=== lab2_4_bit_serial_adder ===
lab2_4_bit_serial_adder, the clock network:
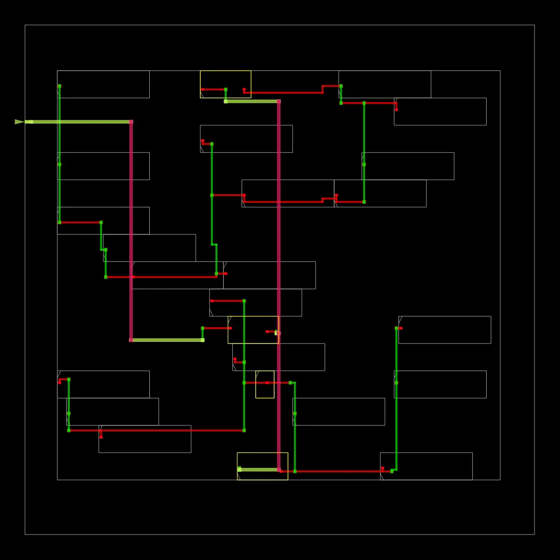

--- src/rtl/lab2_4_bit_serial_adder.sv ---
// Purpose: bit-serial adder, one bit per cycle LSB first, {cout,S} = A + B + cin.
// Latency: start accepted at edge N -> done high for the cycle after edge N+WIDTH.
// Backpressure: none; start is ignored while busy, accepted in IDLE or DONE.
module lab2_4_bit_serial_adder #(
    parameter int WIDTH = 4
) (
    input  logic             clk,
    input  logic             rst_n,
    input  logic             start,
    input  logic [WIDTH-1:0] A,
    input  logic [WIDTH-1:0] B,
    input  logic             cin,
    output logic [WIDTH-1:0] S,
    output logic             cout,
    output logic             busy,
    output logic             done
);

    localparam int CW = (WIDTH > 2) ? $clog2(WIDTH) : 1;

    localparam logic [1:0] ST_IDLE = 2'd0;
    localparam logic [1:0] ST_RUN  = 2'd1;
    localparam logic [1:0] ST_DONE = 2'd2;

    logic [1:0]       state;
    logic [WIDTH-1:0] a_sr;
    logic [WIDTH-1:0] b_sr;
    logic [WIDTH-1:0] r_sr;
    logic             carry;
    logic [CW-1:0]    cnt;

    logic             sum_bit;
    logic             carry_nxt;
    logic [WIDTH-1:0] r_nxt;
    logic             last_bit;

    // One full-adder slice on the current LSBs; r_nxt is the result register after this bit.
    always_comb begin
        sum_bit   = a_sr[0] ^ b_sr[0] ^ carry;
        carry_nxt = (a_sr[0] & b_sr[0]) | (a_sr[0] & carry) | (b_sr[0] & carry);
        r_nxt     = {sum_bit, r_sr[WIDTH-1:1]};
        last_bit  = (cnt == CW'(WIDTH - 1));
    end

    // Status flags decode straight from the state flop, so reset clears them at once.
    assign busy = (state == ST_RUN);
    assign done = (state == ST_DONE);

    // FSM plus datapath; operands are captured only on the accepting edge so later
    // changes on A/B/cin cannot disturb an addition already in progress.
    always_ff @(posedge clk or negedge rst_n) begin
        if (!rst_n) begin
            state <= ST_IDLE;
            a_sr  <= '0;
            b_sr  <= '0;
            r_sr  <= '0;
            carry <= 1'b0;
            cnt   <= '0;
            S     <= '0;
            cout  <= 1'b0;
        end else begin
            case (state)
                ST_IDLE, ST_DONE: begin
                    if (start) begin
                        a_sr  <= A;
                        b_sr  <= B;
                        carry <= cin;
                        cnt   <= '0;
                        state <= ST_RUN;
                    end else begin
                        state <= ST_IDLE;
                    end
                end
                ST_RUN: begin
                    a_sr  <= {1'b0, a_sr[WIDTH-1:1]};
                    b_sr  <= {1'b0, b_sr[WIDTH-1:1]};
                    r_sr  <= r_nxt;
                    carry <= carry_nxt;
                    cnt   <= cnt + CW'(1);
                    if (last_bit) begin
                        // Publish the result only when the final bit is in, so S/cout
                        // hold the previous answer throughout IDLE and RUN.
                        S     <= r_nxt;
                        cout  <= carry_nxt;
                        state <= ST_DONE;
                    end
                end
                default: state <= ST_IDLE;
            endcase
        end
    end

endmodule

--- config.mk ---
export PLATFORM = sky130hd
export DESIGN_NAME = lab2_4_bit_serial_adder
export DESIGN_NICKNAME = d
export VERILOG_FILES = /design/src/rtl/lab2_4_bit_serial_adder.sv
export SDC_FILE = /design/constraint.sdc
export NUM_CORES = 1
export LEC_CHECK = 0
export CAP_MARGIN = 20
export CORE_MARGIN = 3
export CORE_UTILIZATION = 53
export CTS_BUF_LIST = sky130_fd_sc_hd__clkbuf_8
export DETAILED_ROUTE_END_ITERATION = 6
export PLACE_DENSITY = 0.8
export SETUP_SLACK_MARGIN = 0.4
export SYNTH_ARGS = -nofsm -noshare
export SYNTH_HDL_FRONTEND = slang
export SYNTH_SLANG_ARGS = --single-unit
export TNS_END_PERCENT = 100
--- constraint.sdc ---
create_clock -name clk -period 1.5 [get_ports clk]
set_input_delay 0.375 -clock clk [delete_from_list [all_inputs] [get_ports clk]]
set_output_delay 0.375 -clock clk [all_outputs]
set_load 0.01 [all_outputs]
=== game_flow_fsm ===
### src/rtl/game_flow_fsm.sv
// Top-level game sequencer: tracks world, level and lives, steps through the
// banner states and pulses level_load whenever play (re)starts.
module game_flow_fsm #(
    parameter int LEVELS_PER_WORLD = 4,
    parameter int NUM_WORLDS       = 3,
    parameter int START_LIVES      = 3,
    parameter int MAX_LIVES        = 9,
    parameter int HOLD_CYCLES      = 100000000
) (
    input  logic       clk,
    input  logic       rst,
    input  logic       start_btn,
    input  logic       level_complete,
    input  logic       player_died,
    output logic [2:0] game_status,
    output logic [2:0] world,
    output logic [2:0] level,
    output logic [3:0] lives,
    output logic       level_load
);

    typedef enum logic [2:0] {
        ST_START     = 3'd0,
        ST_PLAYING   = 3'd1,
        ST_LEVEL_INC = 3'd2,
        ST_WORLD_INC = 3'd3,
        ST_LIFE_LOST = 3'd4,
        ST_GAME_OVER = 3'd5,
        ST_GAME_WON  = 3'd6
    } state_t;

    localparam logic [2:0]  LAST_LEVEL = 3'(LEVELS_PER_WORLD - 1);
    localparam logic [2:0]  LAST_WORLD = 3'(NUM_WORLDS - 1);
    localparam logic [3:0]  INIT_LIVES = 4'(START_LIVES);
    localparam logic [3:0]  CEIL_LIVES = 4'(MAX_LIVES);
    localparam logic [31:0] HOLD_LAST  = 32'(HOLD_CYCLES - 1);

    state_t      state_r, state_s;
    logic [2:0]  world_r, world_s;
    logic [2:0]  level_r, level_s;
    logic [3:0]  lives_r, lives_s;
    logic        level_load_r, level_load_s;
    logic [31:0] hold_cnt_r, hold_cnt_s;
    logic        start_q_r;
    logic        start_edge_s;

    // Rising edge of the button; history resets high so a held button is not an edge
    assign start_edge_s = start_btn & ~start_q_r;

    // State, counters and registered outputs
    always_ff @(posedge clk) begin
        if (rst) begin
            state_r      <= ST_START;
            world_r      <= 3'd0;
            level_r      <= 3'd0;
            lives_r      <= INIT_LIVES;
            level_load_r <= 1'b0;
            hold_cnt_r   <= 32'd0;
            start_q_r    <= 1'b1;
        end else begin
            state_r      <= state_s;
            world_r      <= world_s;
            level_r      <= level_s;
            lives_r      <= lives_s;
            level_load_r <= level_load_s;
            hold_cnt_r   <= hold_cnt_s;
            start_q_r    <= start_btn;
        end
    end

    // Next-state, progression bookkeeping and level_load generation
    always_comb begin
        state_s      = state_r;
        world_s      = world_r;
        level_s      = level_r;
        lives_s      = lives_r;
        level_load_s = 1'b0;
        hold_cnt_s   = 32'd0;
        case (state_r)
            ST_START: begin
                if (start_edge_s) begin
                    state_s      = ST_PLAYING;
                    level_load_s = 1'b1;
                end else begin
                    state_s = ST_START;
                end
            end
            ST_PLAYING: begin
                // The reload cycle ignores inputs so a stale level_complete is not re-counted
                if (level_load_r) begin
                    state_s = ST_PLAYING;
                end else if (level_complete) begin
                    if (level_r < LAST_LEVEL) begin
                        state_s = ST_LEVEL_INC;
                        level_s = level_r + 3'd1;
                    end else if (world_r < LAST_WORLD) begin
                        state_s = ST_WORLD_INC;
                        level_s = 3'd0;
                        world_s = world_r + 3'd1;
                        if (lives_r < CEIL_LIVES) begin
                            lives_s = lives_r + 4'd1;
                        end else begin
                            lives_s = CEIL_LIVES;
                        end
                    end else begin
                        state_s = ST_GAME_WON;
                    end
                end else if (player_died) begin
                    if (lives_r > 4'd1) begin
                        state_s = ST_LIFE_LOST;
                        lives_s = lives_r - 4'd1;
                    end else begin
                        state_s = ST_GAME_OVER;
                        lives_s = 4'd0;
                    end
                end else begin
                    state_s = ST_PLAYING;
                end
            end
            ST_LEVEL_INC, ST_WORLD_INC, ST_LIFE_LOST: begin
                if (hold_cnt_r >= HOLD_LAST) begin
                    state_s      = ST_PLAYING;
                    level_load_s = 1'b1;
                    hold_cnt_s   = 32'd0;
                end else begin
                    hold_cnt_s = hold_cnt_r + 32'd1;
                end
            end
            ST_GAME_OVER, ST_GAME_WON: begin
                if (start_edge_s) begin
                    state_s = ST_START;
                    world_s = 3'd0;
                    level_s = 3'd0;
                    lives_s = INIT_LIVES;
                end else begin
                    state_s = state_r;
                end
            end
            default: begin
                state_s = ST_START;
                world_s = 3'd0;
                level_s = 3'd0;
                lives_s = INIT_LIVES;
            end
        endcase
    end

    assign game_status = state_r;
    assign world       = world_r;
    assign level       = level_r;
    assign lives       = lives_r;
    assign level_load  = level_load_r;

endmodule
### config.mk
export PLATFORM = sky130hd
export DESIGN_NAME = game_flow_fsm
export DESIGN_NICKNAME = d
export VERILOG_FILES = /design/src/rtl/game_flow_fsm.sv
export SDC_FILE = /design/constraint.sdc
export NUM_CORES = 1
export LEC_CHECK = 0
export ABC_AREA = 1
export CORE_ASPECT_RATIO = 1.2
export CORE_MARGIN = 4
export CORE_UTILIZATION = 45
export CTS_CLUSTER_DIAMETER = 80
export DETAILED_ROUTE_END_ITERATION = 10
export PLACE_DENSITY = 0.76
export SYNTH_ARGS = -nofsm -noshare
export SYNTH_HDL_FRONTEND = slang
export SYNTH_SLANG_ARGS = --single-unit
export TNS_END_PERCENT = 100
### constraint.sdc
create_clock -name clk -period 1.9 [get_ports clk]
set_input_delay 0.475 -clock clk [delete_from_list [all_inputs] [get_ports clk]]
set_output_delay 0.475 -clock clk [all_outputs]
set_load 0.02 [all_outputs]
=== key_event_queue ===
### src/rtl/key_pkg.sv
// Shared key ids and event layout for the keyboard event path.
// key_event_t is the default-width (16-bit timestamp) view of a queued event.
package key_pkg;

  localparam int KEY_A     = 0;
  localparam int KEY_S     = 1;
  localparam int KEY_K     = 2;
  localparam int KEY_L     = 3;
  localparam int KEY_ENTER = 4;
  localparam int NUM_KEYS  = 5;
  localparam int KEY_ID_W  = 3;
  localparam int KEY_TS_W  = 16;

  typedef struct packed {
    logic                press;
    logic [KEY_ID_W-1:0] key;
    logic [KEY_TS_W-1:0] ts;
  } key_event_t;

  // Isolates the lowest set bit, giving fixed priority to the lowest key id.
  function automatic logic [NUM_KEYS-1:0] lowest_one(input logic [NUM_KEYS-1:0] req);
    return req & (~req + {{(NUM_KEYS-1){1'b0}}, 1'b1});
  endfunction

endpackage

### src/rtl/key_debounce.sv
// Single-key level filter: a raw level must disagree with the held level for
// DEB_CYC consecutive cycles before it is accepted.
module key_debounce #(
  parameter int DEB_CYC = 4
) (
  input  logic clk_in,
  input  logic rst,
  input  logic raw_i,
  output logic held_o,
  output logic change_o
);

  localparam logic [7:0] LAST = 8'(DEB_CYC - 1);

  logic [7:0] cnt_q, cnt_d;
  logic       held_q, held_d;
  logic       differ;

  always_comb begin
    differ   = raw_i ^ held_q;
    change_o = differ && (cnt_q == LAST);
    cnt_d    = '0;
    held_d   = held_q;
    if (change_o) begin
      held_d = raw_i;
    end else if (differ) begin
      cnt_d = cnt_q + 8'd1;
    end
  end

  always_ff @(posedge clk_in or negedge rst) begin
    if (!rst) begin
      cnt_q  <= '0;
      held_q <= 1'b0;
    end else begin
      cnt_q  <= cnt_d;
      held_q <= held_d;
    end
  end

  assign held_o = held_q;

endmodule

### src/rtl/key_event_queue.sv
// Debounces the five key levels, timestamps press/release edges and queues
// them in a small FIFO drained through a valid/ready handshake.
module key_event_queue
  import key_pkg::*;
#(
  parameter int DEB_CYC = 4,
  parameter int TS_W    = 16,
  parameter int DEPTH   = 8
) (
  input  logic                clk_in,
  input  logic                rst,
  input  logic                a,
  input  logic                s,
  input  logic                k,
  input  logic                l,
  input  logic                enter,
  input  logic                tick,
  input  logic                ts_clr,
  output logic [NUM_KEYS-1:0] held,
  output logic                ev_valid,
  input  logic                ev_ready,
  output logic                ev_press,
  output logic [KEY_ID_W-1:0] ev_key,
  output logic [TS_W-1:0]     ev_ts,
  output logic [TS_W-1:0]     ts_now,
  output logic                overflow
);

  localparam int AW = $clog2(DEPTH);

  typedef struct packed {
    logic                press;
    logic [KEY_ID_W-1:0] key;
    logic [TS_W-1:0]     ts;
  } ev_t;

  logic [NUM_KEYS-1:0] raw, change, grant, pending_q, pending_d;
  ev_t                 slot_q [NUM_KEYS];
  ev_t                 slot_d [NUM_KEYS];
  ev_t                 mem_q  [DEPTH];
  ev_t                 head, push_ev;
  logic [AW-1:0]       wr_q, rd_q;
  logic [AW:0]         cnt_q, cnt_d;
  logic [TS_W-1:0]     ts_q, ts_d;
  logic                ovf_q, ovf_d;
  logic                pop, push, can_push, lost;

  assign raw = {enter, l, k, s, a};

  for (genvar gi = 0; gi < NUM_KEYS; gi++) begin : g_deb
    key_debounce #(.DEB_CYC(DEB_CYC)) u_deb (
      .clk_in   (clk_in),
      .rst      (rst),
      .raw_i    (raw[gi]),
      .held_o   (held[gi]),
      .change_o (change[gi])
    );
  end

  // A slot being pushed this cycle is not lost when its key changes again.
  always_comb begin
    pop      = (cnt_q != '0) && ev_ready;
    can_push = (cnt_q != (AW+1)'(DEPTH)) || pop;
    grant    = can_push ? lowest_one(pending_q) : '0;
    push     = |grant;
    push_ev  = '0;
    for (int i = 0; i < NUM_KEYS; i++) begin
      if (grant[i]) push_ev = slot_q[i];
    end
    pending_d = (pending_q & ~grant) | change;
    lost      = |(change & pending_q & ~grant);
    slot_d    = slot_q;
    for (int i = 0; i < NUM_KEYS; i++) begin
      if (change[i]) slot_d[i] = '{press: raw[i], key: KEY_ID_W'(i), ts: ts_q};
    end
    ts_d  = ts_clr ? '0 : (tick ? ts_q + 1'b1 : ts_q);
    ovf_d = lost | (ovf_q & ~ts_clr);
    cnt_d = cnt_q + {{AW{1'b0}}, push} - {{AW{1'b0}}, pop};
  end

  always_ff @(posedge clk_in or negedge rst) begin
    if (!rst) begin
      pending_q <= '0;
      for (int i = 0; i < NUM_KEYS; i++) slot_q[i] <= '0;
      wr_q      <= '0;
      rd_q      <= '0;
      cnt_q     <= '0;
      ts_q      <= '0;
      ovf_q     <= 1'b0;
    end else begin
      pending_q <= pending_d;
      slot_q    <= slot_d;
      if (push) wr_q <= wr_q + 1'b1;
      if (pop)  rd_q <= rd_q + 1'b1;
      cnt_q     <= cnt_d;
      ts_q      <= ts_d;
      ovf_q     <= ovf_d;
    end
  end

  // Storage needs no reset: the head is masked whenever the FIFO is empty.
  always_ff @(posedge clk_in) begin
    if (push) mem_q[wr_q] <= push_ev;
  end

  assign head     = mem_q[rd_q];
  assign ev_valid = (cnt_q != '0);
  assign ev_press = ev_valid & head.press;
  assign ev_key   = ev_valid ? head.key : '0;
  assign ev_ts    = ev_valid ? head.ts  : '0;
  assign ts_now   = ts_q;
  assign overflow = ovf_q;

endmodule

### config.mk
export PLATFORM = sky130hd
export DESIGN_NAME = key_event_queue
export DESIGN_NICKNAME = d
export VERILOG_FILES = /design/src/rtl/key_pkg.sv /design/src/rtl/key_debounce.sv /design/src/rtl/key_event_queue.sv
export SDC_FILE = /design/constraint.sdc
export NUM_CORES = 1
export LEC_CHECK = 0
export CAP_MARGIN = 20
export CORE_ASPECT_RATIO = 1.5
export CORE_UTILIZATION = 45
export DETAILED_ROUTE_END_ITERATION = 8
export PLACE_DENSITY = 0.61
export SLEW_MARGIN = 20
export SYNTH_ARGS = -nofsm -noshare
export SYNTH_HDL_FRONTEND = slang
export SYNTH_SLANG_ARGS = --single-unit
### constraint.sdc
create_clock -name clk_in -period 8.2 [get_ports clk_in]
set_input_delay 0.82 -clock clk_in [delete_from_list [all_inputs] [get_ports clk_in]]
set_output_delay 0.82 -clock clk_in [all_outputs]
set_load 0.005 [all_outputs]

==> screenshots <==
Sequential cells coloured by netlist name.
Other sequential cells in the stronger grey, the rest of the logic in the fainter grey.
Plate I
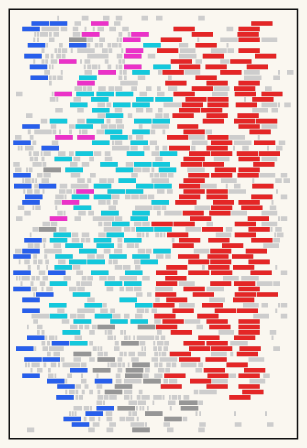
Plate II
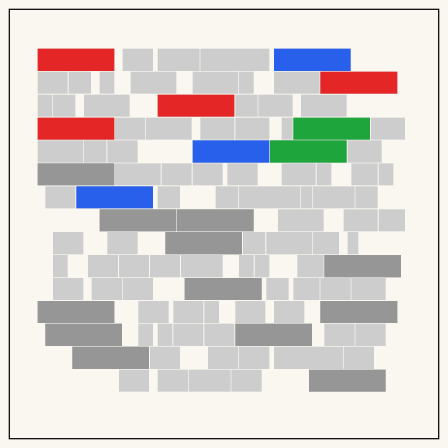
Plate III
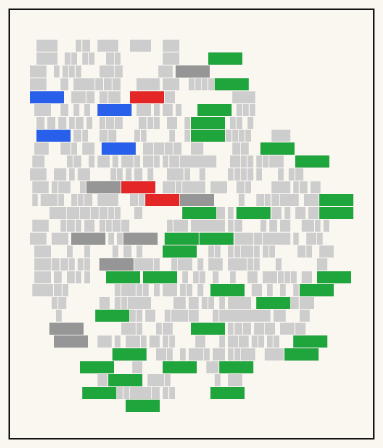
For key_event_queue, see Plate I.
For lab2_4_bit_serial_adder, see Plate II.
For game_flow_fsm, see Plate III.
The one with the fewest cells is Plate II.

key_event_queue, logic cells by family:
Scale bar: 50 um.
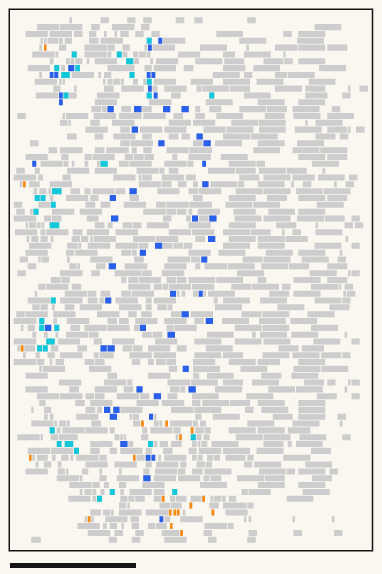
aoi and oai cells: drawn in blue, cells 55. and/or cells: drawn in cyan, cells 35, most used and3_1. inv cells: drawn in orange, cells 19, most used inv_1.

==> metrics.yaml, key_event_queue <==
outcome:
  status: "finished, final reports clean"
grt:
  grt_use_met1: 0.228
  grt.total_usage: 0.190
cells_and_area:
  stdcell_area_um2: 15600
  seqCellArea_um2: 8830
  comb_area_um2: 4490
logic_synthesis:
  adder_share: 0.0144
  top_area_cell: "edfxtp_1"
  yosys-stat-area_um2: 13600
  common_cells: "dfrtp_1, edfxtp_1, mux2_2"
  yosys-stat-cells: 898
  synthesis.area_um2: 13600
  synth_cell_types: 50
  aoi_share: 0.0482
drt:
  initialDrtViolationCount: 402
worst_setup_path:
  critical_path_class: "flop to output pin"
  cp.depth: 5
  path_delay_family: "buffers and inverters"
  path_buffers: 2
floorplanning:
  core_um2: 29600
  fp_util: 0.460
  ioPinCount: 53
timing:
  timing_hold_violations_final: 0
  layout_setup_ws_ns: 4.36
  fin_crit_ns: 3.84
  slew_headroom: 0.240
power_and_ir_drop:
  p_sw_mw: 1.49
  switching_share: 0.299
  p_leak_nw: 6.20
cts:
  path_clk_slew_ns: 0.06
key_event_queue: power by group through the flow:
stage	Combinational (mW)	Sequential (mW)	Clock (mW)
after floorplan	0.961	2.12	0
after global placement	1.49	2.15	0
after detailed placement	1.50	2.16	0
after CTS	1.51	2.13	1.45
after global routing	1.62	2.15	1.51
final	1.46	2.12	1.41
key_event_queue: final cells by class:
type,count,area share
tap,395,0.0318
inverter,19,0.00458
timing repair buffer,69,0.0417
sequential,321,0.568
clock inverter,16,0.0102
multi-input combinational,501,0.288
clock buffer,41,0.0557
key_event_queue: sequential cells by signal (all words and copies together) (netlist names):
| register | cells |
|---|---|
| overflow | 1 |
| rd_q | 3 |
| slot_q | 84 |
| g_deb.u_deb.cnt_q | 40 |
| cnt_q | 4 |
| pending_q | 5 |
| ts_now | 16 |
| g_deb.u_deb.held_o | 5 |
| wr_q | 3 |
| mem_q | 160 |
key_event_queue: layer usage:
metal  routed length [um]  share of wire  up-vias
met3                  895          0.032       39
met2                15200           0.55      121
met4                  600          0.022        0
met5                    0              0        -
met1                11000           0.40     3857
li1                     -              -     3432
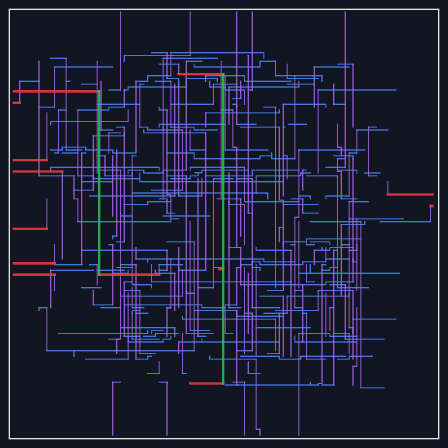
lab2_4_bit_serial_adder: wiring by layer
metal 1: drawn in blue, wire length 945 um. metal 2: drawn in purple, wire length 1,110 um. metal 4: drawn in green, wire length 58.5 um. metal 3: drawn in red, wire length 56.1 um.
GRT Util Overall: 0.194
routed len/inst: 16.5 um
vias: 686

## Picture notes: 'the clock network' of lab2_4_bit_serial_adder
clk sink count: 21
Late-Pin Clk Latency: 0.26 ns

==> metrics.yaml, lab2_4_bit_serial_adder <==
drt:
  remaining_drc_errors: 0
run:
  maxCapViolations: 0
grt:
  grt_overflow: 0
  grt_max_degree: 22
logic_synthesis:
  synth_flop_count: 21
  ys.flop_type: "dfrtp_1"
  top_cell_area_share: 0.494
  yosysSeqAreaShare: 0.494
cells_and_area:
  comb_area_um2: 523
  stdcell_area_um2: 1420
worst_setup_path:
  worstPathRequired_ns: 1.12
  cp_max_fo: 2
  r2r_start: "state[1]"
floorplanning:
  fp_util: 0.590
  dieWidth_um: 50.8
  rows: 15
  ioPinCount: 19
outcome:
  status: "finished, final reports clean"
cts:
  cts_tree: "yes"
-- lab2_4_bit_serial_adder: worst max-delay path, stage by stage (launching register included) --
cell	delay, ns
dfrtp_1	0.39
buf_6	0.13
nor2b_4	0.12
buf_6	0.11
-- lab2_4_bit_serial_adder: final cells by class --
| type | count | share of cell area |
|---|---|---|
| inverter | 1 | 0.00265 |
| multi-input combinational | 47 | 0.370 |
| timing repair buffer | 33 | 0.202 |
| clock buffer | 3 | 0.0292 |
| tap | 25 | 0.0221 |
| sequential | 21 | 0.371 |
| clock inverter | 1 | 0.00354 |
-- lab2_4_bit_serial_adder: per-layer routing --
metal / vias to the layer above / GRT usage / wire length (um)
li1: 327 / - / -
met1: 342 / 0.244 / 945
met2: 12 / 0.313 / 1110
met3: 5 / 0.0267 / 56
met4: 0 / 0.121 / 58
met5: - / 0 / 0
-- lab2_4_bit_serial_adder: power by group --
part	internal [mW]	leakage [nW]	switching, mW
clock	0.185	0.0255	0.187
combinational	0.948	0.427	0.597
sequential	0.825	0.263	0.198
-- lab2_4_bit_serial_adder: repair_timing --
item / in CTS / in global routing
hold buffers: 0 / 0
resized: 37 / 2
buffers inserted: 7 / 2
setup endpoints to repair: 26 / 24
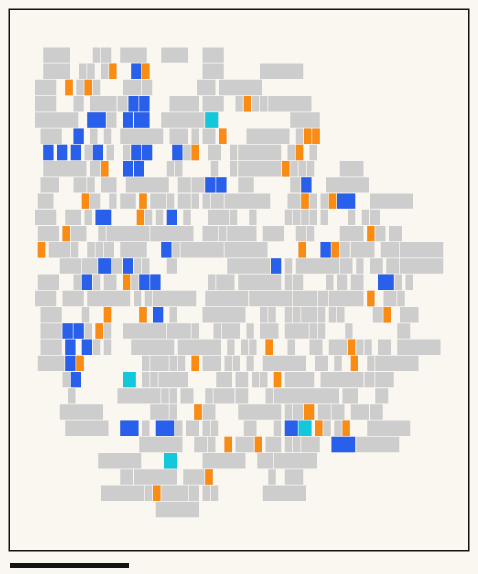
game_flow_fsm: logic cells by family
Scale bar: 20 um.
aoi and oai cells: drawn in blue, cells 42, most used a21oi_1. and/or cells: drawn in cyan, cells 4, most used or2_2. inv cells: drawn in orange, cells 42, most used inv_1.

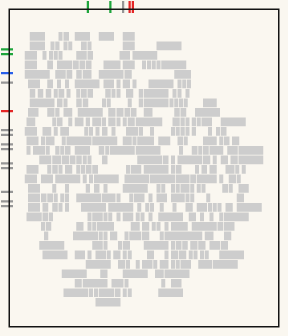
game_flow_fsm: ports around the boundary
Pins as bars across the die edge, other pins in grey.
game_status: drawn in red, pins 3, direction output, edge 2 top, 1 left. lives: drawn in green, pins 4, direction output, edge 2 left, 2 top. clk: drawn in blue, pins 1, direction input, edge left.

==> metrics.yaml, game_flow_fsm <==
cts:
  post_cts_buffers: 0
logic_synthesis:
  synth.most_common_cell: "nand2_1"
  yosys-stat-area_um2: 2550
  yosysSeqAreaShare: 0.368
  area_leaders: "dfxtp_1, nand2_1, nor2_1"
  ys_sh_xor: 0.0514
  async_flop_share: 0
  synthesis.area_um2: 2550
  synth.area.mux_share: 0
  ys.flop_type: "dfxtp_1"
placement:
  dp_hpwl_um: 3710
  gp_congestion: 0.851
drt:
  initialDrtViolationCount: 98
  firstDrtPassIters: 4
  vias: 2238
worst_setup_path:
  cp-end-kind: "output pin"
  critical_path_class: "flop to output pin"
  cpPeakStageDelay_ns: 0.64
floorplanning:
  fp_util: 0.472
power_and_ir_drop:
  p_seq_mw: 1.03
  p_total_mw: 1.96
  p_leak_nw: 1.22
  p_clk_uw: 735
  powerComb_uw: 196
grt:
  grt_use_met1: 0.181
  antenna_found_initial: 0
  use_met2: 0.258
timing:
  max_freq_ghz: 0.548
outcome:
  status: "finished, final reports clean"
==> game_flow_fsm: sequential cells by signal, summed over array words and instances, names as in the netlist <==
register     flops
game_status      3
level_load       1
level            3
hold_cnt_r      32
world            3
start_q_r        1
lives            4
==> game_flow_fsm: through the flow <==
stage / setup slack (ns) / instances
2_1_floorplan: 0.396 / 356
3_3_place_gp: 0.0707 / 443
3_5_place_dp: 0.0406 / 443
4_1_cts: 0.00616 / 451
5_1_grt: 0.00437 / 453
6_report: 0.0751 / 453
==> game_flow_fsm: final timing paths <==
path / from / end / slack (ns) / cells after the start
worst min register to register: hold_cnt_r[0] / hold_cnt_r[0] / 0.48 / 1
worst max register to register: hold_cnt_r[0] / hold_cnt_r[22] / 0.28 / 9
worst max-delay path: world[1] / world[1] / 0.08 / 1
worst min-delay path: hold_cnt_r[0] / hold_cnt_r[0] / 0.48 / 1
==> game_flow_fsm: layout make-up <==
cell class | count | share of cell area
Clock buffer | 5 | 0.0228
Clock inverter | 3 | 0.0145
Inverter | 42 | 0.0527
Multi-Input combinational cell | 263 | 0.475
Sequential cell | 47 | 0.312
Tap cell | 62 | 0.0257
Timing Repair Buffer | 31 | 0.0971

=== img_framer ===
img_framer, ports around the boundary:
Pins as bars across the die edge, other pins in grey.
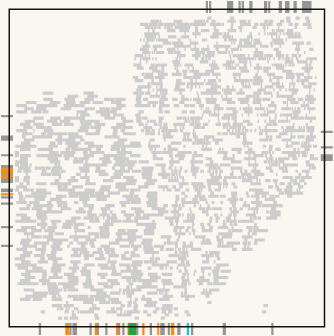

--- src/rtl/img_framer.sv ---
// img_framer: emits header words, pixels, optional Fletcher-32 words and zero padding as a byte-swapped stream.
// Define IMG_FRAMER_CHECKSUM_EN to include the checksum logic and the CKSUM0/CKSUM1 words.
module img_framer #(
  parameter int unsigned HeaderWordCount = 8,
  parameter int unsigned AlignWords      = 256
) (
  input  logic        clk,
  input  logic        rst,
  input  logic        start,
  input  logic [15:0] cfg_width,
  input  logic [15:0] cfg_height,
  input  logic        hdr_wr,
  input  logic [3:0]  hdr_idx,
  input  logic [15:0] hdr_data,
  input  logic        pix_valid,
  output logic        pix_ready,
  input  logic [15:0] pix_data,
  output logic        out_valid,
  input  logic        out_ready,
  output logic [15:0] out_data,
  output logic        busy,
  output logic        done
);

  typedef enum logic [2:0] {
    S_IDLE, S_HEADER, S_PIXELS, S_CKSUM0, S_CKSUM1, S_PAD
  } state_t;

  localparam logic [3:0] HdrLast = 4'(HeaderWordCount - 1);

  state_t      r_state;
  logic [15:0] r_hdr [16];
  logic [3:0]  r_hcnt;
  logic [31:0] r_npix;
  logic [31:0] r_pcnt;
  logic [31:0] r_cnt;
  logic        r_last;
  logic        r_out_valid;
  logic [15:0] r_out_data;
  logic        r_busy;
  logic        r_done;

  logic        w_adv;
  logic [15:0] w_hv;
  logic [31:0] w_cnt1;
  logic        w_aligned;
  state_t      w_tail_state;
  state_t      w_data_end;
  logic        w_data_end_last;

  function automatic logic [15:0] swap16(input logic [15:0] v);
    return {v[7:0], v[15:8]};
  endfunction

  assign w_adv        = !r_out_valid || out_ready;
  assign w_hv         = r_hdr[r_hcnt];
  assign w_cnt1       = r_cnt + 32'd1;
  // Alignment is judged on the count including the word being loaded now.
  assign w_aligned    = (w_cnt1 % AlignWords) == 32'd0;
  assign w_tail_state = w_aligned ? S_IDLE : S_PAD;

`ifdef IMG_FRAMER_CHECKSUM_EN
  logic [15:0] r_a;
  logic [15:0] r_b;
  logic [15:0] w_fv;
  logic [16:0] w_as;
  logic [16:0] w_bs;
  logic [15:0] w_an;
  logic [15:0] w_bn;

  assign w_fv = (r_state == S_HEADER) ? w_hv : pix_data;
  assign w_as = {1'b0, r_a} + {1'b0, w_fv};
  assign w_an = (w_as >= 17'd65535) ? 16'(w_as - 17'd65535) : w_as[15:0];
  assign w_bs = {1'b0, r_b} + {1'b0, w_an};
  assign w_bn = (w_bs >= 17'd65535) ? 16'(w_bs - 17'd65535) : w_bs[15:0];

  assign w_data_end      = S_CKSUM0;
  assign w_data_end_last = 1'b0;
`else
  assign w_data_end      = w_tail_state;
  assign w_data_end_last = w_aligned;
`endif

  assign pix_ready = (r_state == S_PIXELS) && w_adv;
  assign out_valid = r_out_valid;
  assign out_data  = r_out_data;
  assign busy      = r_busy;
  assign done      = r_done;

  always_ff @(posedge clk or posedge rst) begin
    if (rst) begin
      r_state     <= S_IDLE;
      r_hcnt      <= '0;
      r_npix      <= '0;
      r_pcnt      <= '0;
      r_cnt       <= '0;
      r_last      <= 1'b0;
      r_out_valid <= 1'b0;
      r_out_data  <= '0;
      r_busy      <= 1'b0;
      r_done      <= 1'b0;
      for (int unsigned i = 0; i < 16; i++) r_hdr[i] <= '0;
`ifdef IMG_FRAMER_CHECKSUM_EN
      r_a <= '0;
      r_b <= '0;
`endif
    end else begin
      r_done <= 1'b0;
      if (hdr_wr && !r_busy && (32'(hdr_idx) < HeaderWordCount)) r_hdr[hdr_idx] <= hdr_data;

      // Frame completes when the word flagged last leaves the output register.
      if (r_out_valid && out_ready) begin
        r_out_valid <= 1'b0;
        if (r_last) begin
          r_last <= 1'b0;
          r_done <= 1'b1;
          r_busy <= 1'b0;
        end
      end

      case (r_state)
        S_IDLE: begin
          if (start && !r_busy) begin
            r_busy  <= 1'b1;
            r_npix  <= {16'h0000, cfg_width} * {16'h0000, cfg_height};
            r_hcnt  <= '0;
            r_pcnt  <= '0;
            r_cnt   <= '0;
`ifdef IMG_FRAMER_CHECKSUM_EN
            r_a <= '0;
            r_b <= '0;
`endif
            r_state <= S_HEADER;
          end
        end
        S_HEADER: begin
          if (w_adv) begin
            r_out_valid <= 1'b1;
            r_out_data  <= swap16(w_hv);
            r_cnt       <= w_cnt1;
`ifdef IMG_FRAMER_CHECKSUM_EN
            r_a <= w_an;
            r_b <= w_bn;
`endif
            if (r_hcnt == HdrLast) begin
              if (r_npix == 32'd0) begin
                r_state <= w_data_end;
                r_last  <= w_data_end_last;
              end else begin
                r_state <= S_PIXELS;
              end
            end else begin
              r_hcnt <= r_hcnt + 4'd1;
            end
          end
        end
        S_PIXELS: begin
          if (w_adv && pix_valid) begin
            r_out_valid <= 1'b1;
            r_out_data  <= swap16(pix_data);
            r_cnt       <= w_cnt1;
            r_pcnt      <= r_pcnt + 32'd1;
`ifdef IMG_FRAMER_CHECKSUM_EN
            r_a <= w_an;
            r_b <= w_bn;
`endif
            if (r_pcnt + 32'd1 == r_npix) begin
              r_state <= w_data_end;
              r_last  <= w_data_end_last;
            end
          end
        end
`ifdef IMG_FRAMER_CHECKSUM_EN
        S_CKSUM0: begin
          if (w_adv) begin
            r_out_valid <= 1'b1;
            r_out_data  <= swap16(r_a);
            r_cnt       <= w_cnt1;
            r_state     <= S_CKSUM1;
          end
        end
        S_CKSUM1: begin
          if (w_adv) begin
            r_out_valid <= 1'b1;
            r_out_data  <= swap16(r_b);
            r_cnt       <= w_cnt1;
            r_state     <= w_tail_state;
            r_last      <= w_aligned;
          end
        end
`endif
        S_PAD: begin
          if (w_adv) begin
            r_out_valid <= 1'b1;
            r_out_data  <= '0;
            r_cnt       <= w_cnt1;
            r_state     <= w_tail_state;
            r_last      <= w_aligned;
          end
        end
        default: r_state <= S_IDLE;
      endcase
    end
  end

endmodule
--- config.mk ---
export PLATFORM = sky130hd
export DESIGN_NAME = img_framer
export DESIGN_NICKNAME = d
export VERILOG_FILES = /design/src/rtl/img_framer.sv
export SDC_FILE = /design/constraint.sdc
export NUM_CORES = 1
export LEC_CHECK = 0
export CAP_MARGIN = 20
export CORE_AREA = 4 4 269 271
export CTS_CLUSTER_SIZE = 24
export DETAILED_ROUTE_END_ITERATION = 10
export DIE_AREA = 0 0 273 275
export PLACE_DENSITY_LB_ADDON = 0.15
export REMOVE_ABC_BUFFERS = 1
export SYNTH_ARGS = -nofsm -noshare
export SYNTH_HDL_FRONTEND = slang
export SYNTH_SLANG_ARGS = --single-unit
--- constraint.sdc ---
create_clock -name clk -period 13.9 [get_ports clk]
set_input_delay 2.78 -clock clk [delete_from_list [all_inputs] [get_ports clk]]
set_output_delay 2.78 -clock clk [all_outputs]
set_load 0.02 [all_outputs]
=== dcache_flush_ctrl ===
===== config.mk =====
export PLATFORM = sky130hd
export DESIGN_NAME = dcache_flush_ctrl
export DESIGN_NICKNAME = d
export VERILOG_FILES = /design/src/rtl/dcache_flush_ctrl.sv
export SDC_FILE = /design/constraint.sdc
export NUM_CORES = 1
export LEC_CHECK = 0
export CAP_MARGIN = 20
export CORE_MARGIN = 5
export CORE_UTILIZATION = 30
export CTS_BUF_LIST = sky130_fd_sc_hd__clkbuf_8
export CTS_CLUSTER_DIAMETER = 80
export DETAILED_ROUTE_END_ITERATION = 8
export PLACE_DENSITY_LB_ADDON = 0.12
export SLEW_MARGIN = 25
export SYNTH_ARGS = -nofsm -noshare
export SYNTH_HDL_FRONTEND = slang
export SYNTH_SLANG_ARGS = --single-unit

===== constraint.sdc =====
create_clock -name clk -period 3.44 [get_ports clk]
set_input_delay 0.344 -clock clk [delete_from_list [all_inputs] [get_ports clk]]
set_output_delay 0.344 -clock clk [all_outputs]
set_load 0.02 [all_outputs]

===== src/rtl/dcache_flush_ctrl.sv =====
// ---------------------------------------------------------------------------
// dcache_flush_ctrl
//
// Miss handler for a direct-mapped data cache line. When the CPU touches a
// line that misses, the controller takes ownership of the line. If the
// resident line is dirty, it first writes every word back to memory. It then
// refills the line word by word from memory at the new tag. The CPU is
// stalled for the whole transfer.
//
// Parameters
//   DATABITS       data word width
//   ADDRBITS       byte address width
//   CACHEADDRBITS  log2 of words per line
//
// Ports
//   clk, reset_n          clock (rising edge), asynchronous active-low reset
//   req_addr/req_valid    pending CPU access (sampled only in IDLE)
//   line_miss/line_dirty  status of the addressed line
//   line_memory_section   base byte address of the resident (victim) line
//   line_data             line word at flush_addr, one cycle later
//   flush_mode            controller owns the line
//   flush_we/flush_addr/flush_in   line write port used during refill
//   stall                 CPU access must be held
//   mem_addr/mem_rdreq/mem_wrreq/mem_wrdata/mem_ready   memory request
//   mem_rddata/mem_rddata_valid                         memory read return
// ---------------------------------------------------------------------------
module dcache_flush_ctrl #(
  parameter int DATABITS      = 32,
  parameter int ADDRBITS      = 32,
  parameter int CACHEADDRBITS = 5
) (
  input  logic                clk,
  input  logic                reset_n,
  input  logic [ADDRBITS-1:0] req_addr,
  input  logic                req_valid,
  input  logic                line_miss,
  input  logic                line_dirty,
  input  logic [ADDRBITS-1:0] line_memory_section,
  input  logic [DATABITS-1:0] line_data,
  output logic                flush_mode,
  output logic                flush_we,
  output logic [ADDRBITS-1:0] flush_addr,
  output logic [DATABITS-1:0] flush_in,
  output logic                stall,
  output logic [ADDRBITS-1:0] mem_addr,
  output logic                mem_rdreq,
  output logic                mem_wrreq,
  output logic [DATABITS-1:0] mem_wrdata,
  input  logic                mem_ready,
  input  logic [DATABITS-1:0] mem_rddata,
  input  logic                mem_rddata_valid
);

  localparam int TAGBITS = ADDRBITS - CACHEADDRBITS - 2;
  localparam logic [CACHEADDRBITS-1:0] CNT_LAST = '1;

  typedef enum logic [2:0] {
    IDLE,
    WB_RD,
    WB_WR,
    FILL_REQ,
    FILL_WAIT,
    DONE
  } state_t;

  state_t                   state_q, state_d;
  logic [CACHEADDRBITS-1:0] cnt_q, cnt_d;
  logic [TAGBITS-1:0]       tag_q, tag_d;
  logic [ADDRBITS-1:0]      victim_q, victim_d;
  logic [DATABITS-1:0]      wrData_q, wrData_d;
  logic                     wrHeld_q, wrHeld_d;

  logic [ADDRBITS-1:0] victimWordAddr;
  logic [ADDRBITS-1:0] fillWordAddr;
  logic [DATABITS-1:0] wbData;
  logic                missReq;
  logic                unusedReqBits;

  // Byte offset and word index of the CPU address do not take part in the tag.
  assign unusedReqBits  = ^req_addr[CACHEADDRBITS+1:0];

  assign victimWordAddr = victim_q + {{TAGBITS{1'b0}}, cnt_q, 2'b00};
  assign fillWordAddr   = {tag_q, cnt_q, 2'b00};
  assign missReq        = req_valid & line_miss;

  // line_data for the word addressed in WB_RD only becomes valid during the
  // first WB_WR cycle, so that cycle passes it straight through and captures
  // it; later WB_WR cycles replay the captured copy so memory sees a stable
  // word while it applies backpressure.
  assign wbData = wrHeld_q ? wrData_q : line_data;

  assign flush_mode = (state_q != IDLE);
  assign stall      = flush_mode | missReq;

  // State and datapath registers; reset drops everything immediately, which
  // also aborts any transfer in flight.
  always_ff @(posedge clk or negedge reset_n) begin
    if (!reset_n) begin
      state_q  <= IDLE;
      cnt_q    <= '0;
      tag_q    <= '0;
      victim_q <= '0;
      wrData_q <= '0;
      wrHeld_q <= 1'b0;
    end else begin
      state_q  <= state_d;
      cnt_q    <= cnt_d;
      tag_q    <= tag_d;
      victim_q <= victim_d;
      wrData_q <= wrData_d;
      wrHeld_q <= wrHeld_d;
    end
  end

  // Next-state and output decode. All outputs are zero unless the current
  // state drives them, so IDLE (and therefore reset) presents a quiet bus.
  always_comb begin
    state_d    = state_q;
    cnt_d      = cnt_q;
    tag_d      = tag_q;
    victim_d   = victim_q;
    wrData_d   = wrData_q;
    wrHeld_d   = 1'b0;
    flush_we   = 1'b0;
    flush_addr = '0;
    flush_in   = '0;
    mem_addr   = '0;
    mem_rdreq  = 1'b0;
    mem_wrreq  = 1'b0;
    mem_wrdata = '0;

    unique case (state_q)
      IDLE: begin
        if (missReq) begin
          tag_d    = req_addr[ADDRBITS-1:CACHEADDRBITS+2];
          victim_d = line_memory_section;
          cnt_d    = '0;
          state_d  = line_dirty ? WB_RD : FILL_REQ;
        end
      end

      WB_RD: begin
        flush_addr = victimWordAddr;
        state_d    = WB_WR;
      end

      WB_WR: begin
        mem_addr   = victimWordAddr;
        mem_wrreq  = 1'b1;
        mem_wrdata = wbData;
        wrData_d   = wbData;
        wrHeld_d   = 1'b1;
        if (mem_ready) begin
          wrHeld_d = 1'b0;
          if (cnt_q == CNT_LAST) begin
            cnt_d   = '0;
            state_d = FILL_REQ;
          end else begin
            cnt_d   = cnt_q + 1'b1;
            state_d = WB_RD;
          end
        end
      end

      FILL_REQ: begin
        mem_addr  = fillWordAddr;
        mem_rdreq = 1'b1;
        if (mem_ready) begin
          state_d = FILL_WAIT;
        end
      end

      FILL_WAIT: begin
        if (mem_rddata_valid) begin
          flush_we   = 1'b1;
          flush_in   = mem_rddata;
          flush_addr = fillWordAddr;
          cnt_d      = cnt_q + 1'b1;
          state_d    = (cnt_q == CNT_LAST) ? DONE : FILL_REQ;
        end
      end

      DONE: begin
        state_d = IDLE;
      end

      default: begin
        state_d = IDLE;
      end
    endcase
  end

endmodule


img_framer, sequential cells coloured by netlist name:
Other sequential cells in the stronger grey, the rest of the logic in the fainter grey.
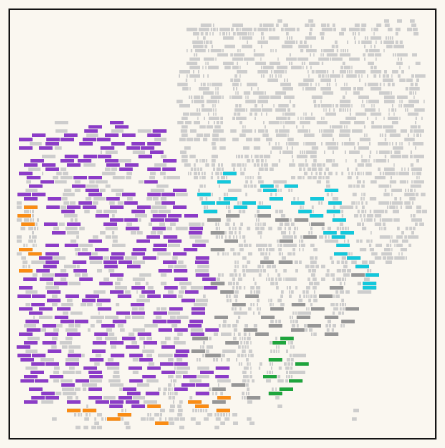
out_data: drawn in orange, sequential cells 16. r_npix: drawn in cyan, sequential cells 32. r_cnt: drawn in green, sequential cells 8. r_hdr: drawn in purple, sequential cells 256.
Another 43 sequential cells are not coloured.
register area: 8890 um2
sequential power: 1.46 mW
Seq area share: 0.330
final core utilization: 0.387

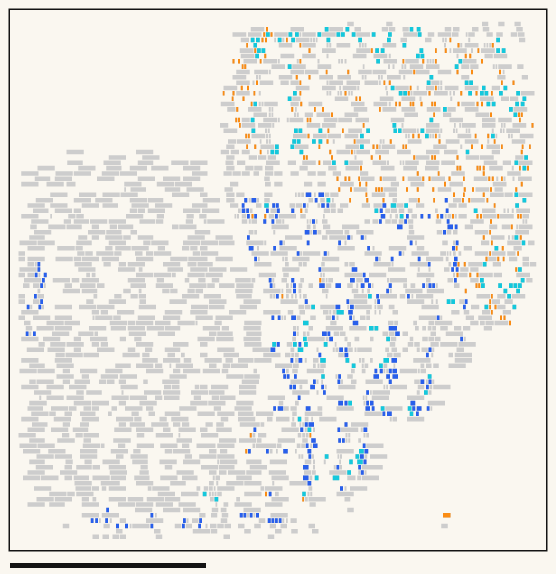
img_framer: logic cells by family
Scale bar: 100 um.
and/or cells: drawn in cyan, cells 160, most used and2_1. inv cells: drawn in orange, cells 234, most used inv_1. aoi and oai cells: drawn in blue, cells 223, most used o21ai_0.

About 'ports around the boundary' of img_framer:
pix_data: drawn in orange, pins 16, direction input, edge 10 bottom, 6 left. hdr_idx: drawn in green, pins 4, direction input, edge bottom. pix_valid: drawn in cyan, pins 1, direction input, edge bottom.
die span in y: 275 um
port bufs: 93

==> metrics.yaml, img_framer <==
outcome:
  status: "finished, final reports clean"
placement:
  dp_hpwl_um: 40700
power_and_ir_drop:
  powerComb_mw: 3.38
  p_clk_frac: 0.172
grt:
  grt_max_degree: 126
  grt_overflow: 0
  top_usage_layer: "met2"
  grt_use_met3: 0.0264
logic_synthesis:
  top_cell_area_share: 0.366
  yosysSeqAreaShare: 0.366
  yosys-stat-area_um2: 24300
  synth.area.mux_share: 0.138
  syn_inst: 2241
drt:
  top_layer: "met5"
  viasPerCell: 4.97
worst_setup_path:
  worstPathRequired_ns: 14.34
cells_and_area:
  final_common_cell: "dfrtp_1"
  nFillCells: 6774
  comb_area_share: 0.506
  regMostFlops: "r_hdr"
run:
  warnings: 27
cts:
  clock.latency.late_pin_ns: 0.56
  cts_tree: "yes"
timing:
  holdWs_ns: 0.369
  slew_viol_final: 0
img_framer: Yosys cell counts (all sizes together), types with 5 or more instances:
| master | number |
|---|---|
| nor2 | 60 |
| inv | 234 |
| and2 | 123 |
| o21ai | 113 |
| fa | 194 |
| o31ai | 18 |
| nor2b | 25 |
| mux4 | 80 |
| ha | 107 |
| a21o | 11 |
| nor3 | 21 |
| nor4 | 17 |
| and3 | 17 |
| and4 | 6 |
| nand4 | 14 |
| nand2b | 5 |
| mux2 | 134 |
| clkbuf | 210 |
| xnor2 | 41 |
| nand2 | 239 |
| nand3 | 28 |
| a31oi | 16 |
| o21a | 5 |
| xor2 | 31 |
| buf | 17 |
| dfrtp | 355 |
| or2 | 5 |
| a21oi | 52 |
img_framer: critical path, cell delays in order:
cell and delay, ns:
clkdlybuf4s50_1 0.90, and2_1 0.39, fa_1 0.54, inv_1 0.05
fa_1 0.47, inv_1 0.05, fa_1 0.48, fa_1 0.51
fa_1 0.49, inv_1 0.05, fa_1 0.47, inv_1 0.04
ha_1 0.35, a21o_1 0.21, a211o_1 0.28, a221oi_1 0.31
o22ai_1 0.26, o21a_1 0.24, o311a_1 0.28, nor2_1 0.11
xnor2_1 0.07, mux2_2 0.26
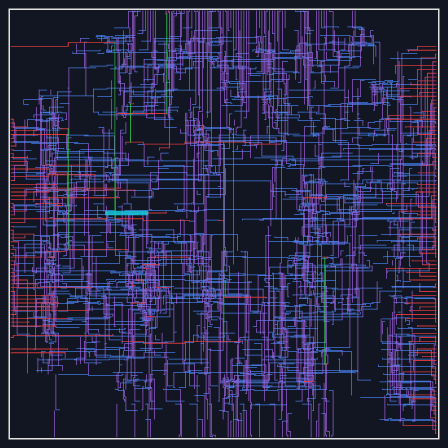
dcache_flush_ctrl: wiring by layer
metal 5: drawn in cyan, wire length 13.8 um. metal 4: drawn in green, wire length 322 um. metal 1: drawn in blue, wire length 8,730 um. metal 3: drawn in red, wire length 1,470 um. metal 2: drawn in purple, wire length 10,900 um.
vias: 5,501
final WL: 21,400 um

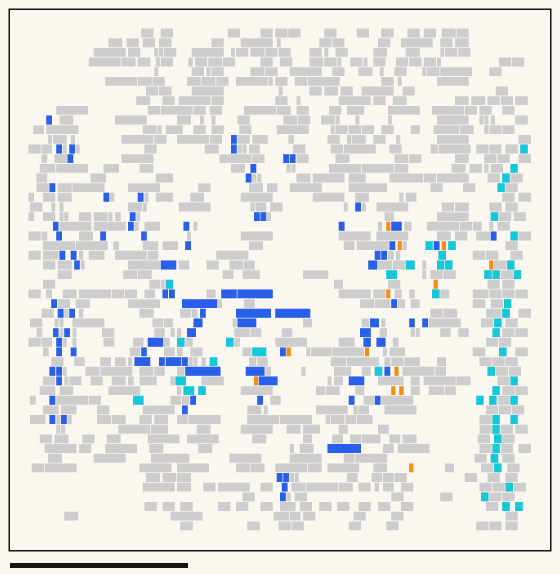
dcache_flush_ctrl: logic cells by family
Scale bar: 50 um.
inv cells: drawn in orange, cells 13, most used inv_1. aoi and oai cells: drawn in blue, cells 90, most used o21ai_1. and/or cells: drawn in cyan, cells 50, most used and2_1.
combinational share of cell area: 0.373
Commonest Layout Cell: clkdlybuf4s50_1
non-filler cells, final: 1,123

==> metrics.yaml, dcache_flush_ctrl <==
timing:
  holdWs_ns: -0.00287
  layout_setup_ws_ns: 0.157
  setup_viol: 0
  timing_hold_violations_final: 4
worst_setup_path:
  crit_end: "flush_addr[9]"
  cp_cell_sequence: "ha_2 > a21o_1 > a31oi_2 > buf_6 > a21oi_1 > xnor2_1 > o21ai_0 > clkdlybuf4s50_1"
logic_synthesis:
  syn_inst: 598
  synth_cell_types: 51
  synth.area.mux_share: 0.218
  aoi_share: 0.132
  synth_warnings: 0
grt:
  grt.total_usage: 0.183
cells_and_area:
  final_layout_size_suffix_gt1_frac: 0.174
floorplanning:
  die_h_um: 152
  core_um2: 20000
outcome:
  status: "complete, but fails checks"
  violations: "negative hold slack"
drt:
  viasPerCell: 4.90
  wire_per_inst_um: 19.1
dcache_flush_ctrl: per-layer routing:
| layer | track usage | vias to the layer above | part of all wire |
|---|---|---|---|
| met2 | 0.325 | 214 | 0.51 |
| li1 | - | 2591 | - |
| met3 | 0.0569 | 20 | 0.069 |
| met5 | 0 | - | 0.00061 |
| met4 | 0.0454 | 2 | 0.015 |
| met1 | 0.214 | 2674 | 0.41 |
dcache_flush_ctrl: report_power, final:
group	switching (mW)	leakage, nW	total, mW	internal (mW)
sequential	0.557	1.18	2.28	1.72
clock	0.429	0.112	0.861	0.432
combinational	2.22	2.53	4.18	1.97
dcache_flush_ctrl: layout make-up:
type | count | area [um2]
clock buffer | 10 | 138
clock inverter | 6 | 90.1
fill | 1952 | 10800
inverter | 13 | 48.8
multi-input combinational | 449 | 3450
sequential | 98 | 2450
tap | 270 | 338
timing repair buffer | 277 | 2730
dcache_flush_ctrl: state kept, by name, indices dropped and copies added, names as in the netlist:
register	flops
cnt_q	5
state_q	3
wrData_q	32
victim_q	32
wrHeld_q	1
tag_q	25
dcache_flush_ctrl: timing repair:
item,4_1_cts,5_1_grt
pin swaps,1,0
hold buffers,0,0
setup buffers,1,0
endpoints found under the setup margin,37,42
resized,32,58

=== path_arbiter ===
path_arbiter, logic cells by family:
Scale bar: 20 um.
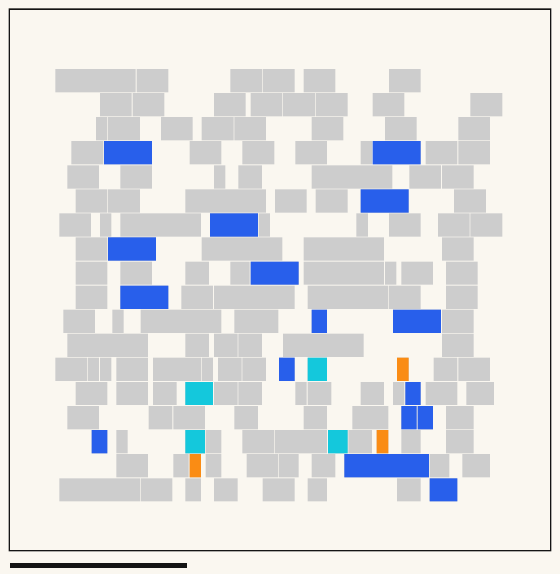

**src/rtl/path_arbiter.sv**
```systemverilog
// Round-robin grant side of the path req/gnt handshake with a single registered output stage.
// Optional ARB_BURST_EN lets one path hold priority for up to BURST_LEN consecutive grants.
module path_arbiter #(
    parameter int unsigned DWIDTH    = 8,
    parameter int unsigned NPATH     = 4,
    parameter int unsigned BURST_LEN = 4
) (
    input  logic                      clk,
    input  logic                      rst_n,
    input  logic [NPATH-1:0]          req_i,
    input  logic [NPATH*DWIDTH-1:0]   data_i,
    input  logic                      flush_i,
    input  logic                      ready_i,
    output logic [NPATH-1:0]          gnt_o,
    output logic                      valid_o,
    output logic [DWIDTH-1:0]         data_o,
    output logic [$clog2(NPATH)-1:0]  id_o
);

    localparam int unsigned IDW = $clog2(NPATH);

    logic              valid_q;
    logic [DWIDTH-1:0] data_q;
    logic [IDW-1:0]    id_q;
    logic [IDW-1:0]    ptr_q;
    logic [IDW-1:0]    ptr_d;
    logic [IDW-1:0]    ptr_inc;
    logic [IDW-1:0]    win_idx;
    logic              win_found;
    logic              load_en;

    assign load_en = (!valid_q || ready_i) && !flush_i;

    // Scan requests starting at ptr_q, wrapping round to find the first requester.
    always_comb begin
        int             idx;
        logic [IDW-1:0] cand;
        idx       = 0;
        cand      = '0;
        win_found = 1'b0;
        win_idx   = '0;
        for (int i = 0; i < int'(NPATH); i++) begin
            idx = int'(ptr_q) + i;
            if (idx >= int'(NPATH)) begin
                idx = idx - int'(NPATH);
            end
            cand = IDW'(idx);
            if (!win_found && req_i[cand]) begin
                win_found = 1'b1;
                win_idx   = cand;
            end
        end
    end

    assign ptr_inc = (win_idx == IDW'(NPATH - 1)) ? '0 : win_idx + 1'b1;

    // Reset gating keeps gnt_o low while rst_n is asserted even though valid_q is 0.
    always_comb begin
        gnt_o = '0;
        if (rst_n && load_en && win_found) begin
            gnt_o[win_idx] = 1'b1;
        end
    end

`ifdef ARB_BURST_EN
    localparam int unsigned BCW = $clog2(BURST_LEN + 1);

    logic [BCW-1:0] bcnt_q;
    logic [BCW-1:0] bcnt_d;

    always_comb begin
        ptr_d  = ptr_q;
        bcnt_d = bcnt_q;
        if (flush_i) begin
            ptr_d  = '0;
            bcnt_d = '0;
        end else if (load_en && !win_found) begin
            bcnt_d = '0;
        end else if (load_en) begin
            // valid_q marks an unbroken grant history for the current id_q.
            if (valid_q && win_idx == id_q && bcnt_q < BCW'(BURST_LEN - 1)) begin
                ptr_d  = win_idx;
                bcnt_d = bcnt_q + 1'b1;
            end else if ((!valid_q || win_idx != id_q) && BURST_LEN > 1) begin
                ptr_d  = win_idx;
                bcnt_d = BCW'(1);
            end else begin
                ptr_d  = ptr_inc;
                bcnt_d = '0;
            end
        end
    end

    always_ff @(posedge clk or negedge rst_n) begin
        if (!rst_n) begin
            bcnt_q <= '0;
        end else begin
            bcnt_q <= bcnt_d;
        end
    end
`else
    always_comb begin
        ptr_d = ptr_q;
        if (flush_i) begin
            ptr_d = '0;
        end else if (load_en && win_found) begin
            ptr_d = ptr_inc;
        end
    end
`endif

    always_ff @(posedge clk or negedge rst_n) begin
        if (!rst_n) begin
            valid_q <= 1'b0;
            data_q  <= '0;
            id_q    <= '0;
            ptr_q   <= '0;
        end else begin
            ptr_q <= ptr_d;
            if (flush_i) begin
                valid_q <= 1'b0;
            end else if (load_en) begin
                if (win_found) begin
                    valid_q <= 1'b1;
                    data_q  <= data_i[win_idx*DWIDTH +: DWIDTH];
                    id_q    <= win_idx;
                end else begin
                    valid_q <= 1'b0;
                end
            end
        end
    end

    assign valid_o = valid_q;
    assign data_o  = data_q;
    assign id_o    = id_q;

endmodule

```
**config.mk**
```make
export PLATFORM = sky130hd
export DESIGN_NAME = path_arbiter
export DESIGN_NICKNAME = d
export VERILOG_FILES = /design/src/rtl/path_arbiter.sv
export SDC_FILE = /design/constraint.sdc
export NUM_CORES = 1
export LEC_CHECK = 0
export CORE_MARGIN = 5
export CORE_UTILIZATION = 35
export CTS_BUF_LIST = sky130_fd_sc_hd__clkbuf_4 sky130_fd_sc_hd__clkbuf_8 sky130_fd_sc_hd__clkbuf_16
export CTS_CLUSTER_SIZE = 40
export DETAILED_ROUTE_END_ITERATION = 6
export PLACE_DENSITY_LB_ADDON = 0.05
export SYNTH_ARGS = -nofsm -noshare
export SYNTH_HDL_FRONTEND = slang
export SYNTH_SLANG_ARGS = --single-unit
```
**constraint.sdc**
```tcl
create_clock -name clk -period 2.97 [get_ports clk]
set_clock_uncertainty 0.1 [all_clocks]
set_input_delay 0.7425 -clock clk [delete_from_list [all_inputs] [get_ports clk]]
set_output_delay 0.7425 -clock clk [all_outputs]
set_load 0.01 [all_outputs]
```
=== uart_baud_ctrl ===
[src/rtl/uart_baud_ctrl.sv]
// rtl/uart_baud_ctrl.sv - auto-baud detect/confirm controller driving uart_rx_byte Baud_sel
// Optional macro UART_BAUD_FORCE_EN adds the Force_en/Force_sel manual override.
module uart_baud_ctrl #(
    parameter int         CLK_FREQ    = 50_000_000,
    parameter logic [7:0] SYNC_BYTE   = 8'h55,
    parameter int         MAX_RETRY   = 4,
    parameter int         TIMEOUT_CYC = 2_000_000,
    parameter int         IDLE_CYC    = 5208
) (
    input  logic       Clk,
    input  logic       Rst_n,
    input  logic       Uart_rx,
    input  logic       Relock,
    input  logic       Rx_done,
    input  logic [7:0] Rx_byte,
`ifdef UART_BAUD_FORCE_EN
    input  logic       Force_en,
    input  logic [2:0] Force_sel,
`endif
    output logic [2:0] Baud_sel,
    output logic       Baud_locked,
    output logic       Lock_err,
    output logic [2:0] Ctrl_state
);

    localparam int P9600   = CLK_FREQ / 9600;
    localparam int P19200  = CLK_FREQ / 19200;
    localparam int P38400  = CLK_FREQ / 38400;
    localparam int P57600  = CLK_FREQ / 57600;
    localparam int P115200 = CLK_FREQ / 115200;

    localparam logic [15:0] GLITCH_LIM = 16'(P115200 / 2);
    localparam logic [15:0] MID4       = 16'((P115200 + P57600) / 2);
    localparam logic [15:0] MID3       = 16'((P57600 + P38400) / 2);
    localparam logic [15:0] MID2       = 16'((P38400 + P19200) / 2);
    localparam logic [15:0] MID1       = 16'((P19200 + P9600) / 2);
    localparam logic [15:0] BREAK_LIM  = 16'(2 * P9600);

    localparam int HW = $clog2(IDLE_CYC + 1);
    localparam int TW = $clog2(TIMEOUT_CYC + 1);
    localparam int RW = $clog2(MAX_RETRY + 1);
    localparam logic [HW-1:0] HI_TGT    = HW'(IDLE_CYC);
    localparam logic [TW-1:0] TMO_LAST  = TW'(TIMEOUT_CYC - 1);
    localparam logic [RW-1:0] RETRY_TGT = RW'(MAX_RETRY);

    typedef enum logic [2:0] {
        S_IDLE     = 3'd0,
        S_ARMED    = 3'd1,
        S_MEASURE  = 3'd2,
        S_CLASSIFY = 3'd3,
        S_CONFIRM  = 3'd4,
        S_LOCKED   = 3'd5,
        S_ERROR    = 3'd6
    } state_t;

    state_t          state, state_nxt;
    logic            rx_meta, rx_s, rx_d;
    logic [HW-1:0]   hi_cnt, hi_nxt;
    logic [15:0]     low_cnt, low_nxt;
    logic [TW-1:0]   tmo_cnt, tmo_nxt;
    logic [RW-1:0]   retry_cnt, retry_nxt;
    logic            first_seen, seen_nxt;
    logic [2:0]      sel_q, sel_nxt;
    logic            fall, rise, fail, restart;

    assign fall = rx_d & ~rx_s;
    assign rise = ~rx_d & rx_s;

    always_ff @(posedge Clk) begin
        if (!Rst_n) begin
            state      <= S_IDLE;
            rx_meta    <= 1'b1;
            rx_s       <= 1'b1;
            rx_d       <= 1'b1;
            hi_cnt     <= '0;
            low_cnt    <= '0;
            tmo_cnt    <= '0;
            retry_cnt  <= '0;
            first_seen <= 1'b0;
            sel_q      <= 3'd0;
        end else begin
            state      <= state_nxt;
            rx_meta    <= Uart_rx;
            rx_s       <= rx_meta;
            rx_d       <= rx_s;
            hi_cnt     <= hi_nxt;
            low_cnt    <= low_nxt;
            tmo_cnt    <= tmo_nxt;
            retry_cnt  <= retry_nxt;
            first_seen <= seen_nxt;
            sel_q      <= sel_nxt;
        end
    end

    always_comb begin
        state_nxt = state;
        hi_nxt    = hi_cnt;
        low_nxt   = low_cnt;
        tmo_nxt   = tmo_cnt;
        retry_nxt = retry_cnt;
        seen_nxt  = first_seen;
        sel_nxt   = sel_q;
        fail      = 1'b0;

        case (state)
            S_IDLE: begin
                if (hi_cnt == HI_TGT) begin
                    state_nxt = S_ARMED;
                    hi_nxt    = '0;
                end else if (rx_s) begin
                    hi_nxt = hi_cnt + HW'(1);
                end else begin
                    hi_nxt = '0;
                end
            end
            S_ARMED: begin
                if (fall) begin
                    state_nxt = S_MEASURE;
                    low_nxt   = 16'd1;
                end
            end
            S_MEASURE: begin
                // A start bit longer than two slowest bit times is a break, not a sync byte
                if (low_cnt > BREAK_LIM) begin
                    state_nxt = S_IDLE;
                    low_nxt   = '0;
                end else if (rise) begin
                    state_nxt = S_CLASSIFY;
                end else if (!rx_s && low_cnt != 16'hFFFF) begin
                    low_nxt = low_cnt + 16'd1;
                end
            end
            S_CLASSIFY: begin
                low_nxt = '0;
                if (low_cnt < GLITCH_LIM) begin
                    state_nxt = S_ARMED;
                end else begin
                    state_nxt = S_CONFIRM;
                    tmo_nxt   = '0;
                    seen_nxt  = 1'b0;
                    if (low_cnt < MID4)      sel_nxt = 3'd4;
                    else if (low_cnt < MID3) sel_nxt = 3'd3;
                    else if (low_cnt < MID2) sel_nxt = 3'd2;
                    else if (low_cnt < MID1) sel_nxt = 3'd1;
                    else                     sel_nxt = 3'd0;
                end
            end
            S_CONFIRM: begin
                tmo_nxt = tmo_cnt + TW'(1);
                // The first byte is the one we measured; only the second one proves the rate
                if (Rx_done) begin
                    if (!first_seen) begin
                        seen_nxt = 1'b1;
                    end else if (Rx_byte == SYNC_BYTE) begin
                        state_nxt = S_LOCKED;
                        retry_nxt = '0;
                    end else begin
                        fail = 1'b1;
                    end
                end else if (tmo_cnt == TMO_LAST) begin
                    fail = 1'b1;
                end
                if (fail) begin
                    retry_nxt = retry_cnt + RW'(1);
                    state_nxt = (retry_cnt + RW'(1) == RETRY_TGT) ? S_ERROR : S_IDLE;
                end
                if (state_nxt != S_CONFIRM) begin
                    tmo_nxt  = '0;
                    seen_nxt = 1'b0;
                end
            end
            S_LOCKED: state_nxt = S_LOCKED;
            S_ERROR:  state_nxt = S_ERROR;
            default:  state_nxt = S_IDLE;
        endcase

`ifdef UART_BAUD_FORCE_EN
        restart = Relock | Force_en;
        if (Force_en) sel_nxt = Force_sel;
`else
        restart = Relock;
`endif
        if (restart) begin
            state_nxt = S_IDLE;
            hi_nxt    = '0;
            low_nxt   = '0;
            tmo_nxt   = '0;
            retry_nxt = '0;
            seen_nxt  = 1'b0;
        end
    end

    assign Ctrl_state = state;
    assign Lock_err   = (state == S_ERROR);
`ifdef UART_BAUD_FORCE_EN
    assign Baud_sel    = Force_en ? Force_sel : sel_q;
    assign Baud_locked = Force_en | (state == S_LOCKED);
`else
    assign Baud_sel    = sel_q;
    assign Baud_locked = (state == S_LOCKED);
`endif

endmodule
[config.mk]
export PLATFORM = sky130hd
export DESIGN_NAME = uart_baud_ctrl
export DESIGN_NICKNAME = d
export VERILOG_FILES = /design/src/rtl/uart_baud_ctrl.sv
export SDC_FILE = /design/constraint.sdc
export NUM_CORES = 1
export LEC_CHECK = 0
export CAP_MARGIN = 40
export CORE_MARGIN = 2
export CORE_UTILIZATION = 45
export CTS_BUF_LIST = sky130_fd_sc_hd__clkbuf_4 sky130_fd_sc_hd__clkbuf_8
export CTS_CLUSTER_DIAMETER = 50
export DETAILED_ROUTE_END_ITERATION = 10
export MAX_ROUTING_LAYER = met4
export PLACE_DENSITY = 0.73
export RECOVER_POWER = 25
export SETUP_SLACK_MARGIN = 0.5
export SYNTH_ARGS = -nofsm -noshare
export SYNTH_HDL_FRONTEND = slang
export SYNTH_SLANG_ARGS = --single-unit
[constraint.sdc]
create_clock -name Clk -period 6.6 [get_ports Clk]
set_input_delay 1.32 -clock Clk [delete_from_list [all_inputs] [get_ports Clk]]
set_output_delay 1.32 -clock Clk [all_outputs]
set_load 0.02 [all_outputs]
=== bnn_maxpool_flat ===
**config.mk**
```make
export PLATFORM = sky130hd
export DESIGN_NAME = bnn_maxpool_flat
export DESIGN_NICKNAME = d
export VERILOG_FILES = /design/src/rtl/bnn_maxpool_if.sv /design/src/rtl/bnn_maxpool.sv /design/src/flat_wrapper.sv
export SDC_FILE = /design/constraint.sdc
export NUM_CORES = 1
export LEC_CHECK = 0
export ABC_AREA = 1
export ABC_CLOCK_PERIOD_IN_PS = 1450
export CORE_AREA = 2 2 82 84
export DETAILED_ROUTE_END_ITERATION = 8
export DIE_AREA = 0 0 84 86
export GPL_ROUTABILITY_DRIVEN = 0
export PLACE_DENSITY = 0.74
export RECOVER_POWER = 25
export REMOVE_ABC_BUFFERS = 1
export SETUP_SLACK_MARGIN = 0.4
export SYNTH_ARGS = -nofsm -noshare
export SYNTH_HDL_FRONTEND = slang
export SYNTH_SLANG_ARGS = --single-unit
```
**constraint.sdc**
```tcl
create_clock -name clk -period 1.45 [get_ports clk]
set_clock_uncertainty 0.05 [all_clocks]
set_input_delay 0.29 -clock clk [delete_from_list [all_inputs] [get_ports clk]]
set_output_delay 0.29 -clock clk [all_outputs]
set_load 0.005 [all_outputs]
```
**src/rtl/bnn_maxpool_if.sv**
```systemverilog
// Bundle of the pooling engine's control handshake and its SRAM read/write ports.
// The slave side is the pooling engine; the master side drives run and returns read data.
interface bnn_maxpool_if #(
  parameter int ADDR_W = 12
);
  logic              run;
  logic              busy;
  logic              done;
  logic              err;
  logic [ADDR_W-1:0] dut_sram_read_address;
  logic [15:0]       sram_dut_read_data;
  logic [ADDR_W-1:0] dut_sram_write_address;
  logic [15:0]       dut_sram_write_data;
  logic              wr_enable;

  modport slave (
    input  run,
    input  sram_dut_read_data,
    output busy,
    output done,
    output err,
    output dut_sram_read_address,
    output dut_sram_write_address,
    output dut_sram_write_data,
    output wr_enable
  );

  modport master (
    output run,
    output sram_dut_read_data,
    input  busy,
    input  done,
    input  err,
    input  dut_sram_read_address,
    input  dut_sram_write_address,
    input  dut_sram_write_data,
    input  wr_enable
  );
endinterface

```
**src/rtl/bnn_maxpool.sv**
```systemverilog
// 2x2 max-pool (bitwise OR) of a binary feature map held in SRAM: reads a D x D
// map (header word D, one 16-bit row per word) and writes the P x P pooled map at OUT_BASE.
module bnn_maxpool #(
  parameter int                ADDR_W   = 12,
  parameter logic [ADDR_W-1:0] OUT_BASE = ADDR_W'(12'h800)
) (
  input  logic             clk,
  input  logic             reset,
  bnn_maxpool_if.slave     bus
);

  typedef enum logic [2:0] {
    IDLE,
    HDR_A,
    HDR_D,
    ROW_A,
    ROW_B,
    ROW_D,
    WRITE,
    DONE
  } state_t;

  state_t            state;
  logic              busy_q;
  logic              done_q;
  logic              err_q;
  logic              wr_en_q;
  logic [ADDR_W-1:0] rd_addr_q;
  logic [ADDR_W-1:0] wr_addr_q;
  logic [15:0]       wr_data_q;
  logic [2:0]        p_q;
  logic [2:0]        np_q;
  logic [15:0]       row_even_q;
  logic [15:0]       row_odd_q;

  // Only the three map sizes the downstream layers are built for are accepted.
  function automatic logic dim_valid(input logic [15:0] d);
    return (d == 16'd8) || (d == 16'd10) || (d == 16'd14);
  endfunction

  // Pooled bit j covers columns 2j/2j+1 of both rows; bits at or above P stay 0,
  // which also keeps any input bits at or above D out of the result.
  function automatic logic [15:0] pool_row_pair(input logic [15:0] a,
                                                input logic [15:0] b,
                                                input logic [2:0]  np);
    logic [15:0] v;
    logic [15:0] o;
    v = a | b;
    o = '0;
    for (int j = 0; j < 8; j++) begin
      if (j < int'(np)) begin
        o[j] = v[2*j] | v[2*j+1];
      end
    end
    return o;
  endfunction

  always_ff @(posedge clk) begin
    if (reset) begin
      state      <= IDLE;
      busy_q     <= 1'b0;
      done_q     <= 1'b0;
      err_q      <= 1'b0;
      wr_en_q    <= 1'b0;
      rd_addr_q  <= '0;
      wr_addr_q  <= '0;
      wr_data_q  <= '0;
      p_q        <= '0;
      np_q       <= '0;
      row_even_q <= '0;
      row_odd_q  <= '0;
    end else begin
      done_q  <= 1'b0;
      wr_en_q <= 1'b0;
      case (state)
        IDLE: begin
          if (bus.run) begin
            busy_q    <= 1'b1;
            err_q     <= 1'b0;
            rd_addr_q <= '0;
            state     <= HDR_A;
          end
        end
        HDR_A: begin
          state <= HDR_D;
        end
        HDR_D: begin
          if (dim_valid(bus.sram_dut_read_data)) begin
            np_q      <= bus.sram_dut_read_data[3:1];
            wr_addr_q <= OUT_BASE;
            wr_data_q <= {13'd0, bus.sram_dut_read_data[3:1]};
            wr_en_q   <= 1'b1;
            rd_addr_q <= ADDR_W'(1);
            p_q       <= '0;
            state     <= ROW_A;
          end else begin
            err_q <= 1'b1;
            state <= DONE;
          end
        end
        // Row 2p lives at address 2p+1, so its partner row 2p+1 is at 2p+2.
        ROW_A: begin
          rd_addr_q <= ADDR_W'({p_q, 1'b0}) + ADDR_W'(2);
          state     <= ROW_B;
        end
        ROW_B: begin
          row_even_q <= bus.sram_dut_read_data;
          state      <= ROW_D;
        end
        ROW_D: begin
          row_odd_q <= bus.sram_dut_read_data;
          state     <= WRITE;
        end
        WRITE: begin
          wr_addr_q <= OUT_BASE + ADDR_W'(1) + ADDR_W'(p_q);
          wr_data_q <= pool_row_pair(row_even_q, row_odd_q, np_q);
          wr_en_q   <= 1'b1;
          if (p_q == np_q - 3'd1) begin
            state <= DONE;
          end else begin
            p_q       <= p_q + 3'd1;
            rd_addr_q <= ADDR_W'({p_q, 1'b1}) + ADDR_W'(2);
            state     <= ROW_A;
          end
        end
        DONE: begin
          done_q <= 1'b1;
          busy_q <= 1'b0;
          state  <= IDLE;
        end
        default: begin
          state <= IDLE;
        end
      endcase
    end
  end

  assign bus.busy                   = busy_q;
  assign bus.done                   = done_q;
  assign bus.err                    = err_q;
  assign bus.wr_enable              = wr_en_q;
  assign bus.dut_sram_read_address  = rd_addr_q;
  assign bus.dut_sram_write_address = wr_addr_q;
  assign bus.dut_sram_write_data    = wr_data_q;

endmodule

```
**src/flat_wrapper.sv**
```systemverilog
// flat-port wrapper written by rule: the top's interface ports become plain ports
module bnn_maxpool_flat 
#(
  parameter int                ADDR_W   = 12,
  parameter logic [ADDR_W-1:0] OUT_BASE = ADDR_W'(12'h800)
)
  (clk, reset, bus_run, bus_sram_dut_read_data, bus_busy, bus_done, bus_err, bus_dut_sram_read_address, bus_dut_sram_write_address, bus_dut_sram_write_data, bus_wr_enable);
  bnn_maxpool_if #(.ADDR_W(ADDR_W)) bus_i ();
  input  logic clk;
  input  logic reset;
  input wire logic [$bits(bus_i.run)-1:0] bus_run;
  input wire logic [$bits(bus_i.sram_dut_read_data)-1:0] bus_sram_dut_read_data;
  output wire logic [$bits(bus_i.busy)-1:0] bus_busy;
  output wire logic [$bits(bus_i.done)-1:0] bus_done;
  output wire logic [$bits(bus_i.err)-1:0] bus_err;
  output wire logic [$bits(bus_i.dut_sram_read_address)-1:0] bus_dut_sram_read_address;
  output wire logic [$bits(bus_i.dut_sram_write_address)-1:0] bus_dut_sram_write_address;
  output wire logic [$bits(bus_i.dut_sram_write_data)-1:0] bus_dut_sram_write_data;
  output wire logic [$bits(bus_i.wr_enable)-1:0] bus_wr_enable;
  assign bus_i.run = bus_run;
  assign bus_i.sram_dut_read_data = bus_sram_dut_read_data;
  assign bus_busy = bus_i.busy;
  assign bus_done = bus_i.done;
  assign bus_err = bus_i.err;
  assign bus_dut_sram_read_address = bus_i.dut_sram_read_address;
  assign bus_dut_sram_write_address = bus_i.dut_sram_write_address;
  assign bus_dut_sram_write_data = bus_i.dut_sram_write_data;
  assign bus_wr_enable = bus_i.wr_enable;
  bnn_maxpool #(.ADDR_W(ADDR_W), .OUT_BASE(OUT_BASE)) u_core (.clk(clk), .reset(reset), .bus(bus_i));
endmodule
```
=== led_pattern_capture_flat ===
===== src/rtl/led_pattern_capture_if.sv =====
// Capture-side bundle for led_pattern_capture.
// master: stream source / read-back consumer (arm, dot, dot_vld, rd_addr out;
//         rd_data and the status lines in).
// slave : the capture block itself.
interface led_pattern_capture_if #(
  parameter int unsigned WIDTH = 5,
  parameter int unsigned AW    = 5
);
  logic             arm;
  logic [WIDTH-1:0] dot;
  logic             dot_vld;
  logic [AW-1:0]    rd_addr;
  logic [WIDTH-1:0] rd_data;
  logic             busy;
  logic             done;
  logic             err;
  logic [AW:0]      col_cnt;

  modport master (
    output arm, dot, dot_vld, rd_addr,
    input  rd_data, busy, done, err, col_cnt
  );

  modport slave (
    input  arm, dot, dot_vld, rd_addr,
    output rd_data, busy, done, err, col_cnt
  );
endinterface


===== src/rtl/led_pattern_capture.sv =====
// Receive-side LED column recorder: waits for a frame after arm, stores
// DEPTH columns of WIDTH bits into a pattern memory, aborts a frame whose
// stream goes idle for more than GAP_MAX cycles, and exposes the memory on a
// registered read port.
// Ports:
//   clk    system clock, all logic on posedge
//   rst_n  asynchronous active-low reset
//   bus    slave side of led_pattern_capture_if
//            arm/dot/dot_vld : frame control and column stream
//            rd_addr/rd_data : read port, 1-cycle latency, read-before-write
//            busy/done/err   : frame status (done/err held until next arm)
//            col_cnt         : columns written in the current/last frame
module led_pattern_capture #(
  parameter int unsigned WIDTH   = 5,
  parameter int unsigned DEPTH   = 32,
  parameter int unsigned AW      = 5,
  parameter int unsigned GAP_MAX = 3
) (
  input  logic                    clk,
  input  logic                    rst_n,
  led_pattern_capture_if.slave    bus
);

  localparam int unsigned CW = AW + 1;
  localparam int unsigned GW = $clog2(GAP_MAX + 1) + 1;

  typedef enum logic [1:0] {
    S_IDLE    = 2'd0,
    S_ARMED   = 2'd1,
    S_CAPTURE = 2'd2,
    S_DONE    = 2'd3
  } state_e;

  state_e           state_q;
  logic [CW-1:0]    col_cnt_q;
  logic [GW-1:0]    gap_q;
  logic             busy_q;
  logic             done_q;
  logic             err_q;
  logic [WIDTH-1:0] rd_data_q;

  logic [WIDTH-1:0] mem_q [DEPTH];

  logic             wr_en_c;
  logic [AW-1:0]    wr_addr_c;

  // Memory write strobe: any valid column while waiting for or inside a frame.
  // The low bits of col_cnt double as the write pointer, so each frame starts
  // at address 0 and can never wrap before the frame is complete.
  always_comb begin
    wr_en_c   = 1'b0;
    wr_addr_c = col_cnt_q[AW-1:0];
    case (state_q)
      S_ARMED: begin
        wr_en_c   = bus.dot_vld;
        wr_addr_c = '0;
      end
      S_CAPTURE: begin
        wr_en_c   = bus.dot_vld;
      end
      default: begin
        wr_en_c   = 1'b0;
      end
    endcase
  end

  // Frame control FSM with registered status outputs.
  always_ff @(posedge clk or negedge rst_n) begin
    if (!rst_n) begin
      state_q   <= S_IDLE;
      col_cnt_q <= '0;
      gap_q     <= '0;
      busy_q    <= 1'b0;
      done_q    <= 1'b0;
      err_q     <= 1'b0;
    end else begin
      case (state_q)
        S_IDLE, S_DONE: begin
          // A dot_vld coinciding with arm is dropped: the first column is
          // only accepted from ARMED.
          if (bus.arm) begin
            state_q   <= S_ARMED;
            col_cnt_q <= '0;
            gap_q     <= '0;
            busy_q    <= 1'b1;
            done_q    <= 1'b0;
            err_q     <= 1'b0;
          end
        end

        S_ARMED: begin
          // No timeout here; the gap limit only applies once a frame started.
          if (bus.dot_vld) begin
            state_q   <= S_CAPTURE;
            col_cnt_q <= CW'(1);
            gap_q     <= '0;
          end
        end

        S_CAPTURE: begin
          if (bus.dot_vld) begin
            col_cnt_q <= col_cnt_q + CW'(1);
            gap_q     <= '0;
            if (col_cnt_q == CW'(DEPTH - 1)) begin
              state_q <= S_DONE;
              busy_q  <= 1'b0;
              done_q  <= 1'b1;
            end
          end else if (gap_q == GW'(GAP_MAX)) begin
            // One more idle cycle would exceed the limit: abort, keep the
            // partial count for diagnosis.
            state_q <= S_IDLE;
            busy_q  <= 1'b0;
            err_q   <= 1'b1;
            gap_q   <= '0;
          end else begin
            gap_q   <= gap_q + GW'(1);
          end
        end

        default: begin
          state_q <= S_IDLE;
          busy_q  <= 1'b0;
        end
      endcase
    end
  end

  // Pattern memory: contents survive reset.
  always_ff @(posedge clk) begin
    if (wr_en_c) begin
      mem_q[wr_addr_c] <= bus.dot;
    end
  end

  // Registered read; a same-cycle write to rd_addr is seen one read later.
  always_ff @(posedge clk or negedge rst_n) begin
    if (!rst_n) begin
      rd_data_q <= '0;
    end else begin
      rd_data_q <= mem_q[bus.rd_addr];
    end
  end

  assign bus.rd_data = rd_data_q;
  assign bus.busy    = busy_q;
  assign bus.done    = done_q;
  assign bus.err     = err_q;
  assign bus.col_cnt = col_cnt_q;

endmodule

===== src/flat_wrapper.sv =====
// flat-port wrapper written by rule: the top's interface ports become plain ports
module led_pattern_capture_flat 
#(
  parameter int unsigned WIDTH   = 5,
  parameter int unsigned DEPTH   = 32,
  parameter int unsigned AW      = 5,
  parameter int unsigned GAP_MAX = 3
)
  (clk, rst_n, bus_arm, bus_dot, bus_dot_vld, bus_rd_addr, bus_rd_data, bus_busy, bus_done, bus_err, bus_col_cnt);
  led_pattern_capture_if #(.WIDTH(WIDTH), .AW(AW)) bus_i ();
  input  logic clk;
  input  logic rst_n;
  input wire logic [$bits(bus_i.arm)-1:0] bus_arm;
  input wire logic [$bits(bus_i.dot)-1:0] bus_dot;
  input wire logic [$bits(bus_i.dot_vld)-1:0] bus_dot_vld;
  input wire logic [$bits(bus_i.rd_addr)-1:0] bus_rd_addr;
  output wire logic [$bits(bus_i.rd_data)-1:0] bus_rd_data;
  output wire logic [$bits(bus_i.busy)-1:0] bus_busy;
  output wire logic [$bits(bus_i.done)-1:0] bus_done;
  output wire logic [$bits(bus_i.err)-1:0] bus_err;
  output wire logic [$bits(bus_i.col_cnt)-1:0] bus_col_cnt;
  assign bus_i.arm = bus_arm;
  assign bus_i.dot = bus_dot;
  assign bus_i.dot_vld = bus_dot_vld;
  assign bus_i.rd_addr = bus_rd_addr;
  assign bus_rd_data = bus_i.rd_data;
  assign bus_busy = bus_i.busy;
  assign bus_done = bus_i.done;
  assign bus_err = bus_i.err;
  assign bus_col_cnt = bus_i.col_cnt;
  led_pattern_capture #(.WIDTH(WIDTH), .DEPTH(DEPTH), .AW(AW), .GAP_MAX(GAP_MAX)) u_core (.clk(clk), .rst_n(rst_n), .bus(bus_i));
endmodule

===== config.mk =====
export PLATFORM = sky130hd
export DESIGN_NAME = led_pattern_capture_flat
export DESIGN_NICKNAME = d
export VERILOG_FILES = /design/src/rtl/led_pattern_capture_if.sv /design/src/rtl/led_pattern_capture.sv /design/src/flat_wrapper.sv
export SDC_FILE = /design/constraint.sdc
export NUM_CORES = 1
export LEC_CHECK = 0
export CAP_MARGIN = 40
export CORE_MARGIN = 10
export CORE_UTILIZATION = 40
export CTS_CLUSTER_SIZE = 12
export DETAILED_ROUTE_END_ITERATION = 8
export MAX_ROUTING_LAYER = met4
export REMOVE_ABC_BUFFERS = 1
export SLEW_MARGIN = 20
export SYNTH_ARGS = -nofsm -noshare
export SYNTH_HDL_FRONTEND = slang
export SYNTH_SLANG_ARGS = --single-unit

===== constraint.sdc =====
create_clock -name clk -period 2.77 [get_ports clk]
set_input_delay 0.4155 -clock clk [delete_from_list [all_inputs] [get_ports clk]]
set_output_delay 0.4155 -clock clk [all_outputs]
set_load 0.02 [all_outputs]

path_arbiter, the clock network:
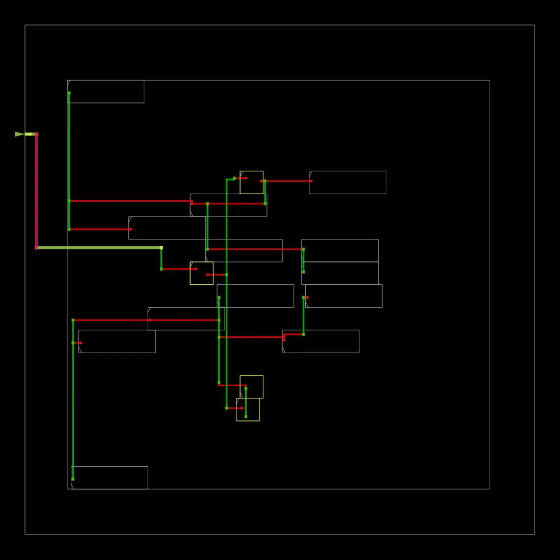
seq_cells: 13
CTS Buf Count: 3
Late-Pin Clk Latency: 0.27 ns
Power Clock: 120 uW
clock buffers: 4

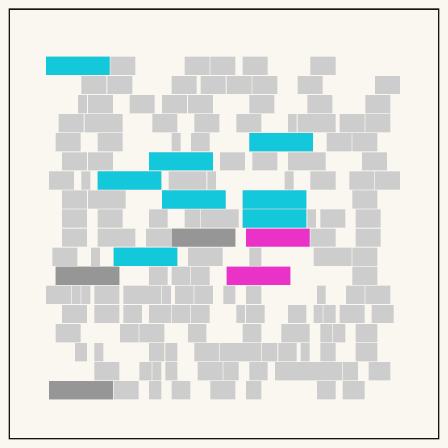
path_arbiter: sequential cells coloured by netlist name
Other sequential cells in the stronger grey, the rest of the logic in the fainter grey.
ptr_q: drawn in magenta, sequential cells 2. data_o: drawn in cyan, sequential cells 8.
Another 3 sequential cells are not coloured.
Seq area share: 0.206
register area: 325 um2
final core utilization: 0.639
sequential power: 245 uW

## Picture notes: 'logic cells by family' of path_arbiter
and/or cells: drawn in cyan, cells 4, most used or3_1, where bottom centre. aoi and oai cells: drawn in blue, cells 16, most used o221ai_2. inv cells: drawn in orange, cells 3, most used inv_1.
combinational share of cell area: 0.348
non-filler cells, final: 182
Commonest Layout Cell: clkdlybuf4s50_1

==> metrics.yaml, path_arbiter <==
cts:
  cts_tree: "yes"
logic_synthesis:
  common_cells: "mux2i_1, dfrtp_1, nand2_1"
  syn_inst: 85
  edf_count: 0
worst_setup_path:
  cp_max_fo: 4
  crit_end: "gnt_o[2]"
  cpPeakStageDelay_ns: 0.27
  slowest_stage: "dlygate4sd2_1"
floorplanning:
  fp_util: 0.368
  dieArea_um2: 3720
drt:
  wl_met1_um: 1010
  postRouteAntennaNets: 0
  remaining_drc_errors: 0
  wirelength_um: 2770
placement:
  placed_area_um2: 1540
  dp.cells: 176
min_path:
  worstHoldStart: "data_o[3]"
outcome:
  status: "finished, final reports clean"
grt:
  grt_use_met1: 0.172
  grt_pass1_wl_um: 4440
power_and_ir_drop:
  p_total_uw: 765
cells_and_area:
  syn_to_final_growth_pct: 73.8
run:
  warnings: 26
==> path_arbiter: layout make-up <==
| cell class | instances | area (um2) | area share |
|---|---|---|---|
| timing repair buffer | 69 | 628 | 0.397 |
| multi-input combinational | 63 | 551 | 0.348 |
| sequential | 13 | 325 | 0.206 |
| tap | 30 | 37.5 | 0.0237 |
| clock buffer | 4 | 30.0 | 0.0190 |
| inverter | 3 | 11.3 | 0.00711 |
==> path_arbiter: cells by family after synthesis <==
group | Yosys count
AND/OR/NAND/NOR | 28
AND-OR/OR-AND | 17
multiplexers | 17
flip-flops | 13
buffers and inverters | 9
adder cells (fa/ha/maj) | 1
==> path_arbiter: flip-flops by register name, summed over array words and instances (netlist names) <==
name     flops
id_o         2
ptr_q        2
valid_o      1
data_o       8
==> path_arbiter: power groups by stage <==
| stage | Sequential, mW | Clock (mW) | Combinational (mW) |
|---|---|---|---|
| after floorplan | 0.268 | 0 | 0.187 |
| after global placement | 0.248 | 0 | 0.386 |
| after detailed placement | 0.248 | 0 | 0.394 |
| after CTS | 0.245 | 0.130 | 0.401 |
| after global routing | 0.254 | 0.137 | 0.434 |
| final | 0.245 | 0.120 | 0.399 |
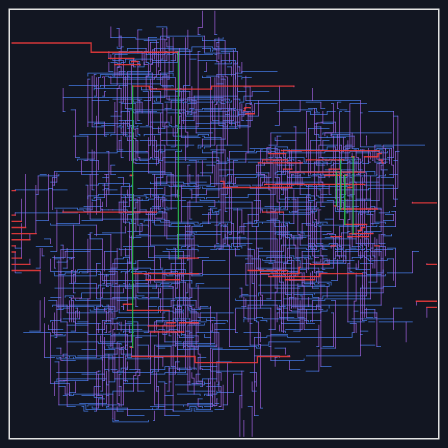
uart_baud_ctrl: wiring by layer
metal 2: drawn in purple, wire length 4,160 um. metal 3: drawn in red, wire length 455 um. metal 1: drawn in blue, wire length 4,070 um. metal 4: drawn in green, wire length 150 um.

==> metrics.yaml, uart_baud_ctrl <==
min_path:
  hold_path.class: "flop to flop"
  worstHoldStart: "rx_meta"
cts:
  cts_sinks: 63
timing:
  slew_headroom: 0.415
  finalCritPeriodShare: 0.637
  fin_crit_ns: 4.21
outcome:
  status: "finished, final reports clean"
worst_setup_path:
  crit_top_cell: "a21oi_1"
  slowest_stage: "dlygate4sd3_1"
  worstPathRequired_ns: 6.88
drt:
  viasPerCell: 6.07
cells_and_area:
  diodes: 0
  inv_count: 12
power_and_ir_drop:
  p_leak_nw: 1.40
logic_synthesis:
  synthesis.area_um2: 3700
  synth_warnings: 0
  avgSynthCellArea_um2: 7.52
run:
  maxCapViolations: 0
floorplanning:
  core_um2: 8090
## uart_baud_ctrl: layer usage
| layer | part of all wire | track usage | vias up |
|---|---|---|---|
| li1 | - | - | 1806 |
| met1 | 0.46 | 0.266 | 1738 |
| met2 | 0.47 | 0.356 | 114 |
| met3 | 0.051 | 0.0551 | 15 |
| met4 | 0.017 | 0.0894 | 0 |
| met5 | 0 | - | - |
## uart_baud_ctrl: worst max-delay path by stage
| stage | cells past startpoint | from | endpoint |
|---|---|---|---|
| after detailed placement | 8 | Rst_n | tmo_cnt[20] |
| after CTS | 8 | Rst_n | tmo_cnt[10] |
| after global routing | 8 | Rst_n | tmo_cnt[14] |
| final | 8 | Rst_n | tmo_cnt[10] |
| after global placement | 5 | Rst_n | tmo_cnt[12] |
| after floorplan | 7 | Rst_n | tmo_cnt[18] |
## uart_baud_ctrl: power by group through the flow
stage / registers (mW) / clock network [mW] / logic, mW
final: 0.383 / 0.273 / 0.0284
after global placement: 0.391 / 0 / 0.0267
after floorplan: 0.391 / 0 / 0.0156
after detailed placement: 0.391 / 0 / 0.0294
after CTS: 0.383 / 0.284 / 0.0294
after global routing: 0.383 / 0.297 / 0.0319
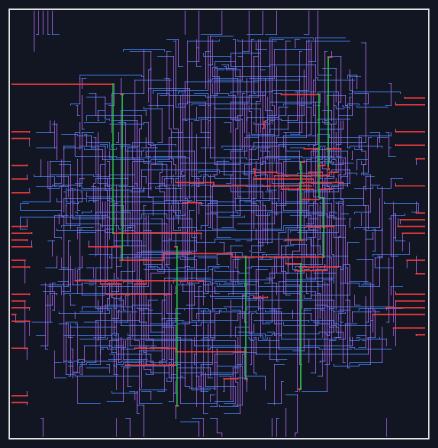
bnn_maxpool_flat: wiring by layer
metal 1: drawn in blue, wire length 3,340 um. metal 2: drawn in purple, wire length 4,280 um. metal 3: drawn in red, wire length 445 um. metal 4: drawn in green, wire length 216 um.

==> metrics.yaml, bnn_maxpool_flat <==
worst_setup_path:
  cp_max_fo: 4
  path_delay_family: "simple AND/OR/NAND/NOR gates"
  startpoint_type: "flop"
  crit_top_cell: "inv_4"
cts:
  cts_max_level: 3
  cts-root-buf: "clkbuf_8"
timing:
  layout_setup_ws_ns: -0.0893
  setup_viol: 29
min_path:
  worstHoldStart: "bus_sram_dut_read_data[10]"
cells_and_area:
  lay_top_cells: "buf_4, inv_1, dfxtp_1, o21ai_0, nand2_1"
  final_layout_size_suffix_gt1_frac: 0.446
  comb_area_um2: 1600
  syn_to_final_growth_pct: 58.5
floorplanning:
  fp_util: 0.441
  rows: 29
grt:
  antenna_found_initial: 0
power_and_ir_drop:
  switching_share: 0.366
  p_leak_nw: 2.01
  powerComb_mw: 3.07
outcome:
  violations: "negative setup slack"
  status: "complete, but fails checks"
placement:
  dp.cells: 526
logic_synthesis:
  top_area_cell: "dfxtp_1"
drt:
  initialDrtViolationCount: 176
## bnn_maxpool_flat: area by class of cell
type / count / share of cell area
multi-input combinational: 248 / 0.365
inverter: 58 / 0.0565
sequential: 58 / 0.272
timing repair buffer: 115 / 0.247
clock buffer: 13 / 0.0362
timing repair inverter: 1 / 0.00171
tap: 77 / 0.0220
## bnn_maxpool_flat: layer usage
layer | global-route usage | vias to the layer above
li1 | - | 1387
met2 | 0.329 | 110
met1 | 0.251 | 1290
met5 | 0 | -
met4 | 0.113 | 0
met3 | 0.0481 | 18
## bnn_maxpool_flat: what timing repair did
| action | 4_1_cts | 5_1_grt |
|---|---|---|
| pin swaps | 38 | 36 |
| setup endpoints to repair | 79 | 79 |
| gates resized | 180 | 63 |
| setup buffers | 9 | 14 |
| cloned | 4 | 4 |
## bnn_maxpool_flat: kinds of logic after synthesis
family | count (synthesis) | synth area share
simple gates | 131 | 0.223
xor+xnor | 2 | 0.00633
other cells | 1 | 0.00135
buf+inv | 92 | 0.161
fa+ha+maj | 7 | 0.0316
compound gates | 83 | 0.157
flops | 58 | 0.420
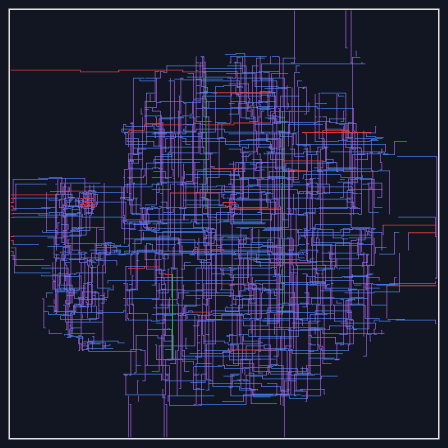
led_pattern_capture_flat: wiring by layer
metal 2: drawn in purple, wire length 7,110 um. metal 1: drawn in blue, wire length 6,560 um. metal 3: drawn in red, wire length 542 um. metal 4: drawn in green, wire length 152 um.

==> metrics.yaml, led_pattern_capture_flat <==
placement:
  dp_hpwl_um: 9610
  dp.cells: 643
  placed_area_um2: 7950
outcome:
  status: "finished, final reports clean"
logic_synthesis:
  top_logic_kind: "multiplexers"
  avgSynthCellArea_um2: 19.4
  ys.flop_type: "edfxtp_1"
  ys_sh_xor: 0
worst_setup_path:
  cp.depth: 5
  cp-end-kind: "flop"
cells_and_area:
  final_layout_size_suffix_gt1_frac: 0.271
  nNetsFinal: 456
  final_common_cell: "edfxtp_1"
drt:
  top_layer: "met4"
  wl_met1_um: 6560
grt:
  top_usage_layer: "met2"
  grt_pass1_wl_um: 22800
  grt_max_degree: 41
  use_met2: 0.197
run:
  warnings: 27
timing:
  timing_hold_violations_final: 0
  rsz0062_at_grt: "no"
==> led_pattern_capture_flat: stage by stage <==
stage                     worst slack [ns]  hold WS (ns)
after global routing                 0.331         0.347
final                                0.560         0.333
after floorplan                      0.872         0.120
after global placement               0.417         0.492
after detailed placement             0.427         0.512
after CTS                            0.535         0.336
==> led_pattern_capture_flat: power breakdown <==
group / total (mW) / switching, mW / internal, mW
Combinational: 0.674 / 0.397 / 0.277
Sequential: 3.06 / 0.0421 / 3.02
Clock: 2.53 / 0.940 / 1.59
Total: 6.26 / 1.38 / 4.88
==> led_pattern_capture_flat: flip-flops by register name, summed over array words and instances (netlist names) <==
name,flops
u_core.bus.busy,1
u_core.bus.col_cnt,6
u_core.bus.done,1
u_core.bus.err,1
u_core.gap_q,3
u_core.bus.rd_data,5
u_core.state_q,2
u_core.mem_q,160
==> led_pattern_capture_flat: area by class of cell <==
class                      instances  area (um2)
tap                              225         282
inverter                           8        30.0
sequential                       179        5280
timing repair buffer              65         571
clock inverter                    12         188
fill                            1425        8840
multi-input combinational        166        1790
clock buffer                      20         437

==> layout pictures side by side <==
Ports around the boundary.
Pins as bars across the die edge, other pins in grey.
panel A
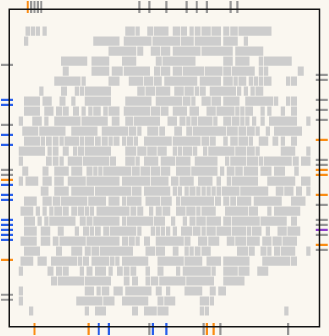
panel B
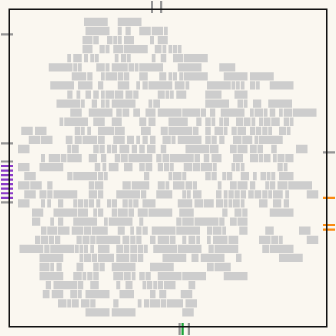
panel C
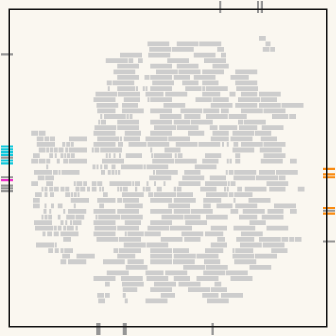
panel D
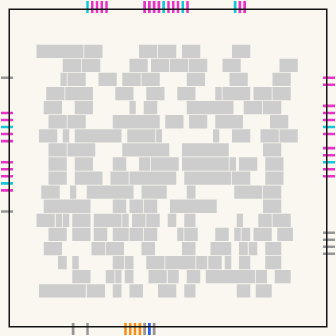
For led_pattern_capture_flat, see panel C.
For uart_baud_ctrl, see panel B.
For bnn_maxpool_flat, see panel A.
For path_arbiter, see panel D.
- fewest pins: panel B


=== jk_mod_counter ===
jk_mod_counter, ports around the boundary:
Pins as bars across the die edge, other pins in grey.
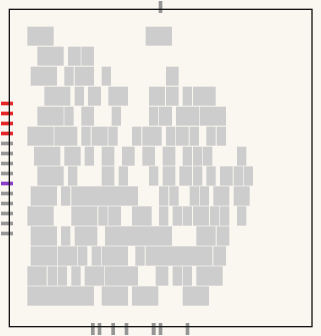

==> src/rtl/jk_mod_counter.sv <==
// jk_mod_counter: modulo-MODULUS up/down counter whose state is a bank of JK cells.
//
// Each cycle the next value is selected, in priority order, as:
// reset, then load, then count up or down, then hold.
// The per-bit J/K drive that moves the current state to that next value is then derived.
// The JK cells are updated from that drive.
//
// The J/K vectors are exported so an external bank of discrete JK flip-flops can run in
// lock-step with this block and be cross-checked against it.
//
// Ports:
//   clk      in   rising-edge clock
//   rst      in   asynchronous reset, active-high; clears count and gates j/k/tc low
//   en       in   count enable
//   up       in   direction: 1 = up, 0 = down
//   load     in   synchronous load strobe (overrides en)
//   load_val in   value to load; out-of-range values load 0
//   count    out  current counter state (registered)
//   j_vec    out  per-bit J drive for the next edge (combinational)
//   k_vec    out  per-bit K drive for the next edge (combinational)
//   tc       out  terminal count: high in the cycle before a wrap (combinational)
module jk_mod_counter #(
    parameter int unsigned WIDTH   = 4,
    parameter int unsigned MODULUS = 10
) (
    input  logic             clk,
    input  logic             rst,
    input  logic             en,
    input  logic             up,
    input  logic             load,
    input  logic [WIDTH-1:0] load_val,
    output logic [WIDTH-1:0] count,
    output logic [WIDTH-1:0] j_vec,
    output logic [WIDTH-1:0] k_vec,
    output logic             tc
);

    if (MODULUS < 2 || 64'(MODULUS) > (64'd1 << WIDTH)) begin : g_bad_modulus
        $error("jk_mod_counter: MODULUS must lie in 2..2**WIDTH");
    end

    localparam logic [WIDTH-1:0] MAX_VAL = WIDTH'(MODULUS - 1);
    // One extra bit so MODULUS == 2**WIDTH is representable in the load range check.
    localparam logic [WIDTH:0]   MOD_EXT = (WIDTH + 1)'(MODULUS);

    logic [WIDTH-1:0] count_q;
    logic [WIDTH-1:0] next_val;
    logic             at_max;
    logic             at_zero;

    always_comb begin
        at_max   = (count_q == MAX_VAL);
        at_zero  = (count_q == '0);
        next_val = count_q;
        if (load) begin
            next_val = ({1'b0, load_val} < MOD_EXT) ? load_val : '0;
        end else if (en) begin
            // The wrap decision is taken before the add/subtract, so no unused code is ever formed.
            if (up) begin
                next_val = at_max ? '0 : count_q + WIDTH'(1);
            end else begin
                next_val = at_zero ? MAX_VAL : count_q - WIDTH'(1);
            end
        end
    end

    always_comb begin
        j_vec = '0;
        k_vec = '0;
        tc    = 1'b0;
        if (!rst) begin
            j_vec = next_val & ~count_q;
            k_vec = ~next_val & count_q;
            tc    = en & ~load & (up ? at_max : at_zero);
        end
    end

    // Full JK characteristic equation q+ = J~q | ~Kq.
    // This also covers the J=K=1 toggle case, which the drive logic never produces.
    always_ff @(posedge clk or posedge rst) begin
        if (rst) begin
            count_q <= '0;
        end else begin
            count_q <= (j_vec & ~count_q) | (~k_vec & count_q);
        end
    end

    assign count = count_q;

endmodule

==> config.mk <==
export PLATFORM = sky130hd
export DESIGN_NAME = jk_mod_counter
export DESIGN_NICKNAME = d
export VERILOG_FILES = /design/src/rtl/jk_mod_counter.sv
export SDC_FILE = /design/constraint.sdc
export NUM_CORES = 1
export LEC_CHECK = 0
export ABC_AREA = 1
export CAP_MARGIN = 5
export CORE_AREA = 2 2 39 41
export CTS_CLUSTER_SIZE = 10
export DETAILED_ROUTE_END_ITERATION = 10
export DIE_AREA = 0 0 41 43
export PLACE_DENSITY = 0.76
export SETUP_SLACK_MARGIN = 0.1
export SYNTH_ARGS = -nofsm -noshare
export SYNTH_HDL_FRONTEND = slang
export SYNTH_SLANG_ARGS = --single-unit
==> constraint.sdc <==
create_clock -name clk -period 3.05 [get_ports clk]
set_input_delay 0.61 -clock clk [delete_from_list [all_inputs] [get_ports clk]]
set_output_delay 0.61 -clock clk [all_outputs]
set_load 0.02 [all_outputs]
=== lut_phase_ctrl ===
**config.mk**
```make
export PLATFORM = sky130hd
export DESIGN_NAME = lut_phase_ctrl
export DESIGN_NICKNAME = d
export VERILOG_FILES = /design/src/rtl/lut_phase_ctrl.sv
export SDC_FILE = /design/constraint.sdc
export NUM_CORES = 1
export LEC_CHECK = 0
export CORE_UTILIZATION = 25
export DETAILED_ROUTE_END_ITERATION = 6
export GPL_TIMING_DRIVEN = 0
export SLEW_MARGIN = 5
export SYNTH_ARGS = -nofsm -noshare
export SYNTH_HDL_FRONTEND = slang
export SYNTH_SLANG_ARGS = --single-unit
```
**constraint.sdc**
```tcl
create_clock -name clk -period 3.4 [get_ports clk]
set_input_delay 0.34 -clock clk [delete_from_list [all_inputs] [get_ports clk]]
set_output_delay 0.34 -clock clk [all_outputs]
set_load 0.03 [all_outputs]
```
**src/rtl/lut_phase_ctrl.sv**
```systemverilog
`default_nettype none
// ============================================================================
// Module  : lut_phase_ctrl
// Purpose : Phase-index sequencer for the waveform LUTs feeding the R2R DAC.
//           It steps table_count at a programmable rate and selects the active
//           waveform. It holds one pending pitch/waveform config and applies it
//           only at a period boundary, or while idle.
// Revision: 1.0 - initial release
// ============================================================================
module lut_phase_ctrl #(
    parameter int TABLE_LEN = 360,
    parameter int DIV_W     = 16
) (
    input  logic             clk,
    input  logic             rst,
    input  logic             en,
    input  logic             cfg_valid,
    output logic             cfg_ready,
    input  logic [DIV_W-1:0] cfg_div,
    input  logic [1:0]       cfg_wave,
    output logic [15:0]      table_count,
    output logic [1:0]       wave_sel,
    output logic             lut_en,
    output logic             period_start
);

    localparam logic [15:0]      c_LAST    = 16'(TABLE_LEN - 1);
    localparam logic [DIV_W-1:0] c_DIV_ONE = {{(DIV_W-1){1'b0}}, 1'b1};

    typedef enum logic [0:0] {
        ST_IDLE = 1'b0,
        ST_RUN  = 1'b1
    } state_t;

    state_t           state_q,     state_d;
    logic [15:0]      count_q,     count_d;
    logic [DIV_W-1:0] presc_q,     presc_d;
    logic [DIV_W-1:0] div_q,       div_d;
    logic [1:0]       wave_q,      wave_d;
    logic             pend_full_q, pend_full_d;
    logic [DIV_W-1:0] pend_div_q,  pend_div_d;
    logic [1:0]       pend_wave_q, pend_wave_d;
    logic             pstart_q,    pstart_d;

    logic w_accept;
    logic w_step;
    logic w_wrap;

    // Handshake and step/wrap qualifiers derived from the current state.
    assign w_accept = cfg_valid && !pend_full_q;
    assign w_step   = (presc_q == (div_q - c_DIV_ONE));
    assign w_wrap   = w_step && (count_q == c_LAST);

    // Next-state logic for the FSM, the phase counters and the config buffer.
    always_comb begin
        state_d     = state_q;
        count_d     = count_q;
        presc_d     = presc_q;
        div_d       = div_q;
        wave_d      = wave_q;
        pend_full_d = pend_full_q;
        pend_div_d  = pend_div_q;
        pend_wave_d = pend_wave_q;
        pstart_d    = 1'b0;

        unique case (state_q)
            ST_IDLE: begin
                count_d = '0;
                presc_d = '0;
                // No waveform is playing, so a pending config can be applied immediately.
                if (pend_full_q) begin
                    div_d       = pend_div_q;
                    wave_d      = pend_wave_q;
                    pend_full_d = 1'b0;
                end
                if (en) begin
                    state_d = ST_RUN;
                end
            end
            ST_RUN: begin
                if (!en) begin
                    // When en drops on a wrap cycle, the drop takes priority. The
                    // pending config is kept and applied in IDLE instead.
                    state_d = ST_IDLE;
                    count_d = '0;
                    presc_d = '0;
                end else if (w_step) begin
                    presc_d = '0;
                    if (w_wrap) begin
                        count_d  = '0;
                        pstart_d = 1'b1;
                        if (pend_full_q) begin
                            div_d       = pend_div_q;
                            wave_d      = pend_wave_q;
                            pend_full_d = 1'b0;
                        end
                    end else begin
                        count_d = count_q + 16'd1;
                    end
                end else begin
                    presc_d = presc_q + c_DIV_ONE;
                end
            end
            default: begin
                state_d = ST_IDLE;
            end
        endcase

        // Accepting requires an empty buffer, so it never races an apply.
        // A config accepted on a wrap cycle waits for the next boundary.
        if (w_accept) begin
            pend_full_d = 1'b1;
            pend_div_d  = (cfg_div == '0) ? c_DIV_ONE : cfg_div;
            pend_wave_d = cfg_wave;
        end
    end

    // State register with synchronous reset; a reset also drops any pending config.
    always_ff @(posedge clk) begin
        if (rst) begin
            state_q     <= ST_IDLE;
            count_q     <= '0;
            presc_q     <= '0;
            div_q       <= c_DIV_ONE;
            wave_q      <= 2'd0;
            pend_full_q <= 1'b0;
            pend_div_q  <= c_DIV_ONE;
            pend_wave_q <= 2'd0;
            pstart_q    <= 1'b0;
        end else begin
            state_q     <= state_d;
            count_q     <= count_d;
            presc_q     <= presc_d;
            div_q       <= div_d;
            wave_q      <= wave_d;
            pend_full_q <= pend_full_d;
            pend_div_q  <= pend_div_d;
            pend_wave_q <= pend_wave_d;
            pstart_q    <= pstart_d;
        end
    end

    assign table_count  = count_q;
    assign wave_sel     = wave_q;
    assign lut_en       = (state_q == ST_RUN);
    assign period_start = pstart_q;
    assign cfg_ready    = !pend_full_q;

endmodule
`default_nettype wire

```
jk_mod_counter, wiring by layer:
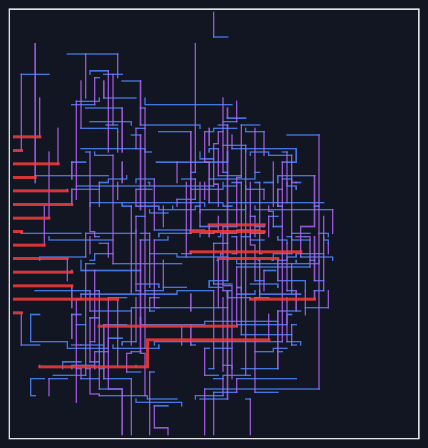
metal 1: drawn in blue, wire length 590 um. metal 3: drawn in red, wire length 132 um. metal 2: drawn in purple, wire length 736 um.

## Picture notes: 'ports around the boundary' of jk_mod_counter
load_val: drawn in red, pins 4, direction input, edge left. load: drawn in purple, pins 1, direction input, edge left.
All pins by edge: 14 left, 7 bottom, 1 top.
die span in y: 43 um
width of the die: 41 um
port bufs: 21

==> metrics.yaml, jk_mod_counter <==
cts:
  cts-root-buf: "clkbuf_4"
  cts_tree: "yes"
  clock.latency.late_pin_ns: 0.24
logic_synthesis:
  synth.most_common_cell: "nand2_1"
  synth_warnings: 0
  top_cell_area_share: 0.220
  synthesis.area_um2: 460
  yosysSeqAreaShare: 0.217
  top_area_cell: "nand2_1"
power_and_ir_drop:
  p_clk_uw: 67.5
outcome:
  status: "finished, final reports clean"
worst_setup_path:
  worstPathRequired_ns: 2.44
  crit_end: "j_vec[0]"
  slowest_stage: "clkdlybuf4s50_1"
cells_and_area:
  nFillCells: 149
  fin_cells: 126
floorplanning:
  core_um2: 1380
  nWellTaps: 16
drt:
  wirelength_um: 1460
  wl_met1_um: 589
grt:
  grt_max_degree: 11
jk_mod_counter: cells by family after synthesis:
| group | count (synthesis) |
|---|---|
| AND-OR/OR-AND | 10 |
| XOR/XNOR | 1 |
| buffers and inverters | 11 |
| flip-flops | 4 |
| AND/OR/NAND/NOR | 56 |
jk_mod_counter: what timing repair did:
item | in CTS | in global routing
endpoints found under the setup margin | 3 | 3
hold endpoints to repair | 0 | 0
resized | 3 | 2
hold buffers | 0 | 0
setup buffers | 0 | 0
jk_mod_counter: metrics by stage:
| step | worst slack [ns] | cell area [um2] | hold slack (ns) | power, mW |
|---|---|---|---|---|
| final | 0.182 | 742 | 0.616 | 0.287 |
| after floorplan | 0.980 | 460 | 0.405 | 0.157 |
| after global routing | 0.0449 | 742 | 0.646 | 0.311 |
| after global placement | 0.0891 | 721 | 0.638 | 0.219 |
| after CTS | 0.109 | 739 | 0.611 | 0.290 |
| after detailed placement | 0.0370 | 721 | 0.640 | 0.221 |
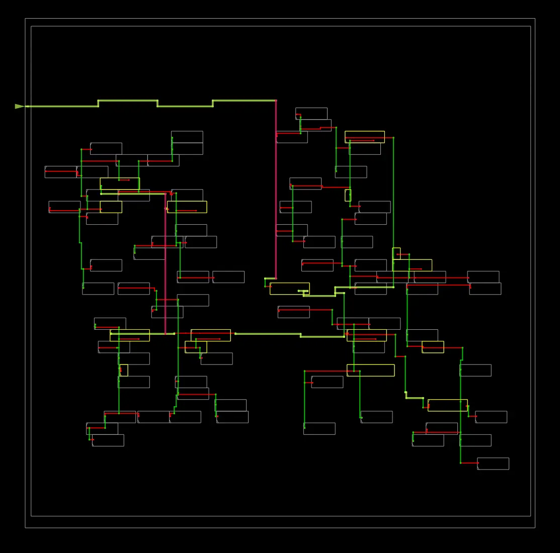
lut_phase_ctrl: the clock network
clock buffers: 13
seq_cells: 71
CTS Buf Count: 9
clk sink count: 71
Late-Pin Clk Latency: 0.33 ns

==> metrics.yaml, lut_phase_ctrl <==
outcome:
  status: "finished, final reports clean"
drt:
  wl_met3_um: 472
  initialDrtViolationCount: 184
power_and_ir_drop:
  pwr_density_cell_nw_per_um2: 461
  p_seq_uw: 868
  pwr-share-seq: 0.430
cells_and_area:
  comb_area_um2: 1880
  fin_cells: 656
  seq_share: 0.325
  nMultiInputCombCells: 322
cts:
  path_clk_slew_ns: 0.05
  post_cts_buffers: 0
worst_setup_path:
  cp-end-kind: "flop"
  startpoint_type: "flop"
logic_synthesis:
  ys.flop_type: "dfxtp_1"
  fp_nets: 447
  synth.area.mux_share: 0.0147
  yosysSeqAreaShare: 0.417
  top_area_cell: "dfxtp_1"
floorplanning:
  core_um2: 13300
grt:
  grt_use_met3: 0.0386
  grt_pass1_wl_um: 14600
timing:
  max_freq_ghz: 0.318
  worst_pin_slew_ns: 0.944
  holdWs_ns: 0.457
[lut_phase_ctrl: metrics by stage]
step | total power, mW | setup WS [ns]
finish | 2.02 | 0.254
global route | 2.10 | 0.00723
CTS | 2.04 | 0.0760
detailed placement | 1.07 | 0.0997
global placement | 1.06 | 0.210
floorplan | 1.00 | 0.710
[lut_phase_ctrl: cell usage in the layout, fill, tap and decap left out, drive strengths merged, types with 7 or more instances in the layout]
master / netlist / routed
a21oi: 51 / 51
o21ai: 30 / 30
clkbuf: 13 / 26
nor4: 8 / 8
dfxtp: 71 / 71
and3: 7 / 7
or3: 10 / 10
clkdlybuf4s50: 0 / 42
xnor2: 15 / 15
inv: 7 / 7
nand2: 55 / 55
nand3: 33 / 33
xor2: 18 / 18
buf: 8 / 8
nand4: 8 / 8
nor2: 32 / 32
[lut_phase_ctrl: critical path: stages, from the launching register on]
cell and delay [ns]:
dfxtp_1 0.30, buf_6 0.13, or4_1 0.52, buf_2 0.18, nor4_1 0.38, a31oi_1 0.25
nor3b_2 0.34, nand4_1 0.22, nand3_1 0.20, clkbuf_1 0.40, a21oi_1 0.08

==> gallery <==
Logic cells by family.
picture 1
Scale bar: 10 um.
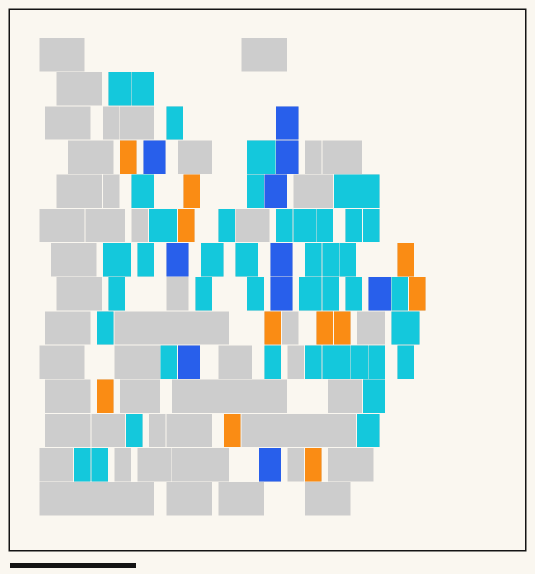
picture 2
Scale bar: 20 um.
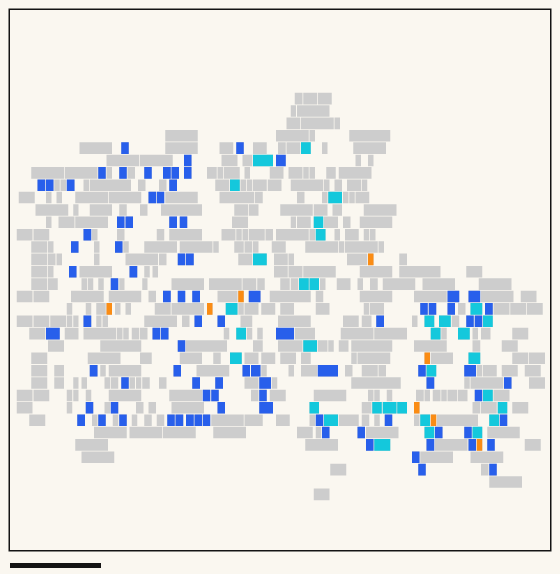
lut_phase_ctrl is picture 2.
jk_mod_counter is picture 1.


=== jtag_tap_target ===
jtag_tap_target, logic cells by family:
Scale bar: 20 um.
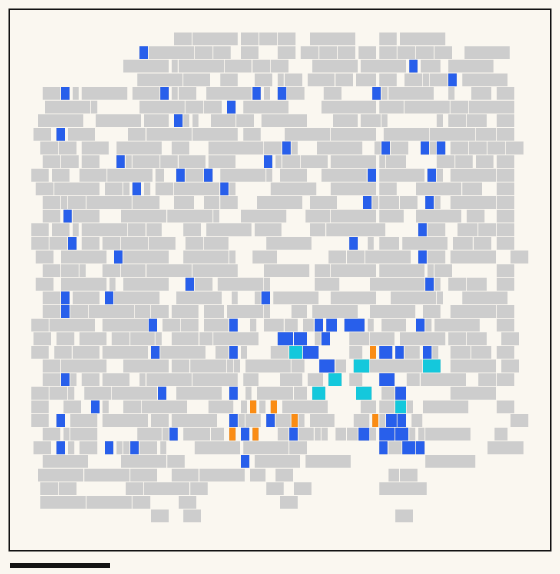
jtag_tap_target, ports around the boundary:
Pins as bars across the die edge, other pins in grey.
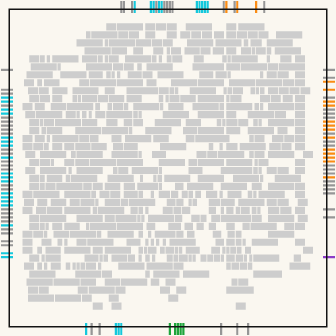
<file path="src/rtl/jtag_tap_target.sv">
// JTAG TAP target: 16-state TAP controller with an instruction register and
// bypass, user test-vector and boundary-scan data registers.
module jtag_tap_target #(
  parameter int unsigned INSTR_WIDTH       = 5,
  parameter int unsigned TEST_VECTOR_WIDTH = 32,
  parameter int unsigned BSR_WIDTH         = 16,
  parameter logic [4:0]  BYPASS_OPCODE     = 5'b00000,
  parameter logic [4:0]  USER_OPCODE       = 5'b00001,
  parameter logic [4:0]  BSR_OPCODE        = 5'b00110
) (
  input  logic                         clk,
  input  logic                         reset,
  input  logic                         tms,
  input  logic                         tdi,
  output logic                         tdo,
  output logic                         tdoEnable,
  output logic [3:0]                   tapState,
  output logic [INSTR_WIDTH-1:0]       instructionReg,
  input  logic [TEST_VECTOR_WIDTH-1:0] userRegIn,
  output logic [TEST_VECTOR_WIDTH-1:0] userRegOut,
  input  logic [BSR_WIDTH-1:0]         bsrIn,
  output logic [BSR_WIDTH-1:0]         bsrOut,
  output logic                         updateDrPulse
);

  localparam int unsigned OPCODE_WIDTH = 5;

  typedef enum logic [3:0] {
    ST_RESET      = 4'd0,
    ST_IDLE       = 4'd1,
    ST_DR_SCAN    = 4'd2,
    ST_IR_SCAN    = 4'd3,
    ST_CAPTURE_IR = 4'd4,
    ST_SHIFT_IR   = 4'd5,
    ST_EXIT1_IR   = 4'd6,
    ST_PAUSE_IR   = 4'd7,
    ST_EXIT2_IR   = 4'd8,
    ST_UPDATE_IR  = 4'd9,
    ST_CAPTURE_DR = 4'd10,
    ST_SHIFT_DR   = 4'd11,
    ST_EXIT1_DR   = 4'd12,
    ST_PAUSE_DR   = 4'd13,
    ST_EXIT2_DR   = 4'd14,
    ST_UPDATE_DR  = 4'd15
  } tap_state_t;

  tap_state_t                   state;
  tap_state_t                   next_state;
  logic [INSTR_WIDTH-1:0]       ir_shift;
  logic [TEST_VECTOR_WIDTH-1:0] user_shift;
  logic [BSR_WIDTH-1:0]         bsr_shift;
  logic                         bypass_reg;
  logic [OPCODE_WIDTH-1:0]      opcode;
  logic                         sel_user;
  logic                         sel_bsr;

  // TAP state register
  always_ff @(posedge clk or negedge reset) begin
    if (!reset) state <= ST_RESET;
    else        state <= next_state;
  end

  // TAP next-state decode
  always_comb begin
    next_state = state;
    unique case (state)
      ST_RESET:      next_state = tms ? ST_RESET    : ST_IDLE;
      ST_IDLE:       next_state = tms ? ST_DR_SCAN  : ST_IDLE;
      ST_DR_SCAN:    next_state = tms ? ST_IR_SCAN  : ST_CAPTURE_DR;
      ST_IR_SCAN:    next_state = tms ? ST_RESET    : ST_CAPTURE_IR;
      ST_CAPTURE_IR: next_state = tms ? ST_EXIT1_IR : ST_SHIFT_IR;
      ST_SHIFT_IR:   next_state = tms ? ST_EXIT1_IR : ST_SHIFT_IR;
      ST_EXIT1_IR:   next_state = tms ? ST_UPDATE_IR : ST_PAUSE_IR;
      ST_PAUSE_IR:   next_state = tms ? ST_EXIT2_IR : ST_PAUSE_IR;
      ST_EXIT2_IR:   next_state = tms ? ST_UPDATE_IR : ST_SHIFT_IR;
      ST_UPDATE_IR:  next_state = tms ? ST_DR_SCAN  : ST_IDLE;
      ST_CAPTURE_DR: next_state = tms ? ST_EXIT1_DR : ST_SHIFT_DR;
      ST_SHIFT_DR:   next_state = tms ? ST_EXIT1_DR : ST_SHIFT_DR;
      ST_EXIT1_DR:   next_state = tms ? ST_UPDATE_DR : ST_PAUSE_DR;
      ST_PAUSE_DR:   next_state = tms ? ST_EXIT2_DR : ST_PAUSE_DR;
      ST_EXIT2_DR:   next_state = tms ? ST_UPDATE_DR : ST_SHIFT_DR;
      ST_UPDATE_DR:  next_state = tms ? ST_DR_SCAN  : ST_IDLE;
    endcase
  end

  assign tapState = state;

  // Data register select; user wins if two opcodes are configured equal
  assign opcode   = OPCODE_WIDTH'(instructionReg);
  assign sel_user = (opcode == USER_OPCODE);
  assign sel_bsr  = (opcode == BSR_OPCODE) && !sel_user;

  // Capture / shift / update datapath
  always_ff @(posedge clk or negedge reset) begin
    if (!reset) begin
      instructionReg <= INSTR_WIDTH'(BYPASS_OPCODE);
      ir_shift       <= '0;
      user_shift     <= '0;
      bsr_shift      <= '0;
      bypass_reg     <= 1'b0;
      tdo            <= 1'b0;
      tdoEnable      <= 1'b0;
      userRegOut     <= '0;
      bsrOut         <= '0;
      updateDrPulse  <= 1'b0;
    end else begin
      tdoEnable     <= (state == ST_SHIFT_IR) || (state == ST_SHIFT_DR);
      updateDrPulse <= (state == ST_UPDATE_DR);
      case (state)
        ST_RESET:      instructionReg <= INSTR_WIDTH'(BYPASS_OPCODE);
        ST_CAPTURE_IR: ir_shift <= INSTR_WIDTH'(2'b01);
        ST_SHIFT_IR: begin
          ir_shift <= INSTR_WIDTH'({tdi, ir_shift} >> 1);
          tdo      <= ir_shift[0];
        end
        ST_UPDATE_IR:  instructionReg <= ir_shift;
        ST_CAPTURE_DR: begin
          if (sel_user)     user_shift <= userRegIn;
          else if (sel_bsr) bsr_shift  <= bsrIn;
          else              bypass_reg <= 1'b0;
        end
        ST_SHIFT_DR: begin
          // Concatenate-then-shift keeps a 1-bit register legal
          if (sel_user) begin
            user_shift <= TEST_VECTOR_WIDTH'({tdi, user_shift} >> 1);
            tdo        <= user_shift[0];
          end else if (sel_bsr) begin
            bsr_shift <= BSR_WIDTH'({tdi, bsr_shift} >> 1);
            tdo       <= bsr_shift[0];
          end else begin
            bypass_reg <= tdi;
            tdo        <= bypass_reg;
          end
        end
        ST_UPDATE_DR: begin
          if (sel_user)     userRegOut <= user_shift;
          else if (sel_bsr) bsrOut     <= bsr_shift;
        end
        default: ;
      endcase
    end
  end

endmodule

</file>
<file path="config.mk">
export PLATFORM = sky130hd
export DESIGN_NAME = jtag_tap_target
export DESIGN_NICKNAME = d
export VERILOG_FILES = /design/src/rtl/jtag_tap_target.sv
export SDC_FILE = /design/constraint.sdc
export NUM_CORES = 1
export LEC_CHECK = 0
export CAP_MARGIN = 20
export CORE_MARGIN = 4
export CORE_UTILIZATION = 51
export CTS_BUF_LIST = sky130_fd_sc_hd__clkbuf_8
export DETAILED_ROUTE_END_ITERATION = 16
export GPL_ROUTABILITY_DRIVEN = 0
export PLACE_DENSITY = 0.87
export SLEW_MARGIN = 10
export SYNTH_ARGS = -nofsm -noshare
export SYNTH_HDL_FRONTEND = slang
export SYNTH_SLANG_ARGS = --single-unit
</file>
<file path="constraint.sdc">
create_clock -name clk -period 1.8 [get_ports clk]
set_input_delay 0.18 -clock clk [delete_from_list [all_inputs] [get_ports clk]]
set_output_delay 0.18 -clock clk [all_outputs]
set_load 0.01 [all_outputs]
</file>
==> metrics.yaml <==
drt:
  wirelength_um: 11500
  top_layer: "met4"
  postRouteAntennaNets: 0
  viasPerCell: 5.25
worst_setup_path:
  path_buffers: 1
  slowest_stage: "dfrtp_1"
  cp_cell_sequence: "nor2_2 > and2_2 > nand2_4 > buf_12 > mux2_4"
  cp-end-kind: "flop"
  path_delay_family: "simple AND/OR/NAND/NOR gates"
timing:
  setup_tns_ns: 0
  finalCritPeriodShare: 0.913
  setup_viol: 0
  holdWs_ns: 0.353
  fin_skew_ns: 0.0105
outcome:
  status: "finished, final reports clean"
power_and_ir_drop:
  p_clk_frac: 0.225
  combPwrFrac: 0.387
  pwr-share-seq: 0.388
floorplanning:
  nWellTaps: 133
logic_synthesis:
  synth_flop_count: 114
  syn_inst: 420
  synth.area.mux_share: 0.223
Notes on 'logic cells by family' of jtag_tap_target above:
inv cells: drawn in orange, cells 7, most used inv_1, where bottom centre. and/or cells: drawn in cyan, cells 7. aoi and oai cells: drawn in blue, cells 77, most used o21ai_0, where spread over the die.

Notes on 'ports around the boundary' of jtag_tap_target above:
userRegOut: drawn in cyan, pins 32, direction output, edge 18 left, 10 top, 4 bottom. instructionReg: drawn in green, pins 5, direction output, edge bottom. reset: drawn in purple, pins 1, direction input, edge right. bsrIn: drawn in orange, pins 16, direction input, edge 13 right, 3 top.
All pins by edge: 42 left, 32 right, 24 top, 14 bottom.
width of the die: 108 um
die span in y: 108 um
port bufs: 111

## cells in the final DEF (no fill, tap or decap), types with 2 or more instances in the layout
cell type and instances:
nor2_1 3, nor2b_1 4, o22ai_1 2, a22o_1 5, clkdlybuf4s50_1 109, a31oi_1 2
nand2_1 67, bufinv_16 3, buf_12 4, inv_1 8, mux2_2 17, clkinvlp_4 2
nand3b_1 2, mux2i_1 48, mux2_4 30, a21oi_1 3, clkbuf_8 17, buf_4 6
nand2_4 2, inv_6 3, o21ai_0 60, clkinv_4 5, dfrtp_1 112
## power groups by stage
stage                     Clock [mW]  Sequential [mW]  Combinational (mW)
after detailed placement           0             4.33                4.24
final                           2.51             4.34                4.33
after CTS                       2.55             4.33                4.37
after global placement             0             4.29                4.06
after global routing            2.69             4.48                4.69
after floorplan                    0             4.36                2.30
## worst paths after layout
path	endpoint	slack, ns
max	userRegOut[13]	0.16
min	tapState[2]	0.35
max reg2reg	userRegOut[13]	0.16
min reg2reg	bsr_shift[14]	0.51
max in group asynchronous	tapState[0]	0.94
min in group clk	user_shift[27]	0.39
## what timing repair did
action,CTS,global route
gates cloned,1,0
resized,2,1
buffers inserted,0,0
endpoints found under the hold margin,114,0
setup endpoints to repair,1,1
hold buffers,1,0


==> gallery <==
Logic cells by family.
image #1
Scale bar: 20 um.
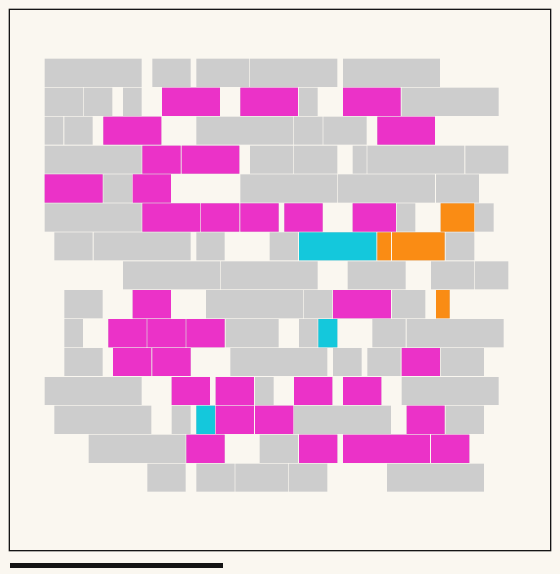
image #2
Scale bar: 20 um.
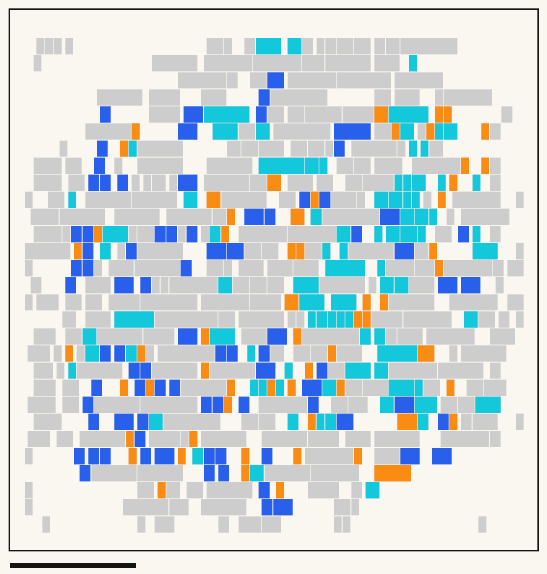
image #3
Scale bar: 50 um.
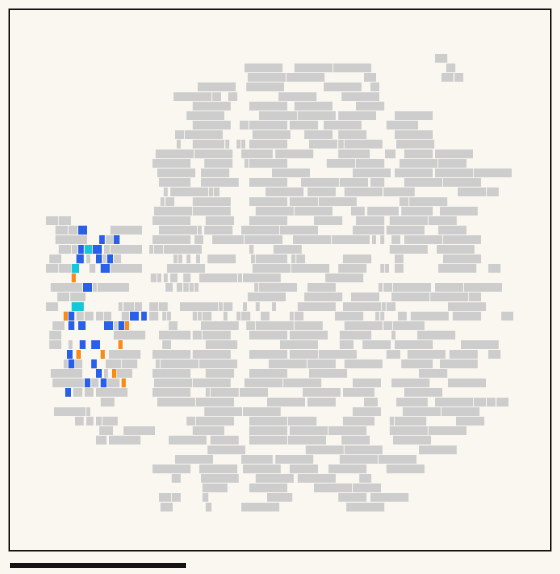
image #4
Scale bar: 20 um.
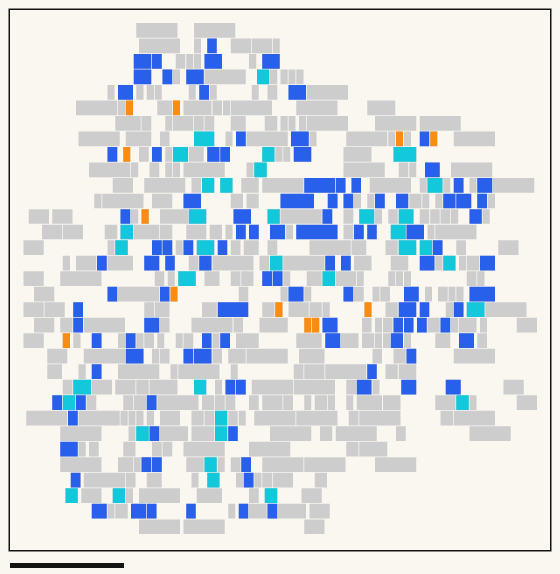
For lab2_4_bit_serial_adder, see image #1.
For led_pattern_capture_flat, see image #3.
For bnn_maxpool_flat, see image #2.
For uart_baud_ctrl, see image #4.
- largest die: image #3
- smallest die: image #1

Key to image #1:
nand cells: drawn in cyan, cells 3, most used nand3_1. nor cells: drawn in orange, cells 4, most used nor2_1, where middle right. mux cells: drawn in magenta, cells 33, most used mux2i_1.


==> screenshots <==
Sequential cells coloured by netlist name.
Other sequential cells in the stronger grey, the rest of the logic in the fainter grey.
shot_01.png
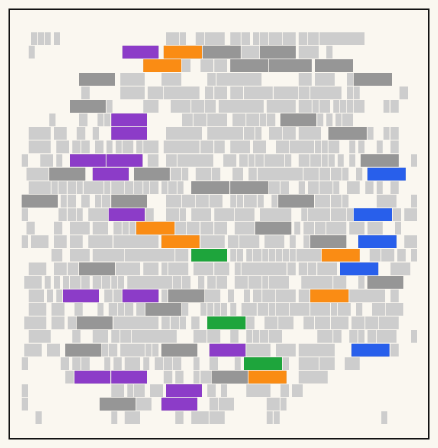
shot_02.png
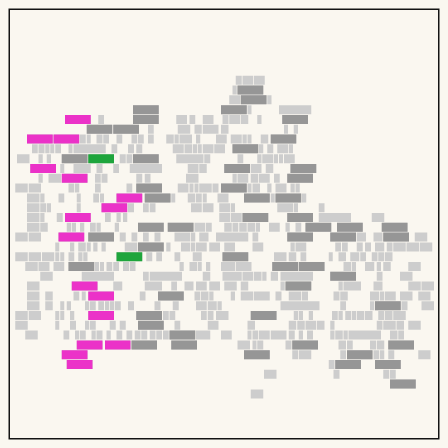
shot_03.png
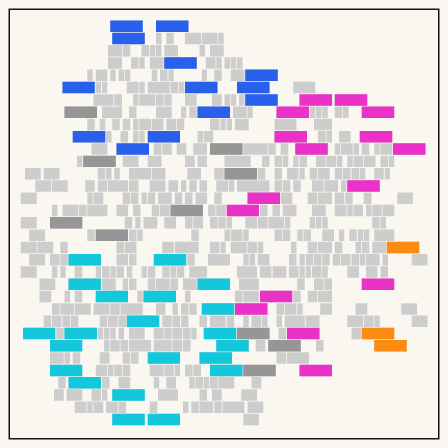
shot_04.png
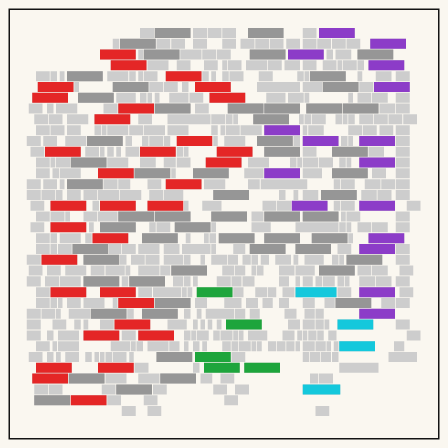
shot_05.png
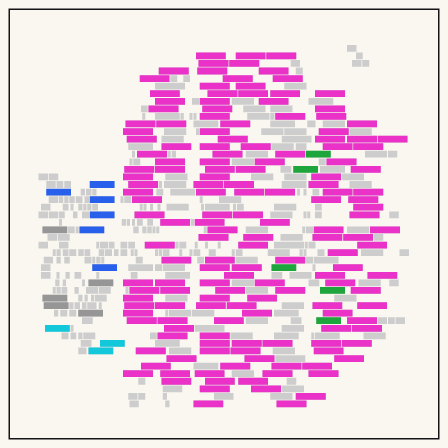
shot_06.png
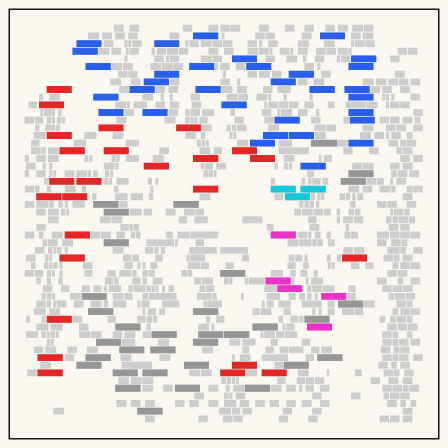
For uart_baud_ctrl, see shot_03.png.
For dcache_flush_ctrl, see shot_06.png.
For lut_phase_ctrl, see shot_02.png.
For jtag_tap_target, see shot_04.png.
For led_pattern_capture_flat, see shot_05.png.
For bnn_maxpool_flat, see shot_01.png.
Of these, most sequential cells: shot_05.png
Of these, most cells: shot_06.png

Key to shot_01.png:
u_core.np_q: drawn in green, sequential cells 3. u_core.bus.dut_sram_write_address: drawn in blue, sequential cells 5, where middle right. u_core.row_even_q: drawn in purple, sequential cells 14. u_core.bus.dut_sram_write_data: drawn in orange, sequential cells 7.

Power is estimated from default activity; no workload was simulated.
